# ---- block 1 ----
### Floorplan with the power grid, block 1

Bar = 20 um. Pins as bars on the die edge.
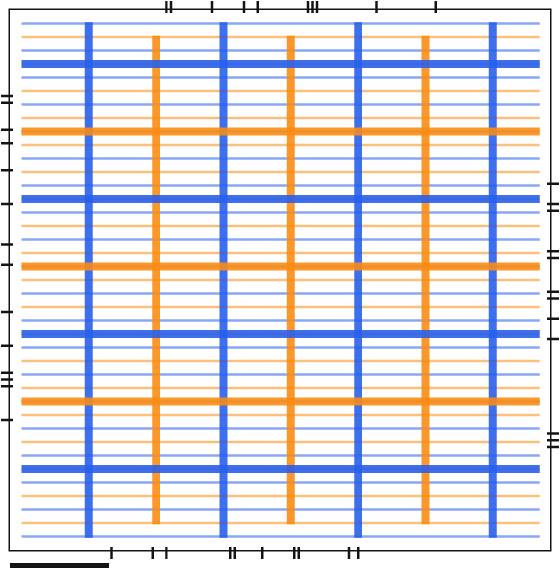
<file path="src/rtl/conv32b_8b.sv">
`default_nettype none
`timescale 1ns / 1ps
// ============================================================================
// Module   : conv32b_8b
// Purpose  : Word-to-byte serializer. Buffers up to two 32-bit words in a
//            small FIFO and emits each one as four bytes, most significant
//            byte first, one byte per clk_4f cycle.
// Ports    : clk_4f    - byte-rate clock, rising edge
//            reset_L   - asynchronous active-low reset
//            data_in   - 32-bit input word
//            valid_in  - data_in valid this cycle
//            ready_out - FIFO can take a word this cycle (combinational)
//            data_out  - current byte, 8'h00 when valid_out is low
//            valid_out - data_out holds a valid byte
//            last_out  - marks the final byte (bits 7:0) of each word
// Revision : 1.0 - initial release
// ============================================================================
module conv32b_8b #(
    parameter int DEPTH = 2
) (
    input  logic        clk_4f,
    input  logic        reset_L,
    input  logic [31:0] data_in,
    input  logic        valid_in,
    output logic        ready_out,
    output logic [7:0]  data_out,
    output logic        valid_out,
    output logic        last_out
);

    localparam logic [1:0] FULL_COUNT = 2'(DEPTH);

    typedef enum logic [0:0] {
        IDLE  = 1'b0,
        SHIFT = 1'b1
    } state_t;

    // Word FIFO storage and bookkeeping
    logic [31:0] mem [0:1];
    logic        wr_ptr;
    logic        rd_ptr;
    logic [1:0]  count;

    // Serializer state
    state_t      state;
    state_t      state_nx;
    logic [1:0]  byte_idx;
    logic [1:0]  byte_idx_nx;
    logic [31:0] shreg;
    logic [31:0] shreg_nx;
    logic [7:0]  data_nx;
    logic        valid_nx;
    logic        last_nx;

    logic        push;
    logic        load;

    // Ready depends only on the registered count, so a pop in the same
    // cycle never frees a slot early.
    assign ready_out = (count != FULL_COUNT);
    assign push      = valid_in && ready_out;
    // A new word is loaded either from idle or straight after the last byte
    // of the current word, which gives gapless back-to-back output.
    assign load      = ((state == IDLE) || (byte_idx == 2'd0)) && (count != 2'd0);

    // FIFO data: no reset needed, entries are only read when count says so
    always_ff @(posedge clk_4f) begin
        if (push) begin
            mem[wr_ptr] <= data_in;
        end
    end

    // FIFO pointers and occupancy
    always_ff @(posedge clk_4f or negedge reset_L) begin
        if (!reset_L) begin
            wr_ptr <= 1'b0;
            rd_ptr <= 1'b0;
            count  <= 2'd0;
        end else begin
            if (push) begin
                wr_ptr <= ~wr_ptr;
            end
            if (load) begin
                rd_ptr <= ~rd_ptr;
            end
            case ({push, load})
                2'b10:   count <= count + 2'd1;
                2'b01:   count <= count - 2'd1;
                default: count <= count;
            endcase
        end
    end

    // Serializer state and registered outputs
    always_ff @(posedge clk_4f or negedge reset_L) begin
        if (!reset_L) begin
            state     <= IDLE;
            byte_idx  <= 2'd0;
            shreg     <= 32'h0;
            data_out  <= 8'h00;
            valid_out <= 1'b0;
            last_out  <= 1'b0;
        end else begin
            state     <= state_nx;
            byte_idx  <= byte_idx_nx;
            shreg     <= shreg_nx;
            data_out  <= data_nx;
            valid_out <= valid_nx;
            last_out  <= last_nx;
        end
    end

    always_comb begin
        state_nx    = state;
        byte_idx_nx = byte_idx;
        shreg_nx    = shreg;
        data_nx     = 8'h00;
        valid_nx    = 1'b0;

        if (load) begin
            // The top byte comes straight from the FIFO head so it appears
            // one cycle after the word is accepted.
            state_nx    = SHIFT;
            byte_idx_nx = 2'd3;
            shreg_nx    = mem[rd_ptr];
            data_nx     = mem[rd_ptr][31:24];
            valid_nx    = 1'b1;
        end else if ((state == SHIFT) && (byte_idx != 2'd0)) begin
            byte_idx_nx = byte_idx - 2'd1;
            valid_nx    = 1'b1;
            case (byte_idx_nx)
                2'd3:    data_nx = shreg[31:24];
                2'd2:    data_nx = shreg[23:16];
                2'd1:    data_nx = shreg[15:8];
                default: data_nx = shreg[7:0];
            endcase
        end else if (state == SHIFT) begin
            // Last byte done and nothing buffered
            state_nx = IDLE;
        end

        last_nx = valid_nx && (byte_idx_nx == 2'd0);
    end

endmodule
`default_nettype wire

</file>
<file path="config.mk">
export PLATFORM = sky130hd
export DESIGN_NAME = conv32b_8b
export DESIGN_NICKNAME = d
export VERILOG_FILES = /design/src/rtl/conv32b_8b.sv
export SDC_FILE = /design/constraint.sdc
export NUM_CORES = 1
export LEC_CHECK = 0
export CAP_MARGIN = 20
export CORE_MARGIN = 2
export CORE_UTILIZATION = 40
export CTS_BUF_LIST = sky130_fd_sc_hd__clkbuf_16
export CTS_CLUSTER_DIAMETER = 200
export CTS_CLUSTER_SIZE = 40
export DETAILED_ROUTE_END_ITERATION = 12
export PLACE_DENSITY = 0.59
export RECOVER_POWER = 25
export SYNTH_ARGS = -nofsm -noshare
export SYNTH_HDL_FRONTEND = slang
export SYNTH_SLANG_ARGS = --single-unit
export TNS_END_PERCENT = 30
</file>
<file path="constraint.sdc">
create_clock -name clk_4f -period 6.1 [get_ports clk_4f]
set_input_delay 0.915 -clock clk_4f [delete_from_list [all_inputs] [get_ports clk_4f]]
set_output_delay 0.915 -clock clk_4f [all_outputs]
set_load 0.01 [all_outputs]
</file>
==> results.tsv <==
metric	value	unit
fin worst setup slack	3.02	ns
Area leader share	43.7	%
Top pwr grp	sequential cells	
Placer Congestion	0.761	
Worst Setup SP	reset_L	
Worst slew margin	-72.0	%
biggest regs	mem (64), shreg (32), data_out (8)	
per-cell routed wire length	16.0	um
status	finished, violations left	
share of layout cells above drive strength 1	11.4	%
failing checks	capacitance limit, slew limit	
Latency at later pin	0.40	ns
CTS tree	yes	
met2 routed WL	3.94	mm
fillers	931	
Clock transition at path regs	0.05	ns
clkbuf count	17	
Inverters	3	
Die Size	0.0118	mm2
DRT iter0 DRCs	131	
Pins Over Slew Limit	50	
M1 WL	3.62	mm
Critical Path, Cell by Cell	buf_2 -> clkbuf_1	
top cell category	registers	
max-capacitance violation count	1	
Post-DP HPWL	4.83	mm
n_diodes	0	
post-route ant nets	0	
number of flops mapped to enable cells by yosys	64	
routed vias/inst	5.02	
clk pwr	0.000849	W
## Picture notes: 'Floorplan with the power grid' of block 1
Orange marks VDD. Blue marks VSS.
7 straps on met5. 39 met1 rails follow the rows. The core has 38 rows. 7 straps on met4. 46 signal pins sit on the boundary.


# ---- block 2 ----
### Floorplan with the power grid, block 2

Bar = 20 um. Pins as bars on the die edge.
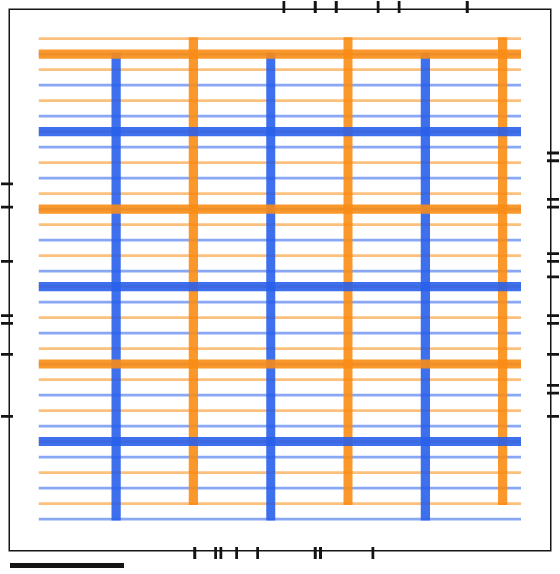
### Placed cells, one color a class, block 2

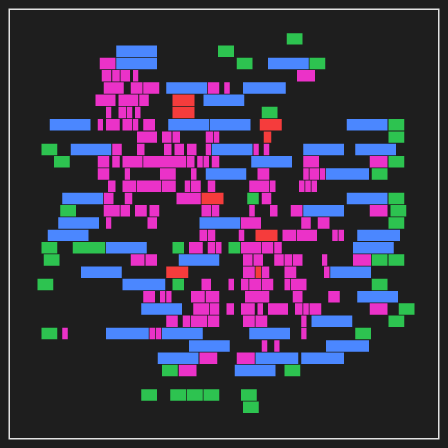
### src/rtl/sar_logic.sv
// sar_logic: successive-approximation controller for the SAR-ADC model.
// Samples the input, strobes the comparator once per bit (MSB first),
// steers the binary-weighted cap-DAC from the trial code and publishes
// the resolved code with a one-cycle valid pulse.
module sar_logic #(
   parameter int NBITS         = 8,
   parameter int SAMPLE_CYCLES = 2,
   parameter int TIMEOUT       = 15
) (
   input  logic             clk,
   input  logic             rst,
   input  logic             start,
   input  logic             vop,
   input  logic             done,
   output logic             asyn_clk,
   output logic             sample,
   output logic [NBITS-1:0] dac_p,
   output logic [NBITS-1:0] dac_n,
   output logic [NBITS-1:0] dout,
   output logic             valid,
   output logic             busy,
   output logic             timeout_err
);

   localparam int CMAX = (TIMEOUT > SAMPLE_CYCLES) ? TIMEOUT : SAMPLE_CYCLES;
   localparam int CW   = $clog2(CMAX + 1);
   localparam int IW   = $clog2(NBITS);
   localparam logic [NBITS-1:0] MSB_CODE = {1'b1, {(NBITS-1){1'b0}}};

   typedef enum logic [2:0] {
      IDLE,
      SAMPLE,
      COMP_HI,
      COMP_LO,
      FINISH
   } state_t;

   state_t          state;
   logic [CW-1:0]   cnt;
   logic [IW-1:0]   bit_idx;

   logic            done_m;
   logic            done_s;
   logic            done_d;
   logic            done_rise;
   logic            done_fall;
   logic            hi_exit;
   logic            lo_exit;
   logic            cur_bit;
   logic [NBITS-1:0] res_code;

   // Two-flop synchronizer for the comparator's done flag, plus one delay
   // stage so the FSM can act on edges of the synchronized flag.
   always_ff @(posedge clk or posedge rst) begin
      if (rst) begin
         done_m <= 1'b0;
         done_s <= 1'b0;
         done_d <= 1'b0;
      end else begin
         done_m <= done;
         done_s <= done_m;
         done_d <= done_s;
      end
   end

   // Waits are edge-qualified: a comparator that never answers leaves no
   // falling edge either, so both halves of the bit run into the timeout.
   assign done_rise = done_s & ~done_d;
   assign done_fall = ~done_s & done_d;
   assign hi_exit   = done_rise || (cnt == CW'(TIMEOUT - 1));
   assign lo_exit   = done_fall || (cnt == CW'(TIMEOUT - 1));

   // Resolved trial code: current bit takes the decision (0 on timeout),
   // the next lower bit is set for the following trial.
   always_comb begin
      cur_bit           = done_rise ? vop : 1'b0;
      res_code          = dac_p;
      res_code[bit_idx] = cur_bit;
      if (bit_idx != '0) begin
         res_code[bit_idx - IW'(1)] = 1'b1;
      end
   end

   // Conversion sequencer with registered outputs.
   always_ff @(posedge clk or posedge rst) begin
      if (rst) begin
         state       <= IDLE;
         cnt         <= '0;
         bit_idx     <= '0;
         dac_p       <= '0;
         dac_n       <= '1;
         dout        <= '0;
         asyn_clk    <= 1'b0;
         sample      <= 1'b0;
         valid       <= 1'b0;
         busy        <= 1'b0;
         timeout_err <= 1'b0;
      end else begin
         valid <= 1'b0;
         case (state)
            IDLE: begin
               if (start) begin
                  state       <= SAMPLE;
                  sample      <= 1'b1;
                  busy        <= 1'b1;
                  timeout_err <= 1'b0;
                  dac_p       <= MSB_CODE;
                  dac_n       <= ~MSB_CODE;
                  bit_idx     <= IW'(NBITS - 1);
                  cnt         <= '0;
               end
            end
            SAMPLE: begin
               if (cnt == CW'(SAMPLE_CYCLES - 1)) begin
                  state    <= COMP_HI;
                  sample   <= 1'b0;
                  asyn_clk <= 1'b1;
                  cnt      <= '0;
               end else begin
                  cnt <= cnt + CW'(1);
               end
            end
            COMP_HI: begin
               if (hi_exit) begin
                  dac_p    <= res_code;
                  dac_n    <= ~res_code;
                  asyn_clk <= 1'b0;
                  cnt      <= '0;
                  state    <= COMP_LO;
                  if (!done_rise) begin
                     timeout_err <= 1'b1;
                  end
               end else begin
                  cnt <= cnt + CW'(1);
               end
            end
            COMP_LO: begin
               if (lo_exit) begin
                  cnt <= '0;
                  if (!done_fall) begin
                     timeout_err <= 1'b1;
                  end
                  if (bit_idx != '0) begin
                     bit_idx  <= bit_idx - IW'(1);
                     asyn_clk <= 1'b1;
                     state    <= COMP_HI;
                  end else begin
                     state <= FINISH;
                  end
               end else begin
                  cnt <= cnt + CW'(1);
               end
            end
            FINISH: begin
               dout  <= dac_p;
               valid <= 1'b1;
               busy  <= 1'b0;
               state <= IDLE;
            end
            default: begin
               state <= IDLE;
            end
         endcase
      end
   end

   // Strobe and sample switch must never overlap; valid ends the busy window.
   a_no_overlap: assert property (@(posedge clk) disable iff (rst) !(asyn_clk && sample));
   a_valid_idle: assert property (@(posedge clk) disable iff (rst) valid |-> !busy);

endmodule

### config.mk
export PLATFORM = sky130hd
export DESIGN_NAME = sar_logic
export DESIGN_NICKNAME = d
export VERILOG_FILES = /design/src/rtl/sar_logic.sv
export SDC_FILE = /design/constraint.sdc
export NUM_CORES = 1
export LEC_CHECK = 0
export CORE_MARGIN = 5
export CORE_UTILIZATION = 30
export DETAILED_ROUTE_END_ITERATION = 10
export PLACE_DENSITY = 0.57
export SLEW_MARGIN = 20
export SYNTH_ARGS = -nofsm -noshare
export SYNTH_HDL_FRONTEND = slang
export SYNTH_SLANG_ARGS = --single-unit
export TNS_END_PERCENT = 5
### constraint.sdc
create_clock -name clk -period 2.32 [get_ports clk]
set_input_delay 0.464 -clock clk [delete_from_list [all_inputs] [get_ports clk]]
set_output_delay 0.464 -clock clk [all_outputs]
set_load 0.05 [all_outputs]
==> results.tsv <==
metric	value	unit
status	completed	
Final Core Density	37.8	%
Hold Path Sink	done_s	
mux frac, synth	5.10	%
Leak	1.16	nW
Inverters	11	
Adder Area Share	2.90	%
Tot Pwr	0.00341	W
Buffers excl. clock	38	
number of flops mapped to enable cells by yosys	0	
Final Cell Area	0.00270	mm2
clkbuf count	7	
Hold Path Class	register to register	
Clock transition at path regs	0.08	ns
Final Hold Vio Count	0	
Setup CP Type	register to output port	
critical path arrival	1.63	ns
Clock Power Share	14.3	%
clk pwr	0.000488	W
top post-synthesis cells by area	dfrtp_1 39%, dfstp_2 9.7%, mux2_1 4.2%	
WP depth	1	
Placer Congestion	0.816	
count leader, synth	dfrtp_1	
Sw Pwr	0.00155	W
post-route ant nets	0	
sequential power	0.00122	W
Die Y	94.8	um
uppermost layer routed	met4	
hold depth	0	
About 'Floorplan with the power grid' of block 2:
Orange marks VDD. Blue marks VSS.
6 straps on met5. The core has 31 rows. 6 straps on met4. 32 met1 rails follow the rows. 34 signal pins sit on the boundary.

About 'Placed cells, one color a class' of block 2:
Red marks clock drivers and dummy loads, cells 8. Green marks other buffers and delay cells, cells 38. Magenta marks combinational and other logic, cells 152. Blue marks flops, cells 42.


# ---- block 3 ----
### Floorplan with the power grid, block 3

Bar = 50 um. Pins as bars on the die edge.
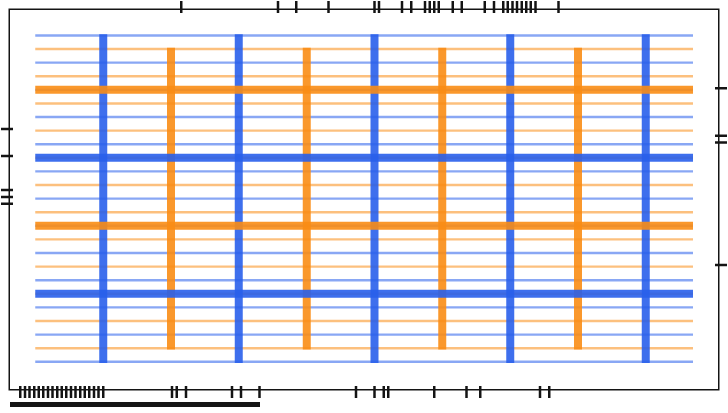
### Placed cells, one color a class, block 3

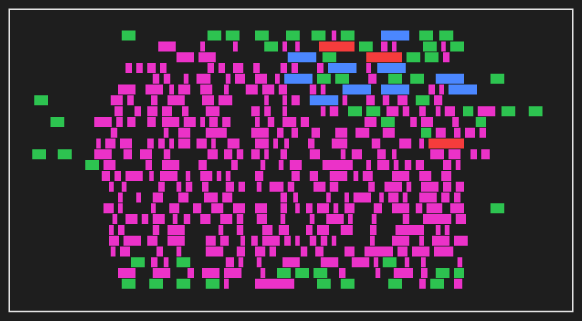
--- src/rtl/risc_pkg.sv ---
// Shared definitions for the 8-bit teaching RISC: opcodes and instruction field positions.
// No logic, so no latency.
// No handshake or backpressure.
package risc_pkg;

  // Instruction field slice positions
  localparam int OPC_HI = 15;
  localparam int OPC_LO = 11;
  localparam int RD_HI  = 10;
  localparam int RD_LO  = 8;
  localparam int RS_HI  = 7;
  localparam int RS_LO  = 5;

  // 5-bit opcodes
  localparam logic [4:0] OP_ADD  = 5'b00000;
  localparam logic [4:0] OP_SUB  = 5'b00001;
  localparam logic [4:0] OP_AND  = 5'b00010;
  localparam logic [4:0] OP_OR   = 5'b00011;
  localparam logic [4:0] OP_XOR  = 5'b00100;
  localparam logic [4:0] OP_NOT  = 5'b00101;
  localparam logic [4:0] OP_SHL  = 5'b00110;
  localparam logic [4:0] OP_SHR  = 5'b00111;
  localparam logic [4:0] OP_MOV  = 5'b01000;
  localparam logic [4:0] OP_MVI  = 5'b01001;
  localparam logic [4:0] OP_ADDI = 5'b01010;
  localparam logic [4:0] OP_INC  = 5'b01011;
  localparam logic [4:0] OP_DEC  = 5'b01100;
  localparam logic [4:0] OP_LDA  = 5'b01101;
  localparam logic [4:0] OP_STA  = 5'b01110;
  localparam logic [4:0] OP_JMP  = 5'b01111;
  localparam logic [4:0] OP_JZ   = 5'b10000;
  localparam logic [4:0] OP_JC   = 5'b10001;

endpackage

--- src/rtl/execute_alu8.sv ---
// Combinational 8-bit ALU: data result, carry/borrow out and flag-update enables.
// Zero latency (pure combinational).
// No handshake or backpressure.
module alu8
  import risc_pkg::*;
(
  input  logic [4:0] opcode_i,
  input  logic [7:0] a_i,
  input  logic [7:0] b_i,
  input  logic [7:0] imm_i,
  input  logic       cin_unused_i,
  output logic [7:0] result_o,
  output logic       cout_o,
  output logic       zf_en_o,
  output logic       cf_en_o
);

  logic [8:0] sum9;

  // Opcode decode; address-sourced opcodes and reserved ones yield zero with no flag update
  always_comb begin
    sum9     = '0;
    result_o = '0;
    cout_o   = 1'b0;
    zf_en_o  = 1'b0;
    cf_en_o  = 1'b0;
    unique case (opcode_i)
      OP_ADD: begin
        sum9     = {1'b0, a_i} + {1'b0, b_i};
        result_o = sum9[7:0];
        cout_o   = sum9[8];
        zf_en_o  = 1'b1;
        cf_en_o  = 1'b1;
      end
      // Bit 8 of a 9-bit difference is the borrow
      OP_SUB: begin
        sum9     = {1'b0, a_i} - {1'b0, b_i};
        result_o = sum9[7:0];
        cout_o   = sum9[8];
        zf_en_o  = 1'b1;
        cf_en_o  = 1'b1;
      end
      OP_AND: begin result_o = a_i & b_i; zf_en_o = 1'b1; cf_en_o = 1'b1; end
      OP_OR:  begin result_o = a_i | b_i; zf_en_o = 1'b1; cf_en_o = 1'b1; end
      OP_XOR: begin result_o = a_i ^ b_i; zf_en_o = 1'b1; cf_en_o = 1'b1; end
      OP_NOT: begin result_o = ~a_i;      zf_en_o = 1'b1; cf_en_o = 1'b1; end
      OP_SHL: begin
        result_o = {a_i[6:0], 1'b0};
        cout_o   = a_i[7];
        zf_en_o  = 1'b1;
        cf_en_o  = 1'b1;
      end
      OP_SHR: begin
        result_o = {1'b0, a_i[7:1]};
        cout_o   = a_i[0];
        zf_en_o  = 1'b1;
        cf_en_o  = 1'b1;
      end
      OP_MOV: result_o = b_i;
      OP_MVI: result_o = imm_i;
      OP_ADDI: begin
        sum9     = {1'b0, a_i} + {1'b0, imm_i};
        result_o = sum9[7:0];
        cout_o   = sum9[8];
        zf_en_o  = 1'b1;
        cf_en_o  = 1'b1;
      end
      OP_INC: begin
        sum9     = {1'b0, a_i} + 9'd1;
        result_o = sum9[7:0];
        cout_o   = sum9[8];
        zf_en_o  = 1'b1;
        cf_en_o  = 1'b1;
      end
      OP_DEC: begin
        sum9     = {1'b0, a_i} - 9'd1;
        result_o = sum9[7:0];
        cout_o   = sum9[8];
        zf_en_o  = 1'b1;
        cf_en_o  = 1'b1;
      end
      OP_STA: result_o = a_i;
      default: ;
    endcase
  end

endmodule

--- src/rtl/execute.sv ---
// Execute stage: registers the ALU/jump result into ALUOUT and maintains ZF/CF.
// One T1 edge of latency; outputs hold between edges.
// No handshake: a new instruction is accepted on every edge, never stalls.
module execute
  import risc_pkg::*;
(
  input  logic        T1,
  input  logic [7:0]  valA,
  input  logic [7:0]  valB,
  input  logic [7:0]  X,
  input  logic [15:0] Addr,
  input  logic [15:0] IR,
  output logic [7:0]  ALUOUT,
  input  logic        rst,
  output logic        ZF,
  output logic        CF
);

  logic [4:0]  opcode;
  logic [7:0]  alu_res;
  logic        alu_cout;
  logic        alu_zf_en;
  logic        alu_cf_en;
  logic [7:0]  aluout_d, aluout_q;
  logic        zf_d, zf_q;
  logic        cf_d, cf_q;
  // Register indices, IR low bits and the address high byte do not influence this stage
  logic [18:0] unused_bits;

  assign opcode      = IR[OPC_HI:OPC_LO];
  assign unused_bits = {IR[10:0], Addr[15:8]};

  alu8 u_alu8 (
    .opcode_i     (opcode),
    .a_i          (valA),
    .b_i          (valB),
    .imm_i        (X),
    .cin_unused_i (1'b0),
    .result_o     (alu_res),
    .cout_o       (alu_cout),
    .zf_en_o      (alu_zf_en),
    .cf_en_o      (alu_cf_en)
  );

  // Result mux (ALU vs address/jump paths) and flag next-state; jumps test the held flags
  always_comb begin
    aluout_d = alu_res;
    zf_d     = zf_q;
    cf_d     = cf_q;
    case (opcode)
      OP_LDA, OP_JMP: aluout_d = Addr[7:0];
      OP_JZ:          aluout_d = zf_q ? Addr[7:0] : 8'h00;
      OP_JC:          aluout_d = cf_q ? Addr[7:0] : 8'h00;
      default: ;
    endcase
    if (alu_zf_en) zf_d = (alu_res == 8'h00);
    if (alu_cf_en) cf_d = alu_cout;
  end

  // Stage registers with synchronous reset taking priority over the instruction
  always_ff @(posedge T1) begin
    if (rst) begin
      aluout_q <= 8'h00;
      zf_q     <= 1'b0;
      cf_q     <= 1'b0;
    end else begin
      aluout_q <= aluout_d;
      zf_q     <= zf_d;
      cf_q     <= cf_d;
    end
  end

  assign ALUOUT = aluout_q;
  assign ZF     = zf_q;
  assign CF     = cf_q;

endmodule

--- config.mk ---
export PLATFORM = sky130hd
export DESIGN_NAME = execute
export DESIGN_NICKNAME = d
export VERILOG_FILES = /design/src/rtl/risc_pkg.sv /design/src/rtl/execute_alu8.sv /design/src/rtl/execute.sv
export SDC_FILE = /design/constraint.sdc
export NUM_CORES = 1
export LEC_CHECK = 0
export CELL_PAD_IN_SITES_DETAIL_PLACEMENT = 1
export CELL_PAD_IN_SITES_GLOBAL_PLACEMENT = 1
export CORE_ASPECT_RATIO = 0.5
export CORE_MARGIN = 5
export CORE_UTILIZATION = 30
export DETAILED_ROUTE_END_ITERATION = 16
export HOLD_SLACK_MARGIN = 0.06
export MAX_ROUTING_LAYER = met4
export PLACE_DENSITY = 0.73
export SYNTH_ARGS = -nofsm -noshare
export SYNTH_HDL_FRONTEND = slang
export SYNTH_SLANG_ARGS = --single-unit
export TNS_END_PERCENT = 30
--- constraint.sdc ---
create_clock -name T1 -period 8.7 [get_ports T1]
set_clock_uncertainty 0.05 [all_clocks]
set_input_delay 1.74 -clock T1 [delete_from_list [all_inputs] [get_ports T1]]
set_output_delay 1.74 -clock T1 [all_outputs]
set_load 0.02 [all_outputs]
==> results.tsv <==
metric	value	unit
Top Layout Cells	48 x clkdlybuf4s50_1, 34 x ha_1, 32 x nand2_1	
Latency at later pin	0.24	ns
Area leader share	16.4	%
Post-CTS Repair Setup Buffers	0	
# H-tree levels	1	
Post-synth seq share	7.70	%
synth-to-layout area growth	22.7	%
pre-CTS WS	3.47	ns
mux frac, synth	0.818	%
Min Clock Period, post-route	5.05	ns
Core Rows	24	
largest net degree at the start of global routing	20	
Slowest-stage cell, CP	a2111oi_0	
Inst Count DP	507	
Post-CTS Hold Buffers	0	
Hold Path Sink	ZF	
max incr delay on CP	0.84	ns
status	completed	
M1 WL	4.93	mm
Notes on 'Floorplan with the power grid' of block 3 above:
Blue marks VSS. Orange marks VDD.
4 straps on met5. 9 straps on met4.

Notes on 'Placed cells, one color a class' of block 3 above:
Green marks other buffers and delay cells, cells 52. Blue marks flops, cells 10. Red marks clock drivers, cells 3. Magenta marks combinational and other logic, cells 328.


# ---- block 4 ----
==> src/rtl/mem_bus_arbiter_if.sv <==
`default_nettype none
// ============================================================================
//  Module   : mem_bus_arbiter_if
//  Purpose  : Bundles the requester handshake, response and memory-macro
//             signals of the memory bus arbiter.
//  Ports    : req_valid/req_we/req_addr/req_wdata  - requester requests
//             req_ready                            - one-hot grant
//             rsp_valid/rsp_rdata                  - completion pulse + data
//             mem_en/mem_we/mem_addr/mem_wdata     - memory macro strobes
//             mem_rdata                            - memory read data
//  Modports : slave  - the arbiter
//             master - requesters and memory model (environment side)
//  Revision : 1.0 - initial release
// ============================================================================
interface mem_bus_arbiter_if #(
    parameter int NREQ = 3,
    parameter int AW   = 32,
    parameter int DW   = 32
);
    logic [NREQ-1:0]    req_valid;
    logic [NREQ-1:0]    req_we;
    logic [NREQ*AW-1:0] req_addr;
    logic [NREQ*DW-1:0] req_wdata;
    logic [NREQ-1:0]    req_ready;
    logic [NREQ-1:0]    rsp_valid;
    logic [DW-1:0]      rsp_rdata;
    logic               mem_en;
    logic               mem_we;
    logic [AW-1:0]      mem_addr;
    logic [DW-1:0]      mem_wdata;
    logic [DW-1:0]      mem_rdata;

    modport slave (
        input  req_valid, req_we, req_addr, req_wdata, mem_rdata,
        output req_ready, rsp_valid, rsp_rdata, mem_en, mem_we, mem_addr, mem_wdata
    );

    modport master (
        output req_valid, req_we, req_addr, req_wdata, mem_rdata,
        input  req_ready, rsp_valid, rsp_rdata, mem_en, mem_we, mem_addr, mem_wdata
    );
endinterface
`default_nettype wire

==> src/rtl/mem_bus_arbiter.sv <==
`default_nettype none
// ============================================================================
//  Module   : mem_bus_arbiter
//  Purpose  : Round-robin arbiter sharing one single-port memory bus between
//             NREQ requesters (0 = ifetch, 1 = load/store, 2 = DMA/IO).
//             One transaction at a time: IDLE -> ISSUE -> WAIT* -> RESP.
//  Ports    : clock     - system clock, rising edge
//             reset     - asynchronous, active-high
//             bus       - mem_bus_arbiter_if.slave (requests, responses,
//                         memory macro signals)
//             busy      - high whenever the FSM is not in IDLE
//             grant_id  - index of the current / most recent grant
//  Revision : 1.0 - initial release
// ============================================================================
module mem_bus_arbiter #(
    parameter int NREQ        = 3,
    parameter int AW          = 32,
    parameter int DW          = 32,
    parameter int WAIT_CYCLES = 1
) (
    input  logic                 clock,
    input  logic                 reset,
    mem_bus_arbiter_if.slave     bus,
    output logic                 busy,
    output logic [2:0]           grant_id
);

    typedef enum logic [1:0] {
        IDLE  = 2'd0,
        ISSUE = 2'd1,
        WAIT  = 2'd2,
        RESP  = 2'd3
    } state_t;

    state_t          state;
    logic [2:0]      ptr;
    logic [2:0]      cap_id;
    logic [3:0]      wait_cnt;

    logic            sel_found;
    logic [2:0]      sel_id;
    logic            sel_we;
    logic [AW-1:0]   sel_addr;
    logic [DW-1:0]   sel_wdata;
    logic [NREQ-1:0] cap_onehot;

    // Round-robin pick: scan candidates ptr, ptr+1, ... (mod NREQ) and take
    // the first valid one. The outer loop fixes priority order.
    always_comb begin
        sel_found = 1'b0;
        sel_id    = 3'd0;
        sel_we    = 1'b0;
        sel_addr  = '0;
        sel_wdata = '0;
        for (int k = 0; k < NREQ; k++) begin
            for (int i = 0; i < NREQ; i++) begin
                if (!sel_found && bus.req_valid[i] && (i == ((int'(ptr) + k) % NREQ))) begin
                    sel_found = 1'b1;
                    sel_id    = 3'(i);
                    sel_we    = bus.req_we[i];
                    sel_addr  = bus.req_addr[i*AW +: AW];
                    sel_wdata = bus.req_wdata[i*DW +: DW];
                end
            end
        end
    end

    // Grant is combinational in IDLE only; held low while reset is asserted
    // so every output reads zero during reset.
    always_comb begin
        bus.req_ready = '0;
        for (int i = 0; i < NREQ; i++) begin
            bus.req_ready[i] = !reset && (state == IDLE) && sel_found && (sel_id == 3'(i));
        end
    end

    always_comb begin
        cap_onehot = '0;
        for (int i = 0; i < NREQ; i++) begin
            cap_onehot[i] = (cap_id == 3'(i));
        end
    end

    assign busy = (state != IDLE);

    // mem_we / mem_addr / mem_wdata double as the captured request fields:
    // loaded on accept and held until the next accept.
    always_ff @(posedge clock or posedge reset) begin
        if (reset) begin
            state         <= IDLE;
            ptr           <= 3'd0;
            cap_id        <= 3'd0;
            wait_cnt      <= 4'd0;
            grant_id      <= 3'd0;
            bus.mem_en    <= 1'b0;
            bus.mem_we    <= 1'b0;
            bus.mem_addr  <= '0;
            bus.mem_wdata <= '0;
            bus.rsp_valid <= '0;
            bus.rsp_rdata <= '0;
        end else begin
            case (state)
                IDLE: begin
                    if (sel_found) begin
                        cap_id        <= sel_id;
                        grant_id      <= sel_id;
                        ptr           <= (sel_id == 3'(NREQ - 1)) ? 3'd0 : sel_id + 3'd1;
                        bus.mem_we    <= sel_we;
                        bus.mem_addr  <= sel_addr;
                        bus.mem_wdata <= sel_wdata;
                        bus.mem_en    <= 1'b1;
                        state         <= ISSUE;
                    end
                end
                ISSUE: begin
                    bus.mem_en <= 1'b0;
                    wait_cnt   <= 4'(WAIT_CYCLES);
                    if (WAIT_CYCLES == 0) begin
                        // Zero-latency memory: data is valid in the issue cycle.
                        bus.rsp_valid <= cap_onehot;
                        bus.rsp_rdata <= bus.mem_we ? '0 : bus.mem_rdata;
                        state         <= RESP;
                    end else begin
                        state <= WAIT;
                    end
                end
                WAIT: begin
                    if (wait_cnt <= 4'd1) begin
                        bus.rsp_valid <= cap_onehot;
                        bus.rsp_rdata <= bus.mem_we ? '0 : bus.mem_rdata;
                        wait_cnt      <= 4'd0;
                        state         <= RESP;
                    end else begin
                        wait_cnt <= wait_cnt - 4'd1;
                    end
                end
                RESP: begin
                    bus.rsp_valid <= '0;
                    state         <= IDLE;
                end
                default: state <= IDLE;
            endcase
        end
    end

endmodule
`default_nettype wire

==> src/flat_wrapper.sv <==
// flat-port wrapper written by rule: the top's interface ports become plain ports
module mem_bus_arbiter_flat 
#(
    parameter int NREQ        = 3,
    parameter int AW          = 32,
    parameter int DW          = 32,
    parameter int WAIT_CYCLES = 1
)
  (clock, reset, busy, grant_id, bus_req_valid, bus_req_we, bus_req_addr, bus_req_wdata, bus_mem_rdata, bus_req_ready, bus_rsp_valid, bus_rsp_rdata, bus_mem_en, bus_mem_we, bus_mem_addr, bus_mem_wdata);
  mem_bus_arbiter_if #(.NREQ(NREQ), .AW(AW), .DW(DW)) bus_i ();
  input  logic clock;
  input  logic reset;
  output logic busy;
  output logic [2:0] grant_id;
  input wire logic [$bits(bus_i.req_valid)-1:0] bus_req_valid;
  input wire logic [$bits(bus_i.req_we)-1:0] bus_req_we;
  input wire logic [$bits(bus_i.req_addr)-1:0] bus_req_addr;
  input wire logic [$bits(bus_i.req_wdata)-1:0] bus_req_wdata;
  input wire logic [$bits(bus_i.mem_rdata)-1:0] bus_mem_rdata;
  output wire logic [$bits(bus_i.req_ready)-1:0] bus_req_ready;
  output wire logic [$bits(bus_i.rsp_valid)-1:0] bus_rsp_valid;
  output wire logic [$bits(bus_i.rsp_rdata)-1:0] bus_rsp_rdata;
  output wire logic [$bits(bus_i.mem_en)-1:0] bus_mem_en;
  output wire logic [$bits(bus_i.mem_we)-1:0] bus_mem_we;
  output wire logic [$bits(bus_i.mem_addr)-1:0] bus_mem_addr;
  output wire logic [$bits(bus_i.mem_wdata)-1:0] bus_mem_wdata;
  assign bus_i.req_valid = bus_req_valid;
  assign bus_i.req_we = bus_req_we;
  assign bus_i.req_addr = bus_req_addr;
  assign bus_i.req_wdata = bus_req_wdata;
  assign bus_i.mem_rdata = bus_mem_rdata;
  assign bus_req_ready = bus_i.req_ready;
  assign bus_rsp_valid = bus_i.rsp_valid;
  assign bus_rsp_rdata = bus_i.rsp_rdata;
  assign bus_mem_en = bus_i.mem_en;
  assign bus_mem_we = bus_i.mem_we;
  assign bus_mem_addr = bus_i.mem_addr;
  assign bus_mem_wdata = bus_i.mem_wdata;
  mem_bus_arbiter #(.NREQ(NREQ), .AW(AW), .DW(DW), .WAIT_CYCLES(WAIT_CYCLES)) u_core (.clock(clock), .reset(reset), .bus(bus_i), .busy(busy), .grant_id(grant_id));
endmodule
==> config.mk <==
export PLATFORM = sky130hd
export DESIGN_NAME = mem_bus_arbiter_flat
export DESIGN_NICKNAME = d
export VERILOG_FILES = /design/src/rtl/mem_bus_arbiter_if.sv /design/src/rtl/mem_bus_arbiter.sv /design/src/flat_wrapper.sv
export SDC_FILE = /design/constraint.sdc
export NUM_CORES = 1
export LEC_CHECK = 0
export CORE_ASPECT_RATIO = 0.6
export CORE_MARGIN = 1.5
export CORE_UTILIZATION = 45
export CTS_BUF_LIST = sky130_fd_sc_hd__clkbuf_8
export CTS_CLUSTER_SIZE = 16
export DETAILED_ROUTE_END_ITERATION = 16
export GPL_ROUTABILITY_DRIVEN = 0
export GPL_TIMING_DRIVEN = 0
export PLACE_DENSITY = 0.84
export SLEW_MARGIN = 20
export SYNTH_ARGS = -nofsm -noshare
export SYNTH_HDL_FRONTEND = slang
export SYNTH_SLANG_ARGS = --single-unit
==> constraint.sdc <==
create_clock -name clock -period 6.7 [get_ports clock]
set_input_delay 0.67 -clock clock [delete_from_list [all_inputs] [get_ports clock]]
set_output_delay 0.67 -clock clock [all_outputs]
set_load 0.005 [all_outputs]
### Floorplan with the power grid, block 4

Bar = 50 um. Pins as bars on the die edge.
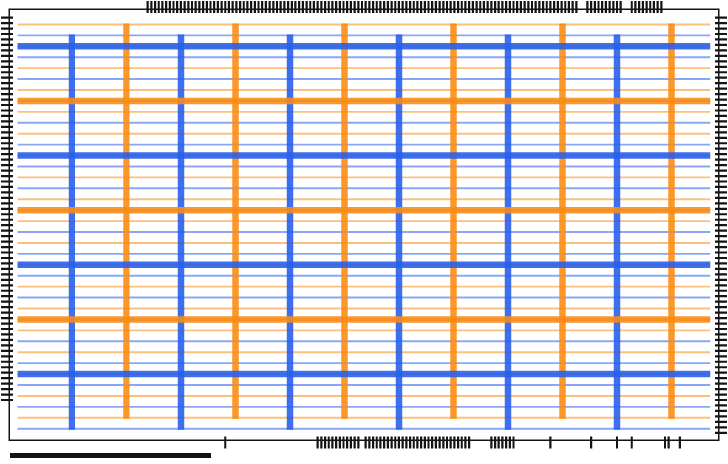
Blue marks VSS. Orange marks VDD.
38 met1 rails follow the rows. 12 straps on met4. 340 signal pins sit on the boundary. The core has 37 rows. 7 straps on met5.

### Placed cells, one color a class, block 4

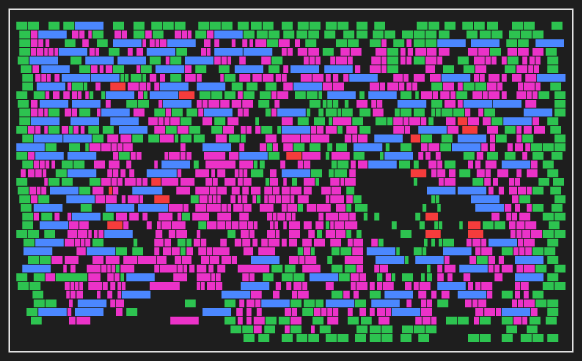
Red marks clock drivers and dummy loads, cells 15. Blue marks flops, cells 112. Green marks other buffers and delay cells, cells 437. Magenta marks combinational and other logic, cells 707.

### Routed clock nets over the placement, block 4

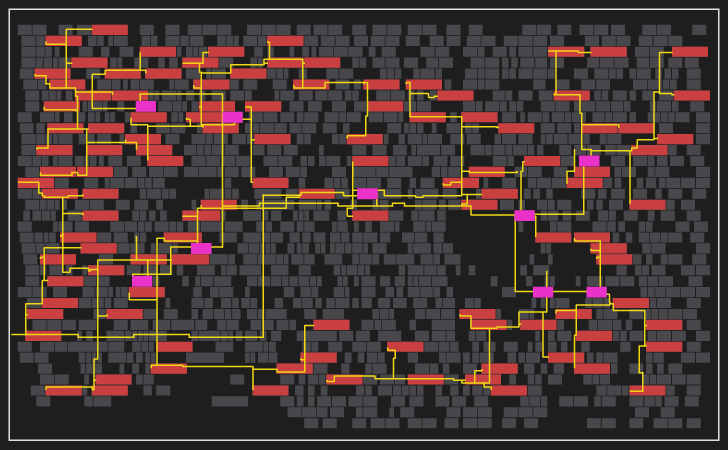
Yellow marks clock wires, length 1570 um. Magenta marks clock drivers, count 9. Red marks flip-flops, count 112.
There are 10 routed clock nets.

==> results.tsv <==
metric	value	unit
largest net degree at the start of global routing	74	
Worst slew margin	26.2	%
M1 WL	13.4	mm
Post-synth seq share	34.6	%
status	completed	
crit end category	output port	
P_int	0.00377	W
Top pwr grp	combinational logic	
Buffers excl. clock	437	
post-cts sizing count	6	
Seq. cell area	0.00281	mm2
tap cells	234	
Leak	4.81	nW
GRT Max-Usage Layer	met2	
Hold Path Class	register to register	
Clock Power Share	5.4	%
OpenROAD warning count	40	
Mapped Cells	915	
clkbuf count	9	
Slowest-stage cell, CP	or4_4	
met2 routed WL	14.7	mm
Basic Gates by Area	16.5	%
top cell category	logic gates	
GRT met2 Usage	51.8	%
count leader, synth	dfrtp_1	
Clock buf/inv share	1.46	%
crit path to	bus_req_ready[0]	

# ---- block 5 ----
### Floorplan with the power grid, block 5

Bar = 50 um. Pins as bars on the die edge.
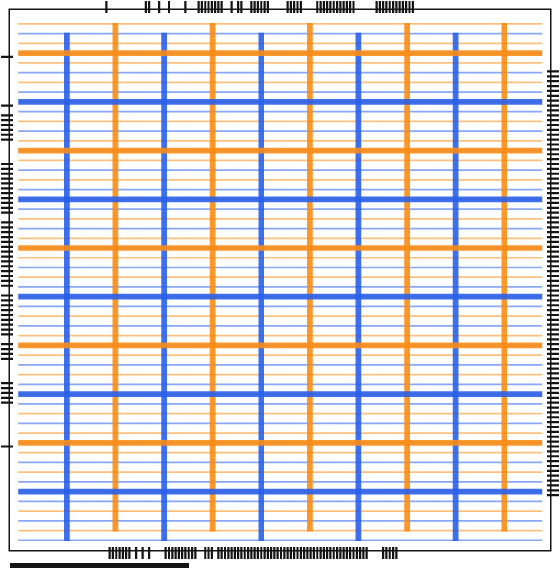
### Placed cells, one color a class, block 5

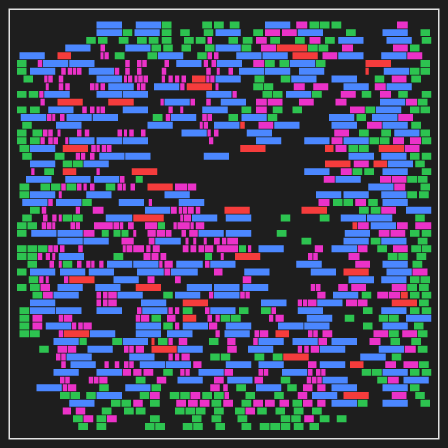
### Routed clock nets over the placement, block 5

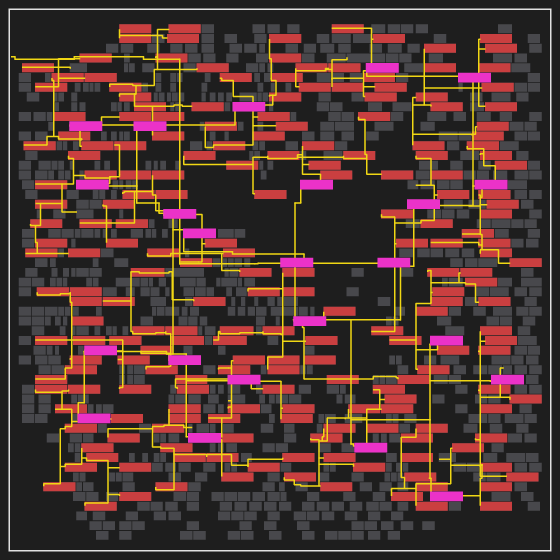
$ cat src/rtl/mem_arb_pkg.sv
// -----------------------------------------------------------------------------
// mem_arb_pkg
// Shared types and constants for the two-port (fetch / data) memory bus
// arbiter:
//   arb_state_t  - arbiter FSM states (IDLE, ACCESS, RESP)
//   grant_t      - encoding of which requester owns the bus
//   OP_LDR/OP_STR- opcode carried with a latched data transfer
//   op_from_rw   - maps the requester's read/write select onto an opcode
// -----------------------------------------------------------------------------
package mem_arb_pkg;

    typedef enum logic [1:0] {
        IDLE   = 2'b00,
        ACCESS = 2'b01,
        RESP   = 2'b10
    } arb_state_t;

    typedef enum logic {
        GRANT_FETCH = 1'b0,
        GRANT_DATA  = 1'b1
    } grant_t;

    localparam logic [3:0] OP_LDR = 4'b1101;
    localparam logic [3:0] OP_STR = 4'b1110;

    // Translate a 0=read / 1=write select into the transfer opcode.
    function automatic logic [3:0] op_from_rw(input logic rw);
        logic [3:0] op;
        if (rw == 1'b1) begin
            op = OP_STR;
        end else begin
            op = OP_LDR;
        end
        return op;
    endfunction

endpackage

$ cat src/rtl/mem_bus_arbiter_rr_arb2.sv
// -----------------------------------------------------------------------------
// rr_arb2
// Combinational two-way round-robin decision.
//   fetch_req  in  : fetch requester pending
//   data_req   in  : data requester pending
//   last_grant in  : requester that received the previous grant
//   gnt_valid  out : at least one request is pending
//   gnt_sel    out : winner; on a tie the requester NOT granted last wins
// -----------------------------------------------------------------------------
module rr_arb2
    import mem_arb_pkg::*;
(
    input  logic   fetch_req,
    input  logic   data_req,
    input  grant_t last_grant,
    output logic   gnt_valid,
    output grant_t gnt_sel
);

    // Pick the winner; a lone request wins outright, a tie alternates.
    always_comb begin
        gnt_valid = 1'b0;
        gnt_sel   = GRANT_FETCH;
        case ({fetch_req, data_req})
            2'b11: begin
                gnt_valid = 1'b1;
                if (last_grant == GRANT_DATA) begin
                    gnt_sel = GRANT_FETCH;
                end else begin
                    gnt_sel = GRANT_DATA;
                end
            end
            2'b10: begin
                gnt_valid = 1'b1;
                gnt_sel   = GRANT_FETCH;
            end
            2'b01: begin
                gnt_valid = 1'b1;
                gnt_sel   = GRANT_DATA;
            end
            default: begin
                gnt_valid = 1'b0;
                gnt_sel   = GRANT_FETCH;
            end
        endcase
    end

endmodule

$ cat src/rtl/mem_bus_arbiter.sv
// -----------------------------------------------------------------------------
// mem_bus_arbiter
// Shares one RAM port between an instruction-fetch requester (read only) and
// a data requester (LDR/STR). Each transfer: grant edge -> WAIT_CYCLES cycles
// of ACCESS with the bus driven -> one RESP cycle with the winner's Ack.
//
// Ports
//   Clk, Reset                 clock, asynchronous active-high reset
//   FetchReq/FetchAddr         fetch request, held until FetchAck
//   FetchAck/FetchData         one-cycle completion pulse and read word
//   DataReq/DataRW/DataAddr/DataWdata  data request (RW: 0=LDR, 1=STR)
//   DataAck/DataRdata          one-cycle completion pulse and LDR word
//   AddressBus/Dout/RW/BusEn   RAM access (all zero when BusEn=0)
//   Din                        RAM read data
//   Busy                       arbiter not IDLE
// All outputs come straight from flops.
// -----------------------------------------------------------------------------
module mem_bus_arbiter
    import mem_arb_pkg::*;
#(
    parameter int WAIT_CYCLES = 2
) (
    input  logic        Clk,
    input  logic        Reset,
    input  logic        FetchReq,
    input  logic [31:0] FetchAddr,
    output logic        FetchAck,
    output logic [31:0] FetchData,
    input  logic        DataReq,
    input  logic        DataRW,
    input  logic [31:0] DataAddr,
    input  logic [31:0] DataWdata,
    output logic        DataAck,
    output logic [31:0] DataRdata,
    output logic [31:0] AddressBus,
    output logic [31:0] Dout,
    output logic        RW,
    output logic        BusEn,
    input  logic [31:0] Din,
    output logic        Busy
);

    // Counter reload: ACCESS ends on the edge where the counter is already 0.
    localparam logic [3:0] WAIT_LOAD = 4'(WAIT_CYCLES - 1);

    arb_state_t  state_r, state_s;
    logic [3:0]  cnt_r, cnt_s;
    grant_t      winner_r, winner_s;
    grant_t      last_grant_r, last_grant_s;
    logic [31:0] addr_r, addr_s;
    logic [31:0] wdata_r, wdata_s;
    logic [3:0]  op_r, op_s;
    logic [31:0] fetch_data_r, fetch_data_s;
    logic [31:0] data_rdata_r, data_rdata_s;

    logic        bus_en_r, bus_en_s;
    logic [31:0] addr_bus_r, addr_bus_s;
    logic [31:0] dout_r, dout_s;
    logic        rw_r, rw_s;
    logic        fetch_ack_r, fetch_ack_s;
    logic        data_ack_r, data_ack_s;
    logic        busy_r, busy_s;

    logic        gnt_valid_s;
    grant_t      gnt_sel_s;

    rr_arb2 u_rr_arb2 (
        .fetch_req  (FetchReq),
        .data_req   (DataReq),
        .last_grant (last_grant_r),
        .gnt_valid  (gnt_valid_s),
        .gnt_sel    (gnt_sel_s)
    );

    // State and transfer-context registers.
    always_ff @(posedge Clk or posedge Reset) begin
        if (Reset) begin
            state_r      <= IDLE;
            cnt_r        <= 4'd0;
            winner_r     <= GRANT_FETCH;
            last_grant_r <= GRANT_DATA;
            addr_r       <= 32'h0;
            wdata_r      <= 32'h0;
            op_r         <= OP_LDR;
            fetch_data_r <= 32'h0;
            data_rdata_r <= 32'h0;
        end else begin
            state_r      <= state_s;
            cnt_r        <= cnt_s;
            winner_r     <= winner_s;
            last_grant_r <= last_grant_s;
            addr_r       <= addr_s;
            wdata_r      <= wdata_s;
            op_r         <= op_s;
            fetch_data_r <= fetch_data_s;
            data_rdata_r <= data_rdata_s;
        end
    end

    // Next-state logic; requests are only looked at in IDLE, which is what
    // prevents a Req still high during RESP from being granted twice.
    always_comb begin
        state_s      = state_r;
        cnt_s        = cnt_r;
        winner_s     = winner_r;
        last_grant_s = last_grant_r;
        addr_s       = addr_r;
        wdata_s      = wdata_r;
        op_s         = op_r;
        fetch_data_s = fetch_data_r;
        data_rdata_s = data_rdata_r;
        case (state_r)
            IDLE: begin
                if (gnt_valid_s) begin
                    state_s      = ACCESS;
                    cnt_s        = WAIT_LOAD;
                    winner_s     = gnt_sel_s;
                    last_grant_s = gnt_sel_s;
                    if (gnt_sel_s == GRANT_FETCH) begin
                        // Fetches are reads and never drive write data.
                        addr_s  = FetchAddr;
                        wdata_s = 32'h0;
                        op_s    = OP_LDR;
                    end else begin
                        addr_s  = DataAddr;
                        op_s    = op_from_rw(DataRW);
                        if (DataRW == 1'b1) begin
                            wdata_s = DataWdata;
                        end else begin
                            wdata_s = 32'h0;
                        end
                    end
                end else begin
                    cnt_s = 4'd0;
                end
            end
            ACCESS: begin
                if (cnt_r == 4'd0) begin
                    state_s = RESP;
                    // Last ACCESS edge: capture RAM data for reads only.
                    if (op_r == OP_LDR) begin
                        if (winner_r == GRANT_FETCH) begin
                            fetch_data_s = Din;
                        end else begin
                            data_rdata_s = Din;
                        end
                    end else begin
                        fetch_data_s = fetch_data_r;
                    end
                end else begin
                    cnt_s = cnt_r - 4'd1;
                end
            end
            RESP: begin
                state_s = IDLE;
            end
            default: begin
                state_s = IDLE;
                cnt_s   = 4'd0;
            end
        endcase
    end

    // Output values for the cycle after the coming edge, derived from the
    // next state so the registered outputs line up with the state register.
    always_comb begin
        bus_en_s    = 1'b0;
        addr_bus_s  = 32'h0;
        dout_s      = 32'h0;
        rw_s        = 1'b0;
        fetch_ack_s = 1'b0;
        data_ack_s  = 1'b0;
        busy_s      = 1'b0;
        if (state_s == ACCESS) begin
            bus_en_s   = 1'b1;
            addr_bus_s = addr_s;
            dout_s     = wdata_s;
            rw_s       = (op_s == OP_STR);
        end else begin
            bus_en_s   = 1'b0;
            addr_bus_s = 32'h0;
            dout_s     = 32'h0;
            rw_s       = 1'b0;
        end
        if (state_s == RESP) begin
            fetch_ack_s = (winner_s == GRANT_FETCH);
            data_ack_s  = (winner_s == GRANT_DATA);
        end else begin
            fetch_ack_s = 1'b0;
            data_ack_s  = 1'b0;
        end
        busy_s = (state_s != IDLE);
    end

    // Registered bus and handshake outputs.
    always_ff @(posedge Clk or posedge Reset) begin
        if (Reset) begin
            bus_en_r    <= 1'b0;
            addr_bus_r  <= 32'h0;
            dout_r      <= 32'h0;
            rw_r        <= 1'b0;
            fetch_ack_r <= 1'b0;
            data_ack_r  <= 1'b0;
            busy_r      <= 1'b0;
        end else begin
            bus_en_r    <= bus_en_s;
            addr_bus_r  <= addr_bus_s;
            dout_r      <= dout_s;
            rw_r        <= rw_s;
            fetch_ack_r <= fetch_ack_s;
            data_ack_r  <= data_ack_s;
            busy_r      <= busy_s;
        end
    end

    assign BusEn      = bus_en_r;
    assign AddressBus = addr_bus_r;
    assign Dout       = dout_r;
    assign RW         = rw_r;
    assign FetchAck   = fetch_ack_r;
    assign DataAck    = data_ack_r;
    assign Busy       = busy_r;
    assign FetchData  = fetch_data_r;
    assign DataRdata  = data_rdata_r;

endmodule

$ cat config.mk
export PLATFORM = sky130hd
export DESIGN_NAME = mem_bus_arbiter
export DESIGN_NICKNAME = d
export VERILOG_FILES = /design/src/rtl/mem_arb_pkg.sv /design/src/rtl/mem_bus_arbiter_rr_arb2.sv /design/src/rtl/mem_bus_arbiter.sv
export SDC_FILE = /design/constraint.sdc
export NUM_CORES = 1
export LEC_CHECK = 0
export CAP_MARGIN = 20
export CORE_MARGIN = 2
export CORE_UTILIZATION = 38
export DETAILED_ROUTE_END_ITERATION = 8
export HOLD_SLACK_MARGIN = 0.12
export PLACE_DENSITY_LB_ADDON = 0.15
export SLEW_MARGIN = 25
export SYNTH_ARGS = -nofsm -noshare
export SYNTH_HDL_FRONTEND = slang
export SYNTH_SLANG_ARGS = --single-unit
$ cat constraint.sdc
create_clock -name Clk -period 24.1 [get_ports Clk]
set_input_delay 6.025 -clock Clk [delete_from_list [all_inputs] [get_ports Clk]]
set_output_delay 6.025 -clock Clk [all_outputs]
set_load 0.01 [all_outputs]
==> results.tsv <==
metric	value	unit
status	completed	
count leader, synth	dfrtp_1	
Synth Area in XOR/XNOR	0.107	%
uppermost layer routed	met4	
Die Size	0.0227	mm2
CTS Root Cell	clkbuf_16	
max-capacitance violation count	0	
Inst Count DP	1134	
post-route ant nets	0	
fin worst setup slack	16.60	ns
vias in the first global route	6159	
drt pass-1 iters	4	
comb area leader	multiplexers	
mean post-synth cell area	13.0	um2
met2 routed WL	9.80	mm
Area leader share	62.7	%
CP top delay family	buffers and inverters	
Non-Filler Instances	1172	
Pins Over Slew Limit	0	
final wirelength	20.7	mm
setup violators final	0	
n_diodes	0	
ao+oa area frac	12.6	%
crit path to	addr_r[13]	
most frequent logic cell in the layout	clkdlybuf4s50_1	
GRT Max-Usage Layer	met2	
synth-to-layout area growth	44.5	%
Commonest cells post-synth	205 x dfrtp_1, 97 x o21ai_0, 38 x nand2_1	
number of flops mapped to enable cells by yosys	0	
GRT overflow	0	
Final Core Density	56.1	%
top post-synthesis cells by area	dfrtp_1 63%, o21ai_0 5.9%, mux2_4 5.5%	
seq_cells	209	
top cell category	registers	
Worst Hold Launch	addr_r[0]	
crit end category	register	
Sw Pwr	0.000490	W
tap cells	275	
# DRC	0	
Worst R2R Path Depth	5	
Final Net Count	1019	
post-synthesis cell type count	40	
About 'Floorplan with the power grid' of block 5:
Blue marks VSS. Orange marks VDD.
54 met1 rails follow the rows. The core has 53 rows. 10 straps on met5. 266 signal pins sit on the boundary.

About 'Placed cells, one color a class' of block 5:
Blue marks flops, cells 209. Green marks other buffers and delay cells, cells 273. Red marks clock drivers and dummy loads, cells 38. Magenta marks combinational and other logic, cells 377.

About 'Routed clock nets over the placement' of block 5:
Magenta marks clock drivers, count 23. Yellow marks clock wires, length 2610 um. Red marks flip-flops, count 209.
There are 24 routed clock nets.


# ---- block 6 ----
**config.mk**
```make
export PLATFORM = sky130hd
export DESIGN_NAME = ledctl_pwm
export DESIGN_NICKNAME = d
export VERILOG_FILES = /design/src/rtl/ledctl_pkg.sv /design/src/rtl/ledctl_gamma.sv /design/src/rtl/ledctl_pwm.sv
export SDC_FILE = /design/constraint.sdc
export NUM_CORES = 1
export LEC_CHECK = 0
export ABC_AREA = 1
export CORE_MARGIN = 2
export CORE_UTILIZATION = 49
export CTS_CLUSTER_SIZE = 14
export DETAILED_ROUTE_END_ITERATION = 6
export MAX_ROUTING_LAYER = met4
export PLACE_DENSITY = 0.78
export SLEW_MARGIN = 20
export SYNTH_ARGS = -nofsm -noshare
export SYNTH_HDL_FRONTEND = slang
export SYNTH_SLANG_ARGS = --single-unit
```
**constraint.sdc**
```tcl
create_clock -name clk -period 7.2 [get_ports clk]
set_input_delay 1.44 -clock clk [delete_from_list [all_inputs] [get_ports clk]]
set_output_delay 1.44 -clock clk [all_outputs]
set_load 0.05 [all_outputs]
```
**src/rtl/ledctl_pkg.sv**
```systemverilog
// Shared types and helpers for the LED row/column PWM scanner.
// Gamma mapping is enabled in the top level with the LEDCTL_GAMMA_EN macro.
package ledctl_pkg;

    // Scan state: idle, inter-row blanking gap, row ON window.
    typedef enum logic [1:0] {
        IDLE  = 2'd0,
        BLANK = 2'd1,
        ON    = 2'd2
    } state_e;

    // Length of one row's ON window, also the full-scale brightness code.
    function automatic int pwm_max(input int bits);
        return (1 << bits) - 1;
    endfunction

    // PWM counter width: one bit per brightness bit.
    function automatic int cnt_w(input int bits);
        return bits;
    endfunction

    // Index width for a count of n items, never below one bit.
    function automatic int row_w(input int n);
        return (n > 1) ? $clog2(n) : 1;
    endfunction

    // Perceptual brightness curve g = (v*v + PWM_MAX) >> PWM_BITS.
    // Sized for the widest supported brightness (12 bits); callers truncate.
    function automatic logic [11:0] gamma_map(input logic [11:0] v, input int bits);
        logic [23:0] sq;
        sq = 24'(v) * 24'(v) + 24'(pwm_max(bits));
        return 12'(sq >> bits);
    endfunction

endpackage

```
**src/rtl/ledctl_gamma.sv**
```systemverilog
// Combinational gamma map for one brightness value.
module ledctl_gamma
    import ledctl_pkg::*;
#(
    parameter int PWM_BITS = 8
) (
    input  logic [PWM_BITS-1:0] v,
    output logic [PWM_BITS-1:0] g
);

    // Result never exceeds PWM_MAX, so truncation to PWM_BITS is lossless.
    always_comb begin
        g = PWM_BITS'(gamma_map(12'(v), PWM_BITS));
    end

endmodule

```
**src/rtl/ledctl_pwm.sv**
```systemverilog
// Row-multiplexed LED matrix driver with per-LED PWM, blanking gap between
// rows and frame-synchronous shadow latching of brightness.
// Optional build macro: LEDCTL_GAMMA_EN (gamma-map values as they are latched).
module ledctl_pwm
    import ledctl_pkg::*;
#(
    parameter int ROWS         = 3,
    parameter int COLS         = 11,
    parameter int PWM_BITS     = 8,
    parameter int BLANK_CYCLES = 4,
    parameter int CATH_INV     = 0
) (
    input  logic                          clk,
    input  logic                          rst,
    input  logic                          en,
    input  logic [ROWS*COLS*PWM_BITS-1:0] led_bri,
    output logic [ROWS-1:0]               leda,
    output logic [COLS-1:0]               ledc,
    output logic                          frame_start
);

    localparam int RW = row_w(ROWS);
    localparam int CW = cnt_w(PWM_BITS);
    localparam int BW = row_w(BLANK_CYCLES);
    localparam logic [CW-1:0] CNT_LAST = CW'(pwm_max(PWM_BITS) - 1);
    localparam logic [BW-1:0] BLK_LAST = BW'(BLANK_CYCLES - 1);
    localparam logic          CINV     = (CATH_INV != 0);

    // Brightness after optional mapping, viewed as [row][col].
    logic [ROWS*COLS*PWM_BITS-1:0] bri_map;
    logic [PWM_BITS-1:0]           bri_arr [ROWS][COLS];

`ifdef LEDCTL_GAMMA_EN
    for (genvar gi = 0; gi < ROWS*COLS; gi++) begin : g_gamma
        ledctl_gamma #(.PWM_BITS(PWM_BITS)) u_gamma (
            .v (led_bri[gi*PWM_BITS +: PWM_BITS]),
            .g (bri_map[gi*PWM_BITS +: PWM_BITS])
        );
    end
`else
    assign bri_map = led_bri;
`endif

    for (genvar gi = 0; gi < ROWS; gi++) begin : g_row
        for (genvar gc = 0; gc < COLS; gc++) begin : g_col
            assign bri_arr[gi][gc] = bri_map[(gi*COLS+gc)*PWM_BITS +: PWM_BITS];
        end
    end

    state_e              state_q, state_d;
    logic [RW-1:0]       row_q, row_d;
    logic [CW-1:0]       cnt_q, cnt_d;
    logic [BW-1:0]       blk_q, blk_d;
    logic [PWM_BITS-1:0] shadow_q [ROWS][COLS];
    logic [PWM_BITS-1:0] shadow_d [ROWS][COLS];
    logic [ROWS-1:0]     leda_q, leda_d;
    logic [COLS-1:0]     ledc_q, ledc_d;
    logic                fs_q, fs_d;

    // Next scan state, shadow latch and registered output values.
    always_comb begin
        state_d  = state_q;
        row_d    = row_q;
        cnt_d    = cnt_q;
        blk_d    = blk_q;
        shadow_d = shadow_q;
        fs_d     = 1'b0;
        leda_d   = '0;
        ledc_d   = {COLS{CINV}};

        case (state_q)
            IDLE: begin
                if (en) begin
                    state_d  = BLANK;
                    row_d    = '0;
                    cnt_d    = '0;
                    blk_d    = '0;
                    fs_d     = 1'b1;
                    shadow_d = bri_arr;
                end
            end
            BLANK: begin
                if (blk_q == BLK_LAST) begin
                    state_d = ON;
                    cnt_d   = '0;
                    blk_d   = '0;
                end else begin
                    blk_d = blk_q + 1'b1;
                end
            end
            ON: begin
                if (cnt_q == CNT_LAST) begin
                    state_d = BLANK;
                    cnt_d   = '0;
                    blk_d   = '0;
                    if (row_q == RW'(ROWS - 1)) begin
                        // Wrap to row 0 starts a new frame.
                        row_d    = '0;
                        fs_d     = 1'b1;
                        shadow_d = bri_arr;
                    end else begin
                        row_d = row_q + 1'b1;
                    end
                end else begin
                    cnt_d = cnt_q + 1'b1;
                end
            end
            default: state_d = IDLE;
        endcase

        // Disable stops the scan; the shadow is kept and re-latched on restart.
        if (!en) begin
            state_d = IDLE;
            row_d   = '0;
            cnt_d   = '0;
            blk_d   = '0;
            fs_d    = 1'b0;
        end

        // ON windows never coincide with a shadow latch, so shadow_q is current.
        if (state_d == ON) begin
            leda_d = ROWS'(1) << row_d;
            for (int c = 0; c < COLS; c++) begin
                ledc_d[c] = (shadow_q[row_d][c] > cnt_d) ? ~CINV : CINV;
            end
        end
    end

    // State, counters, shadow and output registers.
    always_ff @(posedge clk) begin
        if (rst) begin
            state_q <= IDLE;
            row_q   <= '0;
            cnt_q   <= '0;
            blk_q   <= '0;
            leda_q  <= '0;
            ledc_q  <= {COLS{CINV}};
            fs_q    <= 1'b0;
            for (int r = 0; r < ROWS; r++) begin
                for (int c = 0; c < COLS; c++) begin
                    shadow_q[r][c] <= '0;
                end
            end
        end else begin
            state_q  <= state_d;
            row_q    <= row_d;
            cnt_q    <= cnt_d;
            blk_q    <= blk_d;
            leda_q   <= leda_d;
            ledc_q   <= ledc_d;
            fs_q     <= fs_d;
            shadow_q <= shadow_d;
        end
    end

    assign leda        = leda_q;
    assign ledc        = ledc_q;
    assign frame_start = fs_q;

endmodule
```
### Floorplan with the power grid, block 6

Bar = 50 um. Pins as bars on the die edge.
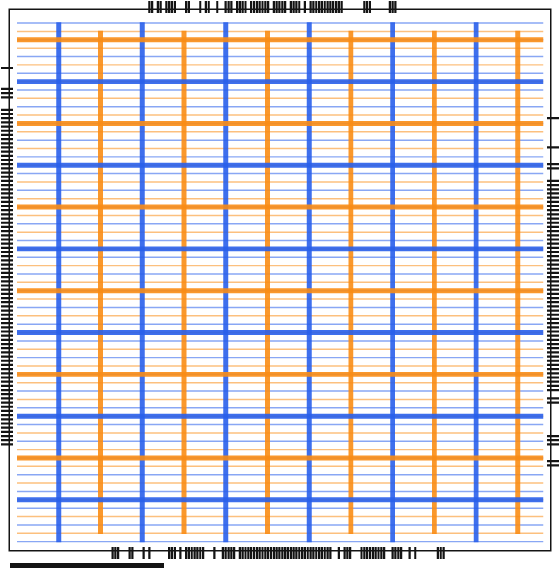
Orange marks VDD. Blue marks VSS.
The core has 62 rows. 282 signal pins sit on the boundary. 12 straps on met5. 12 straps on met4.

### Placed cells, one color a class, block 6

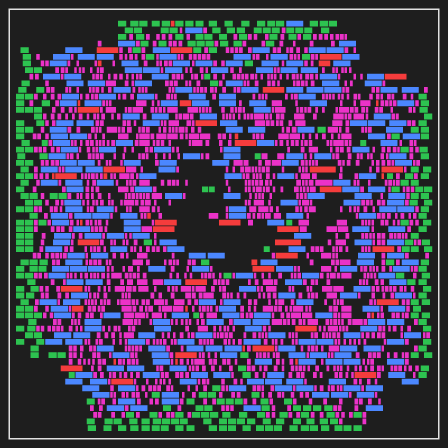
Red marks clock drivers and dummy loads, cells 51. Blue marks flops, cells 293. Magenta marks combinational and other logic, cells 1617. Green marks other buffers and delay cells, cells 291.

==> results.tsv <==
metric	value	unit
GRT met2 Usage	45.8	%
Placer Congestion	0.821	
Final Hold Vio Count	0	
Top Layout Cells	325 x nand2_1, 293 x dfxtp_1, 280 x clkdlybuf4s50_1	
cell count in the Yosys report	2048	
met1 Resource Use GR	32.8	%
power density cells	212	mW/mm2
Post-CTS Hold Buffers	0	
Final Cell Area	0.0181	mm2
CP Data Required Time	7.67	ns
top cell category	logic gates	
Slowest-stage cell, CP	buf_4	
Worst Path Max Fanout	159	
clk pwr	0.00146	W
Post-synth seq share	40.6	%
WL met3	2.53	mm
non-clk buf share	16.0	%
final wirelength	41.1	mm
Net Sw Frac	25.4	%
status	completed	
post-synthesis cell type count	33	
Reg with most FFs	shadow_q	
max reg flops	264	
Worst R2R Path Depth	19	
OpenROAD warning count	36	
mean post-synth cell area	7.05	um2
clkbuf count	43	
met3 usage	3.20	%
setup violators final	0	
tap cells	384	
Hold Path Sink	shadow_q[211]	
# DRC	0	
Adder Area Share	7.89	%
post-route ant nets	0	
Sum Neg Setup Slack	0	ns
top_reg_cell synth	dfxtp_1	

# ---- block 7 ----
`config.mk`:
```
export PLATFORM = sky130hd
export DESIGN_NAME = fifo_stream_reader_flat
export DESIGN_NICKNAME = d
export VERILOG_FILES = /design/src/rtl/soc_fifo_pkg.sv /design/src/rtl/fifo_stream_reader_if.sv /design/src/rtl/fifo_rd_buf.sv /design/src/rtl/fifo_stream_reader.sv /design/src/flat_wrapper.sv
export SDC_FILE = /design/constraint.sdc
export NUM_CORES = 1
export LEC_CHECK = 0
export CAP_MARGIN = 0
export CORE_MARGIN = 3
export CORE_UTILIZATION = 30
export CTS_CLUSTER_SIZE = 8
export DETAILED_ROUTE_END_ITERATION = 8
export RECOVER_POWER = 25
export SYNTH_ARGS = -nofsm -noshare
export SYNTH_HDL_FRONTEND = slang
export SYNTH_SLANG_ARGS = --single-unit
```
`constraint.sdc`:
```
create_clock -name i_clk -period 3.38 [get_ports i_clk]
set_input_delay 0.338 -clock i_clk [delete_from_list [all_inputs] [get_ports i_clk]]
set_output_delay 0.338 -clock i_clk [all_outputs]
set_load 0.005 [all_outputs]
```
`src/rtl/soc_fifo_pkg.sv`:
```
// rtl/soc_fifo_pkg.sv - shared types and helpers for the FIFO read-side stream engine
// Purpose: default word width, word/beat types and a saturating counter helper.
// Ports: none (package).
package soc_fifo_pkg;

   localparam int FIFO_DATA_W_DEF = 32;

   typedef logic [FIFO_DATA_W_DEF-1:0] fifo_word_t;

   // One observed stream beat; used by benches to describe expected output.
   typedef struct packed {
      logic       valid;
      fifo_word_t data;
   } stream_beat_t;

   // Increment that sticks at all-ones instead of wrapping.
   function automatic logic [31:0] sat_inc32(input logic [31:0] v);
      return (v == 32'hFFFF_FFFF) ? v : v + 32'd1;
   endfunction

endpackage

```
`src/rtl/fifo_stream_reader_if.sv`:
```
// rtl/fifo_stream_reader_if.sv - valid/ready stream interface of the FIFO reader
// Purpose: bundles the outgoing word stream.
// Ports (signals): valid - word present, data - word, ready - consumer accepts.
// Modports: master (reader side drives valid/data), slave (consumer drives ready).
interface fifo_stream_reader_if
   import soc_fifo_pkg::*;
#(
   parameter int DATA_WIDTH = FIFO_DATA_W_DEF
) ();

   logic                  valid;
   logic [DATA_WIDTH-1:0] data;
   logic                  ready;

   modport master (output valid, output data, input ready);
   modport slave  (input valid, input data, output ready);

endinterface

```
`src/rtl/fifo_rd_buf.sv`:
```
// rtl/fifo_rd_buf.sv - small circular output buffer for the FIFO reader
// Purpose: BUF_DEPTH-entry ring with push/pop, occupancy count and head output.
// Ports: i_clk, i_rstn (async active-low), i_flush (sync clear of ptrs/count),
//        i_push/i_push_data (write at wr_ptr), i_pop (advance rd_ptr),
//        o_head (entry at rd_ptr), o_count (occupancy).
// The caller guarantees no push when full and no pop when empty.
module fifo_rd_buf
   import soc_fifo_pkg::*;
#(
   parameter int DATA_WIDTH = FIFO_DATA_W_DEF,
   parameter int BUF_DEPTH  = 2,
   parameter int CNT_W      = $clog2(BUF_DEPTH + 1)
) (
   input  logic                  i_clk,
   input  logic                  i_rstn,
   input  logic                  i_flush,
   input  logic                  i_push,
   input  logic [DATA_WIDTH-1:0] i_push_data,
   input  logic                  i_pop,
   output logic [DATA_WIDTH-1:0] o_head,
   output logic [CNT_W-1:0]      o_count
);

   localparam int PTR_W = (BUF_DEPTH > 1) ? $clog2(BUF_DEPTH) : 1;

   logic [DATA_WIDTH-1:0] mem [BUF_DEPTH];
   logic [PTR_W-1:0]      wr_ptr;
   logic [PTR_W-1:0]      rd_ptr;
   logic [CNT_W-1:0]      count;

   // Pointers wrap naturally because BUF_DEPTH is a power of two.
   always_ff @(posedge i_clk or negedge i_rstn) begin
      if (!i_rstn) begin
         wr_ptr <= '0;
         rd_ptr <= '0;
         count  <= '0;
         for (int i = 0; i < BUF_DEPTH; i++) begin
            mem[i] <= '0;
         end
      end else if (i_flush) begin
         // Contents are left in place; only the bookkeeping is cleared.
         wr_ptr <= '0;
         rd_ptr <= '0;
         count  <= '0;
      end else begin
         if (i_push) begin
            mem[wr_ptr] <= i_push_data;
            wr_ptr      <= wr_ptr + 1'b1;
         end
         if (i_pop) begin
            rd_ptr <= rd_ptr + 1'b1;
         end
         count <= count + CNT_W'(i_push) - CNT_W'(i_pop);
      end
   end

   assign o_head  = mem[rd_ptr];
   assign o_count = count;

endmodule

```
`src/rtl/fifo_stream_reader.sv`:
```
// rtl/fifo_stream_reader.sv - drains a Sync_FIFO read port into a valid/ready stream
// Purpose: issues FIFO reads only when buffer space is guaranteed, absorbs the
//          FIFO's one-cycle read latency and presents one word per cycle.
// Ports: i_clk, i_rstn (async active-low), i_flush (sync discard of buffered and
//        in-flight words), o_fifo_rd_en / i_fifo_rd_data / i_fifo_empty (FIFO read
//        port), strm (stream master: valid, data, ready), o_busy (buffer non-empty
//        or read in flight).
// Option: FIFO_RD_STATS_EN adds o_word_cnt and o_stall_cnt (saturating, cleared on
//         reset and flush).
module fifo_stream_reader
   import soc_fifo_pkg::*;
#(
   parameter int DATA_WIDTH = FIFO_DATA_W_DEF,
   parameter int BUF_DEPTH  = 2,
   parameter int CNT_W      = $clog2(BUF_DEPTH + 1)
) (
   input  logic                  i_clk,
   input  logic                  i_rstn,
   input  logic                  i_flush,
   output logic                  o_fifo_rd_en,
   input  logic [DATA_WIDTH-1:0] i_fifo_rd_data,
   input  logic                  i_fifo_empty,
   fifo_stream_reader_if.master  strm,
   output logic                  o_busy
`ifdef FIFO_RD_STATS_EN
   ,
   output logic [31:0]           o_word_cnt,
   output logic [31:0]           o_stall_cnt
`endif
);

   logic                  pend;
   logic                  pop;
   logic [CNT_W-1:0]      count;
   logic [CNT_W:0]        committed;
   logic [DATA_WIDTH-1:0] head;

   assign pop = strm.valid && strm.ready;

   // Slots already spoken for after this cycle: held words plus the word in
   // flight, minus the one leaving now. A read is issued only if a slot remains,
   // so a captured word always has somewhere to land.
   assign committed    = {1'b0, count} + (CNT_W + 1)'(pend) - (CNT_W + 1)'(pop);
   assign o_fifo_rd_en = !i_fifo_empty && !i_flush &&
                         (committed < (CNT_W + 1)'(BUF_DEPTH));

   // Every strobe is an accepted read, so its data arrives next cycle.
   // rd_en is low during flush, which also clears pend.
   always_ff @(posedge i_clk or negedge i_rstn) begin
      if (!i_rstn) begin
         pend <= 1'b0;
      end else begin
         pend <= o_fifo_rd_en;
      end
   end

   fifo_rd_buf #(
      .DATA_WIDTH (DATA_WIDTH),
      .BUF_DEPTH  (BUF_DEPTH),
      .CNT_W      (CNT_W)
   ) u_buf (
      .i_clk       (i_clk),
      .i_rstn      (i_rstn),
      .i_flush     (i_flush),
      .i_push      (pend),
      .i_push_data (i_fifo_rd_data),
      .i_pop       (pop),
      .o_head      (head),
      .o_count     (count)
   );

   assign strm.valid = (count != '0);
   assign strm.data  = head;
   assign o_busy     = (count != '0) || pend;

`ifdef FIFO_RD_STATS_EN
   always_ff @(posedge i_clk or negedge i_rstn) begin
      if (!i_rstn) begin
         o_word_cnt  <= '0;
         o_stall_cnt <= '0;
      end else if (i_flush) begin
         o_word_cnt  <= '0;
         o_stall_cnt <= '0;
      end else begin
         if (pop) begin
            o_word_cnt <= sat_inc32(o_word_cnt);
         end
         if (strm.valid && !strm.ready) begin
            o_stall_cnt <= sat_inc32(o_stall_cnt);
         end
      end
   end
`endif

endmodule
```
`src/flat_wrapper.sv`:
```
// flat-port wrapper written by rule: the top's interface ports become plain ports
module fifo_stream_reader_flat import soc_fifo_pkg::*;
#(
   parameter int DATA_WIDTH = FIFO_DATA_W_DEF,
   parameter int BUF_DEPTH  = 2,
   parameter int CNT_W      = $clog2(BUF_DEPTH + 1)
)
  (i_clk, i_rstn, i_flush, o_fifo_rd_en, i_fifo_rd_data, i_fifo_empty, o_busy, strm_valid, strm_data, strm_ready);
  fifo_stream_reader_if #(.DATA_WIDTH(DATA_WIDTH)) strm_i ();
  input  logic i_clk;
  input  logic i_rstn;
  input  logic i_flush;
  output logic o_fifo_rd_en;
  input  logic [DATA_WIDTH-1:0] i_fifo_rd_data;
  input  logic i_fifo_empty;
  output logic o_busy;
  output wire logic [$bits(strm_i.valid)-1:0] strm_valid;
  output wire logic [$bits(strm_i.data)-1:0] strm_data;
  input wire logic [$bits(strm_i.ready)-1:0] strm_ready;
  assign strm_valid = strm_i.valid;
  assign strm_data = strm_i.data;
  assign strm_i.ready = strm_ready;
  fifo_stream_reader #(.DATA_WIDTH(DATA_WIDTH), .BUF_DEPTH(BUF_DEPTH), .CNT_W(CNT_W)) u_core (.i_clk(i_clk), .i_rstn(i_rstn), .i_flush(i_flush), .o_fifo_rd_en(o_fifo_rd_en), .i_fifo_rd_data(i_fifo_rd_data), .i_fifo_empty(i_fifo_empty), .strm(strm_i), .o_busy(o_busy));
endmodule
```
### Floorplan with the power grid, block 7

Bar = 20 um. Pins as bars on the die edge.
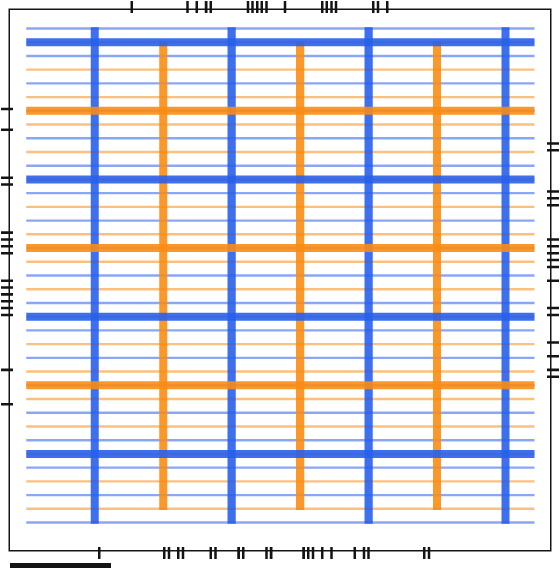
Blue marks VSS. Orange marks VDD.
7 straps on met4. 7 straps on met5. The core has 36 rows.

==> results.tsv <==
metric	value	unit
# DRC	0	
Comb pwr share	39.4	%
Yosys top cell by area	dfrtp_1	
RR Startpoint	u_core.u_buf.o_count[1]	
largest net degree at the start of global routing	38	
sequential power	0.00138	W
synthesized cell area	0.00306	mm2
OpenROAD warning count	26	
Hold WS	0.447	ns
status	finished, violations left	
CTS Buffer Depth	2	
post-route ant nets	0	
max-capacitance violation count	1	
Non-Filler Instances	411	
Final Core Density	42.1	%
failing checks	capacitance limit, slew limit	
Top pwr grp	combinational logic	
mi-comb count	113	
flop share of the area	41.6	%
Pins Over Slew Limit	34	
WL met3	290	um
share of layout cells above drive strength 1	43.2	%
Die Y	107	um
Die Size	0.0115	mm2
### Placed cells, one color a class, block 7

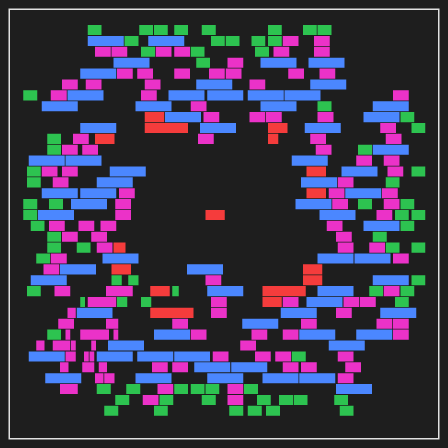
Blue marks flops, cells 69. Green marks other buffers and delay cells, cells 76. Red marks clock drivers and dummy loads, cells 16. Magenta marks combinational and other logic, cells 117.


# ---- block 8 ----
**config.mk**
```make
export PLATFORM = sky130hd
export DESIGN_NAME = div3_serial_rx
export DESIGN_NICKNAME = d
export VERILOG_FILES = /design/src/rtl/div3_pkg.sv /design/src/rtl/div3_rem_step.sv /design/src/rtl/div3_serial_rx.sv
export SDC_FILE = /design/constraint.sdc
export NUM_CORES = 1
export LEC_CHECK = 0
export ABC_CLOCK_PERIOD_IN_PS = 1550
export CAP_MARGIN = 5
export CORE_UTILIZATION = 30
export DETAILED_ROUTE_END_ITERATION = 8
export GPL_TIMING_DRIVEN = 1
export MAX_ROUTING_LAYER = met4
export PLACE_DENSITY = 0.62
export SLEW_MARGIN = 30
export SYNTH_ARGS = -nofsm -noshare
export SYNTH_HDL_FRONTEND = slang
export SYNTH_SLANG_ARGS = --single-unit
```
**constraint.sdc**
```tcl
create_clock -name clk -period 1.55 [get_ports clk]
set_input_delay 0.31 -clock clk [delete_from_list [all_inputs] [get_ports clk]]
set_output_delay 0.31 -clock clk [all_outputs]
set_load 0.02 [all_outputs]
```
**src/rtl/div3_pkg.sv**
```systemverilog
// Shared types and constants for the serial divisible-by-3 checker path.
// Control states, remainder encodings and the bit-count width helper.
package div3_pkg;

    typedef enum logic [1:0] {
        ST_IDLE  = 2'd0,
        ST_SHIFT = 2'd1,
        ST_HOLD  = 2'd2
    } state_t;

    localparam logic [1:0] REM_0 = 2'd0;
    localparam logic [1:0] REM_1 = 2'd1;
    localparam logic [1:0] REM_2 = 2'd2;

    // Width of a counter that must reach data_w inclusive.
    function automatic int cnt_w(input int data_w);
        return $clog2(data_w + 1);
    endfunction

endpackage

```
**src/rtl/div3_rem_step.sv**
```systemverilog
// One step of the mod-3 remainder FSM: next = (2*rem + bit) mod 3.
// Latency: combinational.
// Backpressure: none, pure function of its inputs.
module div3_rem_step
    import div3_pkg::*;
(
    input  logic [1:0] rem,
    input  logic       bit_in,
    output logic [1:0] rem_next
);

    always_comb begin
        rem_next = REM_0;
        unique case ({rem, bit_in})
            {REM_0, 1'b0}: rem_next = REM_0;
            {REM_0, 1'b1}: rem_next = REM_1;
            {REM_1, 1'b0}: rem_next = REM_2;
            {REM_1, 1'b1}: rem_next = REM_0;
            {REM_2, 1'b0}: rem_next = REM_1;
            {REM_2, 1'b1}: rem_next = REM_2;
            default:       rem_next = REM_0;
        endcase
    end

endmodule

```
**src/rtl/div3_serial_rx.sv**
```systemverilog
// MSB-first deserialiser tracking the word's residue mod 3 as bits arrive.
// Latency: result valid on the edge after the last bit is accepted.
// Backpressure: bit_ready drops while a result is held and out_ready is low.
module div3_serial_rx
    import div3_pkg::*;
#(
    parameter int DATA_W = 8
) (
    input  logic              clk,
    input  logic              rst_n,
    input  logic              bit_in,
    input  logic              bit_valid,
    input  logic              frame_start,
    output logic              bit_ready,
    output logic [DATA_W-1:0] word_out,
    output logic [1:0]        rem_out,
    output logic              divisible,
    output logic              out_valid,
    input  logic              out_ready,
    output logic              sync_err
);

    localparam int CNT_W = cnt_w(DATA_W);

    state_t            state, state_nxt;
    logic [DATA_W-1:0] shift_q, shift_nxt;
    logic [DATA_W-1:0] word_q, word_nxt;
    logic [1:0]        rem_q, rem_nxt;
    logic [1:0]        rem_out_q, rem_out_nxt;
    logic [1:0]        rem_src, rem_step;
    logic [CNT_W-1:0]  cnt_q, cnt_nxt;
    logic              sync_err_q, err_nxt;
    logic              accept;

    assign bit_ready = (state != ST_HOLD) || out_ready;
    assign accept    = bit_valid && bit_ready;

    // A frame-start bit restarts the residue from zero, so one stepper covers both cases.
    assign rem_src = frame_start ? REM_0 : rem_q;

    div3_rem_step u_rem_step (
        .rem      (rem_src),
        .bit_in   (bit_in),
        .rem_next (rem_step)
    );

    always_ff @(posedge clk) begin
        if (!rst_n) begin
            state      <= ST_IDLE;
            shift_q    <= '0;
            word_q     <= '0;
            rem_q      <= REM_0;
            rem_out_q  <= REM_0;
            cnt_q      <= '0;
            sync_err_q <= 1'b0;
        end else begin
            state      <= state_nxt;
            shift_q    <= shift_nxt;
            word_q     <= word_nxt;
            rem_q      <= rem_nxt;
            rem_out_q  <= rem_out_nxt;
            cnt_q      <= cnt_nxt;
            sync_err_q <= err_nxt;
        end
    end

    always_comb begin
        state_nxt   = state;
        shift_nxt   = shift_q;
        word_nxt    = word_q;
        rem_nxt     = rem_q;
        rem_out_nxt = rem_out_q;
        cnt_nxt     = cnt_q;
        err_nxt     = 1'b0;

        if (state == ST_HOLD && out_ready) begin
            state_nxt = ST_IDLE;
        end

        if (accept) begin
            if (frame_start) begin
                err_nxt   = (state == ST_SHIFT);
                shift_nxt = {{(DATA_W-1){1'b0}}, bit_in};
                rem_nxt   = rem_step;
                cnt_nxt   = CNT_W'(1);
                state_nxt = ST_SHIFT;
            end else if (state == ST_SHIFT) begin
                shift_nxt = {shift_q[DATA_W-2:0], bit_in};
                rem_nxt   = rem_step;
                cnt_nxt   = cnt_q + CNT_W'(1);
                if (cnt_q == CNT_W'(DATA_W - 1)) begin
                    word_nxt    = {shift_q[DATA_W-2:0], bit_in};
                    rem_out_nxt = rem_step;
                    state_nxt   = ST_HOLD;
                end
            end else begin
                err_nxt = 1'b1;
            end
        end
    end

    assign out_valid = (state == ST_HOLD);
    assign word_out  = word_q;
    assign rem_out   = rem_out_q;
    assign divisible = (rem_out_q == REM_0);
    assign sync_err  = sync_err_q;

endmodule

```
### Floorplan with the power grid, block 8

Bar = 20 um. Pins as bars on the die edge.
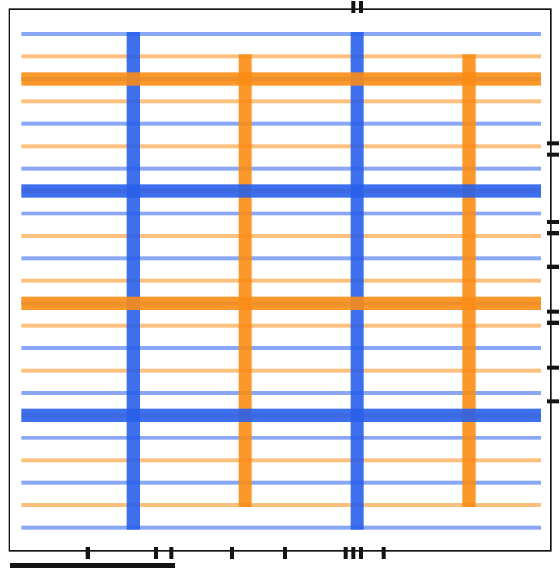
Orange marks VDD. Blue marks VSS.
The core has 22 rows. 4 straps on met5.

### Placed cells, one color a class, block 8

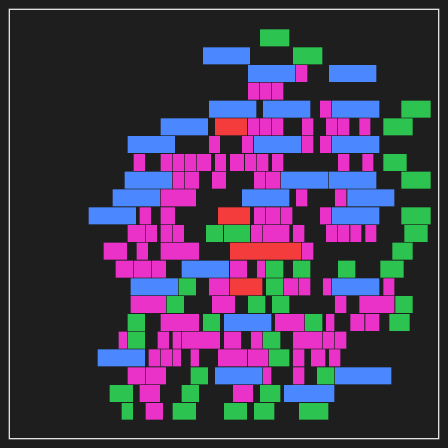
Red marks clock drivers and dummy loads, cells 4. Magenta marks combinational and other logic, cells 101. Blue marks flops, cells 26. Green marks other buffers and delay cells, cells 38.

==> results.tsv <==
metric	value	unit
Top pwr grp	sequential cells	
TritonCTS buffer count	3	
Adder Area Share	2.07	%
post-synthesis cell type count	34	
Placer Congestion	0.763	
Leak	0.695	nW
global-route wire length before repair	4.89	mm
mux frac, synth	0	%
Reg power frac	50.1	%
Inverters	3	
Setup CP Type	register to output port	
Post-CTS Hold Buffers	0	
top cell category	logic gates	
vias in the first global route	1057	
WP depth	1	
Fmax	668	MHz
Clock buf/inv share	4.32	%
Sw Pwr	0.000293	W
asr flop ratio synth	0	%
Mapped Cells	137	
Slew @ Worst Pin	0.311	ns
Seq. cell area	526	um2
clkbuf count	3	
CP startpoint kind	register	
DIE WIDTH	65.5	um
Starting Density	32.1	%
Critical Path, Cell by Cell	clkdlybuf4s50_1	
top_reg_cell synth	dfxtp_1	
seq_cells	26	
Comb pwr share	9.1	%
pre-CTS WS	-0.381	ns
Post-CTS Repair Setup Buffers	1	
status	completed	
share of layout cells above drive strength 1	23.1	%
GRT met2 Usage	24.0	%
Tot GR Track Use	15.0	%
CTS Sinks	26	

# ---- block 9 ----
### Floorplan with the power grid, block 9

Bar = 20 um. Pins as bars on the die edge.
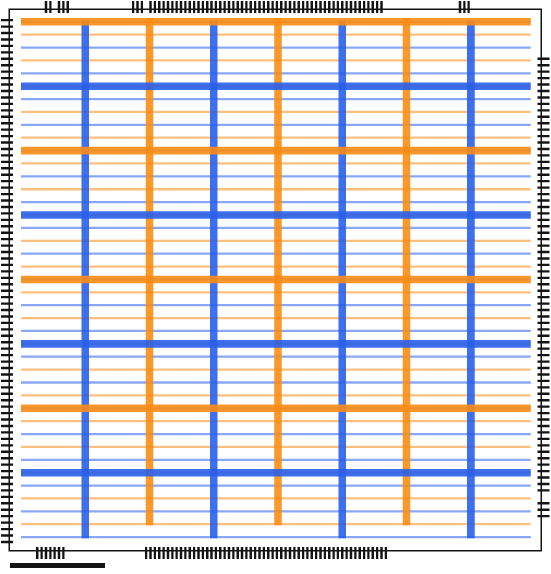
### Placed cells, one color a class, block 9

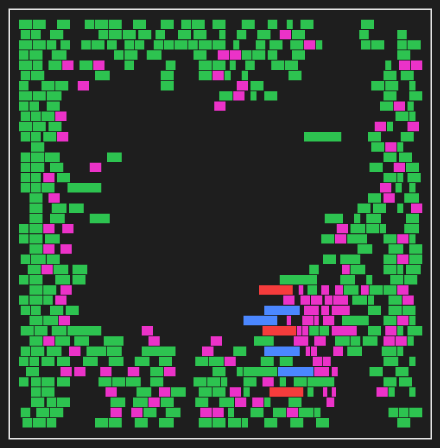
File: config.mk
export PLATFORM = sky130hd
export DESIGN_NAME = mem_port_arbiter_flat
export DESIGN_NICKNAME = d
export VERILOG_FILES = /design/src/rtl/mem_port_arbiter_pkg.sv /design/src/rtl/mem_port_arbiter_if.sv /design/src/rtl/mem_port_arbiter_rr_pick2.sv /design/src/rtl/mem_port_arbiter.sv /design/src/flat_wrapper.sv
export SDC_FILE = /design/constraint.sdc
export NUM_CORES = 1
export LEC_CHECK = 0
export ABC_CLOCK_PERIOD_IN_PS = 1750
export CORE_AREA = 2 2 110 112
export CTS_CLUSTER_SIZE = 10
export DETAILED_ROUTE_END_ITERATION = 7
export DIE_AREA = 0 0 112 114
export GPL_TIMING_DRIVEN = 0
export HOLD_SLACK_MARGIN = 0.03
export MAX_ROUTING_LAYER = met4
export SYNTH_ARGS = -nofsm -noshare
export SYNTH_HDL_FRONTEND = slang
export SYNTH_SLANG_ARGS = --single-unit
File: constraint.sdc
create_clock -name clk -period 1.75 [get_ports clk]
set_clock_uncertainty 0.2 [all_clocks]
set_input_delay 0.35 -clock clk [delete_from_list [all_inputs] [get_ports clk]]
set_output_delay 0.35 -clock clk [all_outputs]
set_load 0.01 [all_outputs]
File: src/rtl/mem_port_arbiter_pkg.sv
// Shared types for the two-host memory port arbiter.
// Latency: n/a (types and constants only).
// Backpressure: n/a.
package mem_port_arbiter_pkg;

   localparam int ADDR_W_DEF = 32;
   localparam int DATA_W_DEF = 32;

   typedef enum logic [2:0] {
      IDLE    = 3'd0,
      GRANT_I = 3'd1,
      GRANT_D = 3'd2,
      WAIT_I  = 3'd3,
      WAIT_D  = 3'd4
   } arb_state_t;

   typedef enum logic {
      HOST_I = 1'b0,
      HOST_D = 1'b1
   } arb_host_t;

endpackage

File: src/rtl/mem_port_arbiter_if.sv
// Bundle of the instruction host, data host and shared agent Avalon-MM buses.
// Latency: n/a (wiring only).
// Backpressure: waitrequest per port, readdatavalid qualifies readdata.
interface mem_port_arbiter_if #(
   parameter int ADDR_W = mem_port_arbiter_pkg::ADDR_W_DEF,
   parameter int DATA_W = mem_port_arbiter_pkg::DATA_W_DEF
);
   logic                  i_read;
   logic [ADDR_W-1:0]     i_address;
   logic [DATA_W/8-1:0]   i_byteenable;
   logic                  i_waitrequest;
   logic [DATA_W-1:0]     i_readdata;
   logic                  i_readdatavalid;

   logic                  d_read;
   logic                  d_write;
   logic [ADDR_W-1:0]     d_address;
   logic [DATA_W/8-1:0]   d_byteenable;
   logic [DATA_W-1:0]     d_writedata;
   logic                  d_waitrequest;
   logic [DATA_W-1:0]     d_readdata;
   logic                  d_readdatavalid;

   logic                  m_read;
   logic                  m_write;
   logic [ADDR_W-1:0]     m_address;
   logic [DATA_W/8-1:0]   m_byteenable;
   logic [DATA_W-1:0]     m_writedata;
   logic                  m_waitrequest;
   logic [DATA_W-1:0]     m_readdata;
   logic                  m_readdatavalid;

   // Arbiter side: accepts host commands, drives the agent port.
   modport slave (
      input  i_read, i_address, i_byteenable,
      output i_waitrequest, i_readdata, i_readdatavalid,
      input  d_read, d_write, d_address, d_byteenable, d_writedata,
      output d_waitrequest, d_readdata, d_readdatavalid,
      output m_read, m_write, m_address, m_byteenable, m_writedata,
      input  m_waitrequest, m_readdata, m_readdatavalid
   );

   // Environment side: hosts and agent.
   modport master (
      output i_read, i_address, i_byteenable,
      input  i_waitrequest, i_readdata, i_readdatavalid,
      output d_read, d_write, d_address, d_byteenable, d_writedata,
      input  d_waitrequest, d_readdata, d_readdatavalid,
      input  m_read, m_write, m_address, m_byteenable, m_writedata,
      output m_waitrequest, m_readdata, m_readdatavalid
   );

endinterface

File: src/rtl/mem_port_arbiter_rr_pick2.sv
// Two-requester round-robin selector: on contention the host not granted last wins.
// Latency: purely combinational.
// Backpressure: none; winner is meaningless when neither host requests.
module rr_pick2
   import mem_port_arbiter_pkg::*;
(
   input  logic      req_i,
   input  logic      req_d,
   input  arb_host_t last,
   output arb_host_t winner
);

   // Solo requester wins outright; contention flips away from the last grant.
   always_comb begin
      winner = HOST_I;
      if (req_i && req_d)
         winner = (last == HOST_I) ? HOST_D : HOST_I;
      else if (req_d)
         winner = HOST_D;
   end

endmodule

File: src/rtl/mem_port_arbiter.sv
// Shares one Avalon-MM agent port between instruction (read-only) and data hosts, round-robin.
// Latency: 1 cycle arbitration, grant held until write accepted or read data returned.
// Backpressure: owner sees agent waitrequest; non-owner held with waitrequest=1.
module mem_port_arbiter
   import mem_port_arbiter_pkg::*;
(
   input  logic              clk,
   input  logic              rst,
   mem_port_arbiter_if.slave bus
);

   arb_state_t state, state_nxt;
   arb_host_t  last_grant, last_nxt, winner;
   logic       req_i, req_d;

   assign req_i = bus.i_read;
   assign req_d = bus.d_read | bus.d_write;

   // Read data is broadcast; readdatavalid alone identifies the owner.
   assign bus.i_readdata = bus.m_readdata;
   assign bus.d_readdata = bus.m_readdata;

   rr_pick2 u_pick (
      .req_i  (req_i),
      .req_d  (req_d),
      .last   (last_grant),
      .winner (winner)
   );

   // State and round-robin memory; async reset drops any transaction in flight.
   always_ff @(posedge clk or negedge rst) begin
      if (!rst) begin
         state      <= IDLE;
         last_grant <= HOST_I;
      end else begin
         state      <= state_nxt;
         last_grant <= last_nxt;
      end
   end

   // Next-state and command mux; agent bus is zero whenever no host owns it.
   always_comb begin
      state_nxt           = state;
      last_nxt            = last_grant;
      bus.m_read          = 1'b0;
      bus.m_write         = 1'b0;
      bus.m_address       = '0;
      bus.m_byteenable    = '0;
      bus.m_writedata     = '0;
      bus.i_waitrequest   = 1'b1;
      bus.d_waitrequest   = 1'b1;
      bus.i_readdatavalid = 1'b0;
      bus.d_readdatavalid = 1'b0;
      case (state)
         IDLE: begin
            if (req_i || req_d) begin
               state_nxt = (winner == HOST_D) ? GRANT_D : GRANT_I;
               last_nxt  = winner;
            end
         end
         GRANT_I: begin
            bus.m_read        = bus.i_read;
            bus.m_address     = bus.i_address;
            bus.m_byteenable  = bus.i_byteenable;
            bus.i_waitrequest = bus.m_waitrequest;
            if (!req_i)
               state_nxt = IDLE;
            else if (!bus.m_waitrequest)
               state_nxt = WAIT_I;
         end
         GRANT_D: begin
            // A simultaneous read+write is issued as the write.
            bus.m_write       = bus.d_write;
            bus.m_read        = bus.d_read & ~bus.d_write;
            bus.m_address     = bus.d_address;
            bus.m_byteenable  = bus.d_byteenable;
            bus.m_writedata   = bus.d_writedata;
            bus.d_waitrequest = bus.m_waitrequest;
            if (!req_d)
               state_nxt = IDLE;
            else if (!bus.m_waitrequest)
               state_nxt = bus.d_write ? IDLE : WAIT_D;
         end
         WAIT_I: begin
            if (bus.m_readdatavalid) begin
               bus.i_readdatavalid = 1'b1;
               state_nxt           = IDLE;
            end
         end
         WAIT_D: begin
            if (bus.m_readdatavalid) begin
               bus.d_readdatavalid = 1'b1;
               state_nxt           = IDLE;
            end
         end
         default: state_nxt = IDLE;
      endcase
   end

   // Host protocol checks: a granted host must hold its request; read+write is ambiguous.
   always @(posedge clk) begin
      if (rst) begin
         if (state == GRANT_I)
            assert (bus.i_read)
               else $warning("mem_port_arbiter: instruction host dropped read while granted");
         if (state == GRANT_D)
            assert (bus.d_read || bus.d_write)
               else $warning("mem_port_arbiter: data host dropped request while granted");
         assert (!(bus.d_read && bus.d_write))
            else $warning("mem_port_arbiter: d_read and d_write both high, issuing write");
      end
   end

endmodule

File: src/flat_wrapper.sv
// flat-port wrapper written by rule: the top's interface ports become plain ports
module mem_port_arbiter_flat import mem_port_arbiter_pkg::*;
  (clk, rst, bus_i_read, bus_i_address, bus_i_byteenable, bus_i_waitrequest, bus_i_readdata, bus_i_readdatavalid, bus_d_read, bus_d_write, bus_d_address, bus_d_byteenable, bus_d_writedata, bus_d_waitrequest, bus_d_readdata, bus_d_readdatavalid, bus_m_read, bus_m_write, bus_m_address, bus_m_byteenable, bus_m_writedata, bus_m_waitrequest, bus_m_readdata, bus_m_readdatavalid);
  mem_port_arbiter_if #(.ADDR_W(32), .DATA_W(32)) bus_i ();
  input  logic clk;
  input  logic rst;
  input wire logic [$bits(bus_i.i_read)-1:0] bus_i_read;
  input wire logic [$bits(bus_i.i_address)-1:0] bus_i_address;
  input wire logic [$bits(bus_i.i_byteenable)-1:0] bus_i_byteenable;
  output wire logic [$bits(bus_i.i_waitrequest)-1:0] bus_i_waitrequest;
  output wire logic [$bits(bus_i.i_readdata)-1:0] bus_i_readdata;
  output wire logic [$bits(bus_i.i_readdatavalid)-1:0] bus_i_readdatavalid;
  input wire logic [$bits(bus_i.d_read)-1:0] bus_d_read;
  input wire logic [$bits(bus_i.d_write)-1:0] bus_d_write;
  input wire logic [$bits(bus_i.d_address)-1:0] bus_d_address;
  input wire logic [$bits(bus_i.d_byteenable)-1:0] bus_d_byteenable;
  input wire logic [$bits(bus_i.d_writedata)-1:0] bus_d_writedata;
  output wire logic [$bits(bus_i.d_waitrequest)-1:0] bus_d_waitrequest;
  output wire logic [$bits(bus_i.d_readdata)-1:0] bus_d_readdata;
  output wire logic [$bits(bus_i.d_readdatavalid)-1:0] bus_d_readdatavalid;
  output wire logic [$bits(bus_i.m_read)-1:0] bus_m_read;
  output wire logic [$bits(bus_i.m_write)-1:0] bus_m_write;
  output wire logic [$bits(bus_i.m_address)-1:0] bus_m_address;
  output wire logic [$bits(bus_i.m_byteenable)-1:0] bus_m_byteenable;
  output wire logic [$bits(bus_i.m_writedata)-1:0] bus_m_writedata;
  input wire logic [$bits(bus_i.m_waitrequest)-1:0] bus_m_waitrequest;
  input wire logic [$bits(bus_i.m_readdata)-1:0] bus_m_readdata;
  input wire logic [$bits(bus_i.m_readdatavalid)-1:0] bus_m_readdatavalid;
  assign bus_i.i_read = bus_i_read;
  assign bus_i.i_address = bus_i_address;
  assign bus_i.i_byteenable = bus_i_byteenable;
  assign bus_i_waitrequest = bus_i.i_waitrequest;
  assign bus_i_readdata = bus_i.i_readdata;
  assign bus_i_readdatavalid = bus_i.i_readdatavalid;
  assign bus_i.d_read = bus_d_read;
  assign bus_i.d_write = bus_d_write;
  assign bus_i.d_address = bus_d_address;
  assign bus_i.d_byteenable = bus_d_byteenable;
  assign bus_i.d_writedata = bus_d_writedata;
  assign bus_d_waitrequest = bus_i.d_waitrequest;
  assign bus_d_readdata = bus_i.d_readdata;
  assign bus_d_readdatavalid = bus_i.d_readdatavalid;
  assign bus_m_read = bus_i.m_read;
  assign bus_m_write = bus_i.m_write;
  assign bus_m_address = bus_i.m_address;
  assign bus_m_byteenable = bus_i.m_byteenable;
  assign bus_m_writedata = bus_i.m_writedata;
  assign bus_i.m_waitrequest = bus_m_waitrequest;
  assign bus_i.m_readdata = bus_m_readdata;
  assign bus_i.m_readdatavalid = bus_m_readdatavalid;
  mem_port_arbiter u_core (.clk(clk), .rst(rst), .bus(bus_i));
endmodule
==> results.tsv <==
metric	value	unit
Worst slew margin	69.9	%
failing checks	setup timing	
Synth Area in XOR/XNOR	0	%
TritonCTS buffer count	3	
Setup CP Type	register to output port	
vias in the first global route	2349	
setup violators final	77	
seq_cells	4	
Reg with most FFs	u_core.state	
Reg power frac	4.2	%
biggest regs	u_core.state (3), u_core.last_grant (1)	
top_reg_cell synth	dfrtp_1	
mean post-synth cell area	7.48	um2
max incr delay on CP	0.45	ns
clk pwr	0.000356	W
final wirelength	8.19	mm
GRT Max-Usage Layer	met2	
ao+oa area frac	27.4	%
largest net degree at the start of global routing	11	
Non-Filler Instances	603	
fin worst setup slack	-0.369	ns
Post-CTS Repair Setup Buffers	15	
flop share of the area	2.30	%
CTS Sinks	4	
Final Cell Area	0.00452	mm2
post-cts sizing count	341	
Seq. cell area	104	um2
clkbuf count	3	
Inverters	1	
DIE WIDTH	112	um
Top pwr grp	combinational logic	
CTS Root Cell	clkbuf_16	
max-capacitance violation count	0	
Yosys top cell by area	buf_4	
most frequent logic cell in the layout	clkdlybuf4s50_1	
status	finished, violations left	
synthesized cell area	0.00135	mm2
Adder Area Share	0	%
Placer Congestion	0.795	
max reg flops	3	
Mapped Nets	324	
Notes on 'Floorplan with the power grid' of block 9 above:
Blue marks VSS. Orange marks VDD.
8 straps on met5. The core has 40 rows. 281 signal pins sit on the boundary.

Notes on 'Placed cells, one color a class' of block 9 above:
Blue marks flops, cells 4. Green marks other buffers and delay cells, cells 348. Magenta marks combinational and other logic, cells 101. Red marks clock drivers, cells 3.


# ---- block 10 ----
### Floorplan with the power grid, block 10

Bar = 20 um. Pins as bars on the die edge.
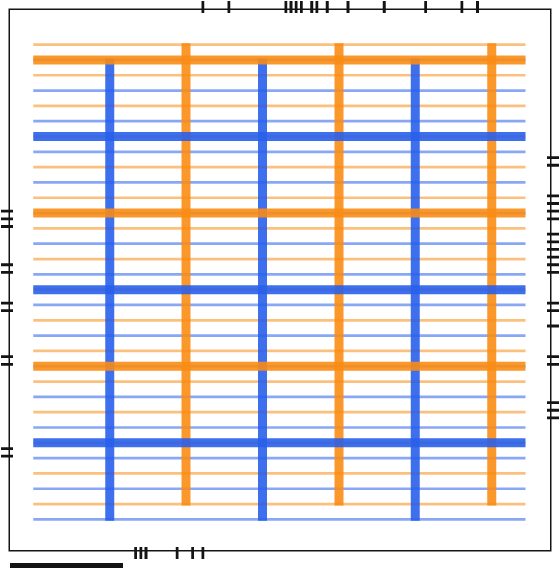
### Placed cells, one color a class, block 10

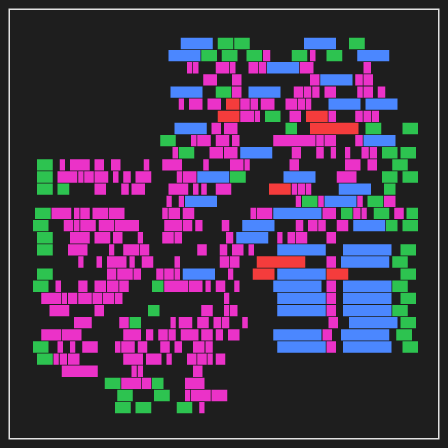
$ cat config.mk
export PLATFORM = sky130hd
export DESIGN_NAME = bitwise_logic_pipe
export DESIGN_NICKNAME = d
export VERILOG_FILES = /design/src/rtl/bitwise_logic_pipe.sv
export SDC_FILE = /design/constraint.sdc
export NUM_CORES = 1
export LEC_CHECK = 0
export ABC_AREA = 0
export CAP_MARGIN = 0
export CELL_PAD_IN_SITES_DETAIL_PLACEMENT = 0
export CELL_PAD_IN_SITES_GLOBAL_PLACEMENT = 2
export CORE_MARGIN = 4
export CORE_UTILIZATION = 34
export DETAILED_ROUTE_END_ITERATION = 16
export PLACE_DENSITY = 0.92
export SLEW_MARGIN = 10
export SYNTH_ARGS = -nofsm -noshare
export SYNTH_HDL_FRONTEND = slang
export SYNTH_SLANG_ARGS = --single-unit
$ cat constraint.sdc
create_clock -name clk -period 3.7 [get_ports clk]
set_input_delay 1.11 -clock clk [delete_from_list [all_inputs] [get_ports clk]]
set_output_delay 1.11 -clock clk [all_outputs]
set_load 0.01 [all_outputs]
$ cat src/rtl/bitwise_logic_pipe.sv
// rtl/bitwise_logic_pipe.sv - bitwise operation unit with a DEPTH-stage valid/ready pipeline and transfer counter
module bitwise_logic_pipe #(
    parameter int WIDTH   = 8,
    parameter int DEPTH   = 2,
    parameter int COUNT_W = 16
) (
    input  logic               clk,
    input  logic               rst,
    input  logic               in_valid,
    output logic               in_ready,
    input  logic [WIDTH-1:0]   A,
    input  logic [WIDTH-1:0]   B,
    input  logic [2:0]         op,
    output logic               out_valid,
    input  logic               out_ready,
    output logic [WIDTH-1:0]   Y,
    output logic               zero,
    output logic               all_ones,
    output logic [COUNT_W-1:0] xfer_count
);

    if (WIDTH < 1 || WIDTH > 64) begin : g_bad_width
        $error("bitwise_logic_pipe: WIDTH must be in 1..64");
    end
    if (DEPTH < 1 || DEPTH > 4) begin : g_bad_depth
        $error("bitwise_logic_pipe: DEPTH must be in 1..4");
    end
    if (COUNT_W < 1) begin : g_bad_count_w
        $error("bitwise_logic_pipe: COUNT_W must be at least 1");
    end

    logic [DEPTH-1:0] stg_valid;
    logic [DEPTH-1:0] stg_zero;
    logic [DEPTH-1:0] stg_ones;
    logic [WIDTH-1:0] stg_y [DEPTH];
    logic [DEPTH-1:0] load;
    logic [WIDTH-1:0] res;
    logic             accept;

    // A stage may load unless it and every stage downstream of it are full
    // while the output is stalled; written in closed form to avoid a ripple loop.
    always_comb begin
        logic full_tail;
        load      = '0;
        full_tail = 1'b1;
        for (int i = 0; i < DEPTH; i++) begin
            full_tail = 1'b1;
            for (int j = i; j < DEPTH; j++) begin
                full_tail = full_tail & stg_valid[j];
            end
            load[i] = out_ready | ~full_tail;
        end
    end

    assign in_ready = load[0] & ~rst;
    assign accept   = in_valid & in_ready;

    always_comb begin
        res = '0;
        case (op)
            3'd0:    res = A & B;
            3'd1:    res = A | B;
            3'd2:    res = A ^ B;
            3'd3:    res = ~(A & B);
            3'd4:    res = ~(A | B);
            3'd5:    res = ~(A ^ B);
            3'd6:    res = ~A;
            default: res = A;
        endcase
    end

    always_ff @(posedge clk) begin
        if (rst) begin
            stg_valid  <= '0;
            stg_zero   <= '0;
            stg_ones   <= '0;
            xfer_count <= '0;
            for (int i = 0; i < DEPTH; i++) begin
                stg_y[i] <= '0;
            end
        end else begin
            if (load[0]) begin
                stg_valid[0] <= accept;
                if (accept) begin
                    stg_y[0]    <= res;
                    stg_zero[0] <= (res == '0);
                    stg_ones[0] <= &res;
                end
            end
            // Data only moves with a valid beat so a stalled or idle stage keeps its contents.
            for (int i = 1; i < DEPTH; i++) begin
                if (load[i]) begin
                    stg_valid[i] <= stg_valid[i-1];
                    if (stg_valid[i-1]) begin
                        stg_y[i]    <= stg_y[i-1];
                        stg_zero[i] <= stg_zero[i-1];
                        stg_ones[i] <= stg_ones[i-1];
                    end
                end
            end
            if (out_valid && out_ready && xfer_count != {COUNT_W{1'b1}}) begin
                xfer_count <= xfer_count + 1'b1;
            end
        end
    end

    assign out_valid = stg_valid[DEPTH-1];
    assign Y         = stg_y[DEPTH-1];
    assign zero      = stg_zero[DEPTH-1];
    assign all_ones  = stg_ones[DEPTH-1];

endmodule

==> results.tsv <==
metric	value	unit
Top pwr grp	sequential cells	
Slew @ Worst Pin	0.550	ns
clkbuf count	5	
Leak	1.31	nW
setup slack, reg-to-reg	1.77	ns
synthesized cell area	0.00263	mm2
Slowest-stage cell, CP	clkdlybuf4s50_1	
Post-DP HPWL	4.28	mm
clk pwr	0.000418	W
RR Startpoint	xfer_count[0]	
top post-synthesis cells by area	edfxtp_1 18%, dfxtp_1 17%, ha_1 8.1%	
fin worst setup slack	0.143	ns
OpenROAD warning count	34	
Final Cell Area	0.00334	mm2
n_diodes	0	
CP Data Required Time	2.59	ns
Core Rows	31	
status	completed	
CTS tree	yes	
Hold Path Sink	stg_zero[0]	
final wirelength	5.45	mm
Die Y	95.9	um
post-cts sizing count	0	
CTS Buffer Depth	2	
GRT Max-Usage Layer	met2	
CP startpoint kind	input port	
met3 usage	2.74	%
top_reg_cell synth	dfxtp_1	
Notes on 'Floorplan with the power grid' of block 10 above:
Blue marks VSS. Orange marks VDD.
51 signal pins sit on the boundary. 32 met1 rails follow the rows. 6 straps on met4. The core has 31 rows. 6 straps on met5.

Notes on 'Placed cells, one color a class' of block 10 above:
Red marks clock drivers and dummy loads, cells 8. Green marks other buffers and delay cells, cells 60. Blue marks flops, cells 38. Magenta marks combinational and other logic, cells 236.


# ---- block 11 ----
### Floorplan with the power grid, block 11

Bar = 20 um. Pins as bars on the die edge.
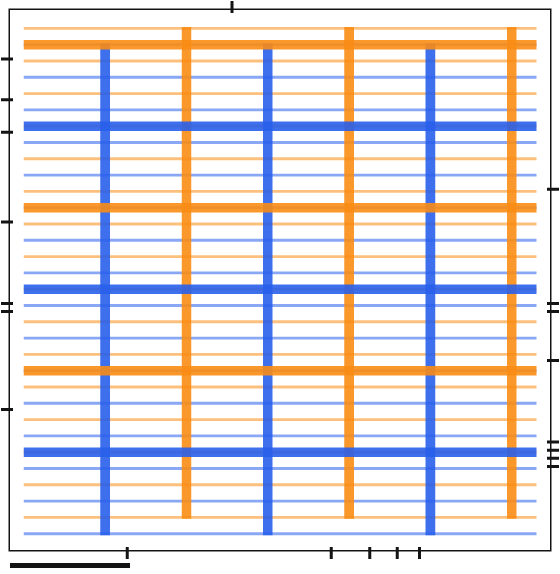
### Placed cells, one color a class, block 11

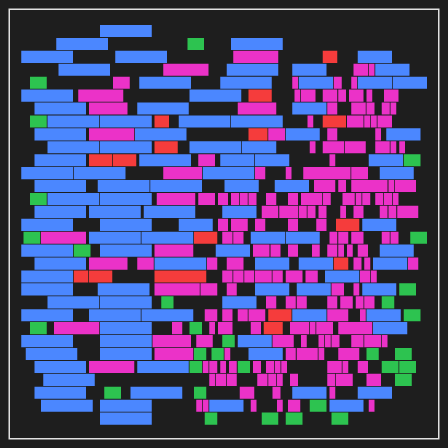
### Routed clock nets over the placement, block 11

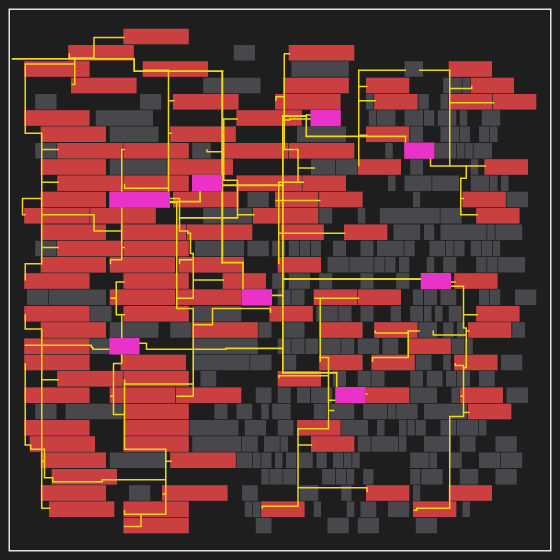
<file path="config.mk">
export PLATFORM = sky130hd
export DESIGN_NAME = uart_tx_fifo
export DESIGN_NICKNAME = d
export VERILOG_FILES = /design/src/rtl/uart_pkg.sv /design/src/rtl/sync_fifo.sv /design/src/rtl/uart_tx_fifo.sv
export SDC_FILE = /design/constraint.sdc
export NUM_CORES = 1
export LEC_CHECK = 0
export CORE_MARGIN = 2
export CORE_UTILIZATION = 59
export CTS_CLUSTER_DIAMETER = 120
export DETAILED_ROUTE_END_ITERATION = 8
export GPL_ROUTABILITY_DRIVEN = 0
export PLACE_DENSITY = 0.78
export SYNTH_ARGS = -nofsm -noshare
export SYNTH_HDL_FRONTEND = slang
export SYNTH_SLANG_ARGS = --single-unit
export TNS_END_PERCENT = 1
</file>
<file path="constraint.sdc">
create_clock -name i_Clk -period 3.7 [get_ports i_Clk]
set_clock_uncertainty 0.15 [all_clocks]
set_input_delay 0.74 -clock i_Clk [delete_from_list [all_inputs] [get_ports i_Clk]]
set_output_delay 0.74 -clock i_Clk [all_outputs]
set_load 0.005 [all_outputs]
</file>
<file path="src/rtl/uart_pkg.sv">
// Shared UART definitions: transmitter state encoding, bit-timing helper and
// line constants common to the transmitter and receiver.
package uart_pkg;

    localparam int unsigned UART_DATA_BITS = 8;
    localparam logic        UART_IDLE_LVL  = 1'b1;

    typedef enum logic [2:0] {
        IDLE,
        START,
        DATA,
        PARITY,
        STOP
    } tx_state_t;

    function automatic int unsigned clks_per_bit(input int unsigned clk_hz,
                                                 input int unsigned baud);
        return clk_hz / baud;
    endfunction

endpackage

</file>
<file path="src/rtl/sync_fifo.sv">
// Single-clock FIFO with occupancy count and overflow pulse; DEPTH must be a
// power of two so the pointers wrap naturally.
module sync_fifo #(
    parameter int unsigned WIDTH = 8,
    parameter int unsigned DEPTH = 8
) (
    input  logic                     clk_i,
    input  logic                     rst_i,
    input  logic                     wr_i,
    input  logic [WIDTH-1:0]         wr_data_i,
    input  logic                     rd_i,
    output logic [WIDTH-1:0]         rd_data_o,
    output logic                     full_o,
    output logic                     empty_o,
    output logic [$clog2(DEPTH):0]   count_o,
    output logic                     ovf_o
);

    localparam int unsigned AW = $clog2(DEPTH);

    logic [WIDTH-1:0] mem_q [DEPTH];
    logic [AW-1:0]    wptr_q, rptr_q;
    logic [AW:0]      count_q;
    logic             ovf_q;
    logic             wr_en, rd_en;

    assign full_o    = (count_q == (AW+1)'(DEPTH));
    assign empty_o   = (count_q == '0);
    assign count_o   = count_q;
    assign ovf_o     = ovf_q;
    assign rd_data_o = mem_q[rptr_q];

    // Full/empty are judged on the pre-edge count, so a simultaneous pop
    // never rescues a write made while full.
    assign wr_en = wr_i && !full_o;
    assign rd_en = rd_i && !empty_o;

    always_ff @(posedge clk_i) begin
        if (wr_en) begin
            mem_q[wptr_q] <= wr_data_i;
        end
    end

    always_ff @(posedge clk_i) begin
        if (rst_i) begin
            wptr_q  <= '0;
            rptr_q  <= '0;
            count_q <= '0;
            ovf_q   <= 1'b0;
        end else begin
            ovf_q <= wr_i && full_o;
            if (wr_en) begin
                wptr_q <= wptr_q + AW'(1);
            end
            if (rd_en) begin
                rptr_q <= rptr_q + AW'(1);
            end
            if (wr_en && !rd_en) begin
                count_q <= count_q + (AW+1)'(1);
            end else if (rd_en && !wr_en) begin
                count_q <= count_q - (AW+1)'(1);
            end
        end
    end

endmodule

</file>
<file path="src/rtl/uart_tx_fifo.sv">
// Buffered UART transmitter: FIFO-fed 8N1 serialiser, LSB first.
// Define UART_TX_PARITY_EN to insert an even-parity bit (8E1).
module uart_tx_fifo
    import uart_pkg::*;
#(
    parameter int unsigned CLK_HZ = 50000000,
    parameter int unsigned BAUD   = 115200,
    parameter int unsigned DEPTH  = 8
) (
    input  logic                      i_Clk,
    input  logic                      i_Rst,
    input  logic                      i_fWr,
    input  logic [UART_DATA_BITS-1:0] i_Data,
    output logic                      o_fFull,
    output logic                      o_fEmpty,
    output logic [$clog2(DEPTH):0]    o_Count,
    output logic                      o_fOvf,
    output logic                      o_fBusy,
    output logic                      o_fDone,
    output logic                      o_Tx
);

    localparam int unsigned CPB = clks_per_bit(CLK_HZ, BAUD);
    localparam int unsigned CW  = $clog2(CPB);

    tx_state_t                 state_q, state_d;
    logic [CW-1:0]             cnt_q, cnt_d;
    logic [UART_DATA_BITS-1:0] shift_q, shift_d;
    logic [2:0]                idx_q, idx_d;
    logic                      tx_q, tx_d;
    logic                      done_q, done_d;
    logic                      busy_q;
`ifdef UART_TX_PARITY_EN
    logic                      parity_q, parity_d;
`endif

    logic                      pop;
    logic                      bit_end;
    logic [UART_DATA_BITS-1:0] head;

    sync_fifo #(
        .WIDTH(UART_DATA_BITS),
        .DEPTH(DEPTH)
    ) u_fifo (
        .clk_i     (i_Clk),
        .rst_i     (i_Rst),
        .wr_i      (i_fWr),
        .wr_data_i (i_Data),
        .rd_i      (pop),
        .rd_data_o (head),
        .full_o    (o_fFull),
        .empty_o   (o_fEmpty),
        .count_o   (o_Count),
        .ovf_o     (o_fOvf)
    );

    assign bit_end = (cnt_q == CW'(CPB - 1));

    // Line outputs are registered from the current state, so everything on
    // the pins trails the state register by one cycle.
    always_comb begin
        state_d = state_q;
        cnt_d   = bit_end ? '0 : cnt_q + CW'(1);
        shift_d = shift_q;
        idx_d   = idx_q;
        tx_d    = UART_IDLE_LVL;
        done_d  = 1'b0;
        pop     = 1'b0;
`ifdef UART_TX_PARITY_EN
        parity_d = parity_q;
`endif
        case (state_q)
            IDLE: begin
                cnt_d = '0;
                if (!o_fEmpty) begin
                    pop     = 1'b1;
                    shift_d = head;
`ifdef UART_TX_PARITY_EN
                    parity_d = ^head;
`endif
                    state_d = START;
                end
            end
            START: begin
                tx_d = 1'b0;
                if (bit_end) begin
                    idx_d   = '0;
                    state_d = DATA;
                end
            end
            DATA: begin
                tx_d = shift_q[0];
                if (bit_end) begin
                    shift_d = shift_q >> 1;
                    idx_d   = idx_q + 3'd1;
                    if (idx_q == 3'(UART_DATA_BITS - 1)) begin
`ifdef UART_TX_PARITY_EN
                        state_d = PARITY;
`else
                        state_d = STOP;
`endif
                    end
                end
            end
`ifdef UART_TX_PARITY_EN
            PARITY: begin
                tx_d = parity_q;
                if (bit_end) begin
                    state_d = STOP;
                end
            end
`endif
            STOP: begin
                if (bit_end) begin
                    done_d = 1'b1;
                    if (!o_fEmpty) begin
                        pop     = 1'b1;
                        shift_d = head;
`ifdef UART_TX_PARITY_EN
                        parity_d = ^head;
`endif
                        state_d = START;
                    end else begin
                        state_d = IDLE;
                    end
                end
            end
            default: state_d = IDLE;
        endcase
        if (state_d != state_q) begin
            cnt_d = '0;
        end
    end

    always_ff @(posedge i_Clk) begin
        if (i_Rst) begin
            state_q <= IDLE;
            cnt_q   <= '0;
            shift_q <= '0;
            idx_q   <= '0;
            tx_q    <= UART_IDLE_LVL;
            done_q  <= 1'b0;
            busy_q  <= 1'b0;
`ifdef UART_TX_PARITY_EN
            parity_q <= 1'b0;
`endif
        end else begin
            state_q <= state_d;
            cnt_q   <= cnt_d;
            shift_q <= shift_d;
            idx_q   <= idx_d;
            tx_q    <= tx_d;
            done_q  <= done_d;
            busy_q  <= (state_q != IDLE);
`ifdef UART_TX_PARITY_EN
            parity_q <= parity_d;
`endif
        end
    end

    assign o_Tx    = tx_q;
    assign o_fDone = done_q;
    assign o_fBusy = busy_q;

endmodule

</file>
==> results.tsv <==
metric	value	unit
CTS tree	yes	
Hold WS	0.339	ns
Worst Path Max Fanout	10	
share of layout cells above drive strength 1	12.7	%
Area leader share	43.9	%
critical path arrival	3.24	ns
mean post-synth cell area	14.2	um2
Peak VDD IR	518	uV
WP depth	11	
final wirelength	7.38	mm
post-synthesis cell type count	46	
top cell category	registers	
placed inst area	0.00467	mm2
Clock Power Share	25.2	%
Reg with most FFs	u_fifo.mem_q	
P_int	0.00208	W
seq_cells	104	
M1 WL	3.30	mm
met1 Resource Use GR	25.5	%
Comb area share	31.2	%
hold depth	2	
OpenROAD warning count	27	
Fmax	320	MHz
Worst Setup SP	cnt_q[0]	
Post-synth seq share	62.2	%
status	completed	
Pins Over Slew Limit	0	
Leak	1.67	nW
sequential power	0.00147	W
## Picture notes: 'Floorplan with the power grid' of block 11
Blue marks VSS. Orange marks VDD.
6 straps on met5. 21 signal pins sit on the boundary. 6 straps on met4. 32 met1 rails follow the rows. The core has 31 rows.

## Picture notes: 'Placed cells, one color a class' of block 11
Red marks clock drivers and dummy loads, cells 16. Blue marks flops, cells 104. Magenta marks combinational and other logic, cells 188. Green marks other buffers and delay cells, cells 31.

## Picture notes: 'Routed clock nets over the placement' of block 11
Red marks flip-flops, count 104. Yellow marks clock wires, length 1050 um. Magenta marks clock drivers, count 9.
There are 10 routed clock nets. Position of the flops: widely spread.


# ---- block 12 ----
### Floorplan with the power grid, block 12

Bar = 20 um. Pins as bars on the die edge.
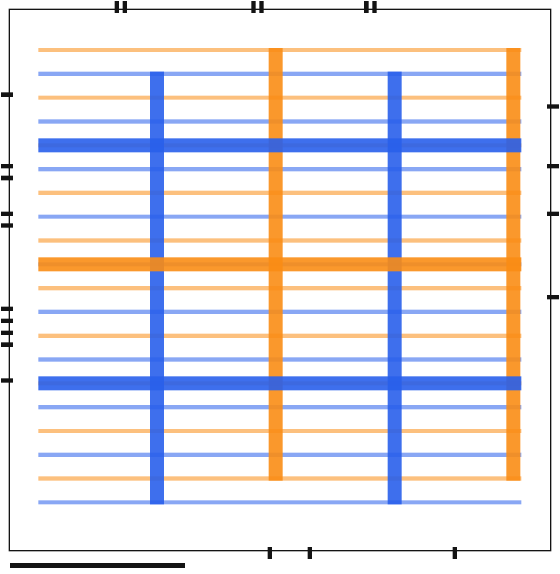
### Placed cells, one color a class, block 12

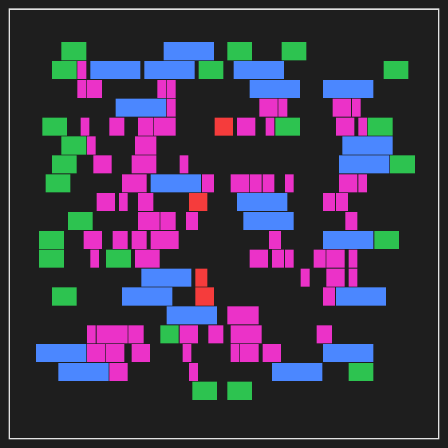
### Routed clock nets over the placement, block 12

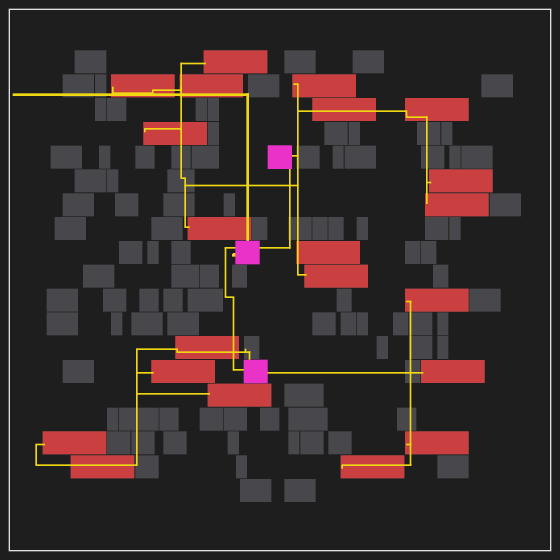
--- config.mk ---
export PLATFORM = sky130hd
export DESIGN_NAME = dff_link_scheduler
export DESIGN_NICKNAME = d
export VERILOG_FILES = /design/src/rtl/dff_link_scheduler.sv
export SDC_FILE = /design/constraint.sdc
export NUM_CORES = 1
export LEC_CHECK = 0
export CAP_MARGIN = 0
export CELL_PAD_IN_SITES_DETAIL_PLACEMENT = 0
export CELL_PAD_IN_SITES_GLOBAL_PLACEMENT = 2
export CORE_MARGIN = 3
export CORE_UTILIZATION = 29
export DETAILED_ROUTE_END_ITERATION = 8
export PLACE_DENSITY_LB_ADDON = 0.1
export SYNTH_ARGS = -nofsm -noshare
export SYNTH_HDL_FRONTEND = slang
export SYNTH_SLANG_ARGS = --single-unit
--- constraint.sdc ---
create_clock -name clk -period 3.3 [get_ports clk]
set_input_delay 0.495 -clock clk [delete_from_list [all_inputs] [get_ports clk]]
set_output_delay 0.495 -clock clk [all_outputs]
set_load 0.05 [all_outputs]
--- src/rtl/dff_link_scheduler.sv ---
// Round-robin front end that shares one DEPTH-stage 1-bit shift chain between two requesters:
// serialises the granted word MSB-first and re-assembles it from the chain output.
module dff_link_scheduler #(
  parameter int WIDTH = 4,
  parameter int DEPTH = 4
) (
  input  logic             clk,
  input  logic             rst,
  input  logic [1:0]       req,
  input  logic [WIDTH-1:0] data0,
  input  logic [WIDTH-1:0] data1,
  output logic [1:0]       grant,
  output logic             busy,
  output logic             chain_in,
  input  logic             chain_out,
  output logic [WIDTH-1:0] rx_word,
  output logic             rx_src,
  output logic             rx_valid
);

  localparam int CW = (WIDTH + DEPTH > 1) ? $clog2(WIDTH + DEPTH) : 1;
  localparam logic [CW-1:0] CNT_LAST = CW'(WIDTH + DEPTH - 1);
  localparam logic [CW-1:0] CNT_CAP  = CW'(DEPTH);
  localparam logic [CW-1:0] CNT_TX   = CW'(WIDTH);

  typedef enum logic {IDLE = 1'b0, XFER = 1'b1} state_t;

  state_t           state_reg, state_next;
  logic [CW-1:0]    cnt_reg;
  logic [WIDTH-1:0] tx_sr_reg;
  logic [WIDTH-1:0] rx_sr_reg;
  logic [WIDTH-1:0] rx_shift;
  logic             src_reg;
  logic             last_src_reg;
  logic [1:0]       grant_reg;
  logic [WIDTH-1:0] rx_word_reg;
  logic             rx_src_reg;
  logic             rx_valid_reg;

  logic start;
  logic winner;
  logic cnt_last;
  logic capture;

  assign start    = (state_reg == IDLE) && (req != 2'b00);
  // Contention goes to whoever did not win last time; a lone request always wins.
  assign winner   = (req == 2'b11) ? ~last_src_reg : req[1];
  assign cnt_last = (cnt_reg == CNT_LAST);
  assign capture  = (state_reg == XFER) && (cnt_reg >= CNT_CAP);

  // Receive shift view including the bit arriving this cycle.
  assign rx_shift[0] = chain_out;
  generate
    for (genvar gi = 1; gi < WIDTH; gi++) begin : g_rx_shift
      assign rx_shift[gi] = rx_sr_reg[gi-1];
    end
  endgenerate

  always_ff @(posedge clk) begin
    if (!rst) state_reg <= IDLE;
    else      state_reg <= state_next;
  end

  always_comb begin
    state_next = state_reg;
    case (state_reg)
      IDLE:    if (start)    state_next = XFER;
      XFER:    if (cnt_last) state_next = IDLE;
      default: state_next = IDLE;
    endcase
  end

  always_comb begin
    busy     = (state_reg == XFER);
    chain_in = (state_reg == XFER) && (cnt_reg < CNT_TX) && tx_sr_reg[WIDTH-1];
  end

  always_ff @(posedge clk) begin
    if (!rst) begin
      cnt_reg      <= '0;
      tx_sr_reg    <= '0;
      rx_sr_reg    <= '0;
      src_reg      <= 1'b0;
      last_src_reg <= 1'b1;
      grant_reg    <= 2'b00;
      rx_word_reg  <= '0;
      rx_src_reg   <= 1'b0;
      rx_valid_reg <= 1'b0;
    end else begin
      grant_reg    <= 2'b00;
      rx_valid_reg <= 1'b0;
      if (start) begin
        tx_sr_reg    <= winner ? data1 : data0;
        src_reg      <= winner;
        last_src_reg <= winner;
        cnt_reg      <= '0;
        grant_reg    <= winner ? 2'b10 : 2'b01;
      end else if (state_reg == XFER) begin
        cnt_reg   <= cnt_reg + 1'b1;
        // Left shift keeps the next outgoing bit at the MSB.
        tx_sr_reg <= tx_sr_reg << 1;
        if (capture) rx_sr_reg <= rx_shift;
        if (cnt_last) begin
          rx_word_reg  <= rx_shift;
          rx_src_reg   <= src_reg;
          rx_valid_reg <= 1'b1;
        end
      end
    end
  end

  assign grant    = grant_reg;
  assign rx_word  = rx_word_reg;
  assign rx_src   = rx_src_reg;
  assign rx_valid = rx_valid_reg;

endmodule
==> results.tsv <==
metric	value	unit
status	completed	
Worst Hold Launch	rx_word[3]	
most frequent logic cell in the layout	clkdlybuf4s50_1	
ys flops	21	
Min Clock Period, post-route	2.26	ns
P_int	0.000347	W
Comb group	0.0000760	W
GRT met2 Usage	17.9	%
Die Size	0.00381	mm2
Starting Density	31.5	%
Yosys top cell by area	dfxtp_1	
Worst Setup SP	busy	
YS chip area	900	um2
met1 Resource Use GR	14.3	%
synth-to-layout area growth	30.0	%
Seq. cell area	420	um2
Tot Pwr	0.000472	W
About 'Floorplan with the power grid' of block 12:
Orange marks VDD. Blue marks VSS.
The core has 19 rows. 23 signal pins sit on the boundary. 4 straps on met4.

About 'Placed cells, one color a class' of block 12:
Blue marks flops, cells 21. Red marks clock drivers and dummy loads, cells 4. Magenta marks combinational and other logic, cells 74. Green marks other buffers and delay cells, cells 23.

About 'Routed clock nets over the placement' of block 12:
Red marks flip-flops, count 21. Yellow marks clock wires, length 282 um. Magenta marks clock drivers, count 3.
There are 4 routed clock nets.



==> layout pictures side by side <==
Routing congestion.
picture 1
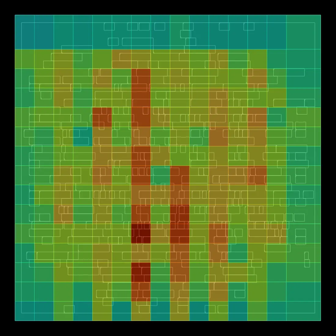
picture 2
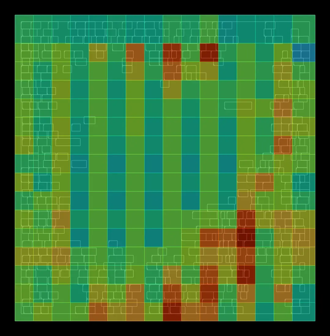
picture 3
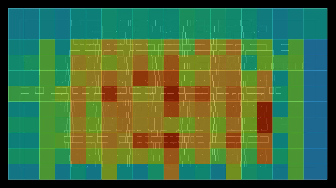
picture 4
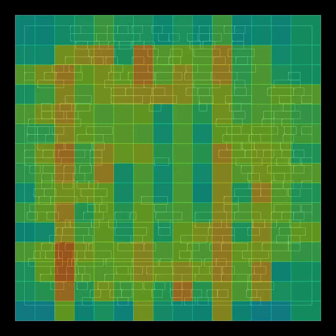
picture 5
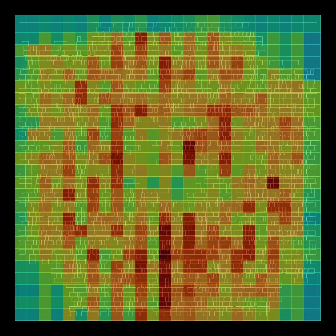
picture 6
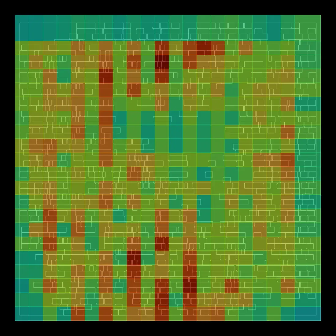
| picture | from |
|---|---|
| picture 1 | block 1 |
| picture 3 | block 3 |
| picture 2 | block 9 |
| picture 6 | block 5 |
| picture 5 | block 6 |
| picture 4 | block 7 |
Of these, highest track usage: picture 5


==> layout pictures side by side <==
Wiring by layer.
Plate I
Bar = 20 um.
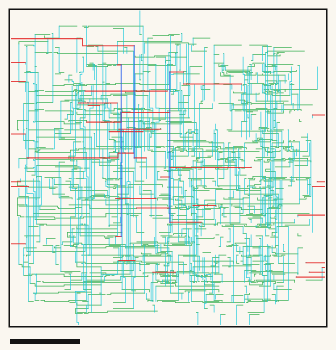
Plate II
Bar = 50 um.
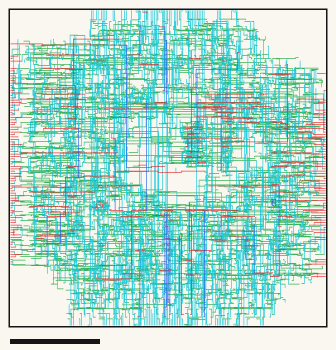
Plate III
Bar = 50 um.
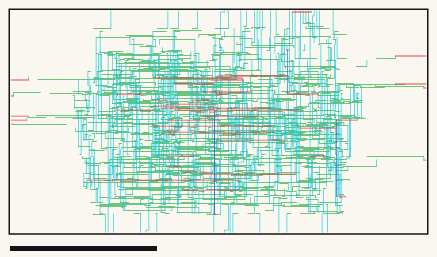
Plate IV
Bar = 20 um.
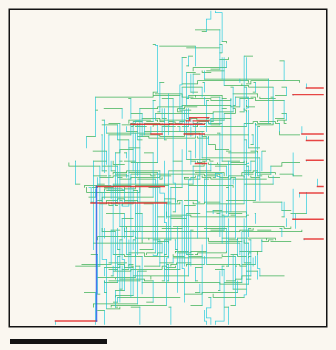
Plate V
Bar = 50 um.
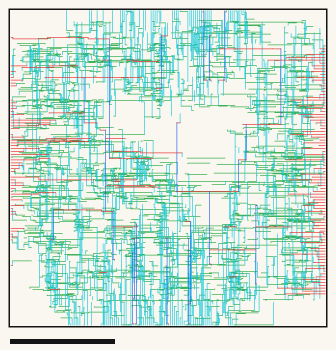
Plate VI
Bar = 20 um.
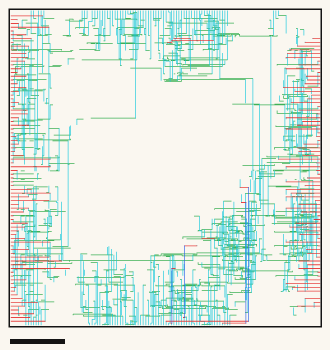
- block 5 = Plate V
- block 3 = Plate III
- block 8 = Plate IV
- block 9 = Plate VI
- block 11 = Plate I
- block 6 = Plate II
The one with the least wire is Plate IV.
The one with the largest die is Plate II.

Power is estimated from default activity; no workload was simulated.
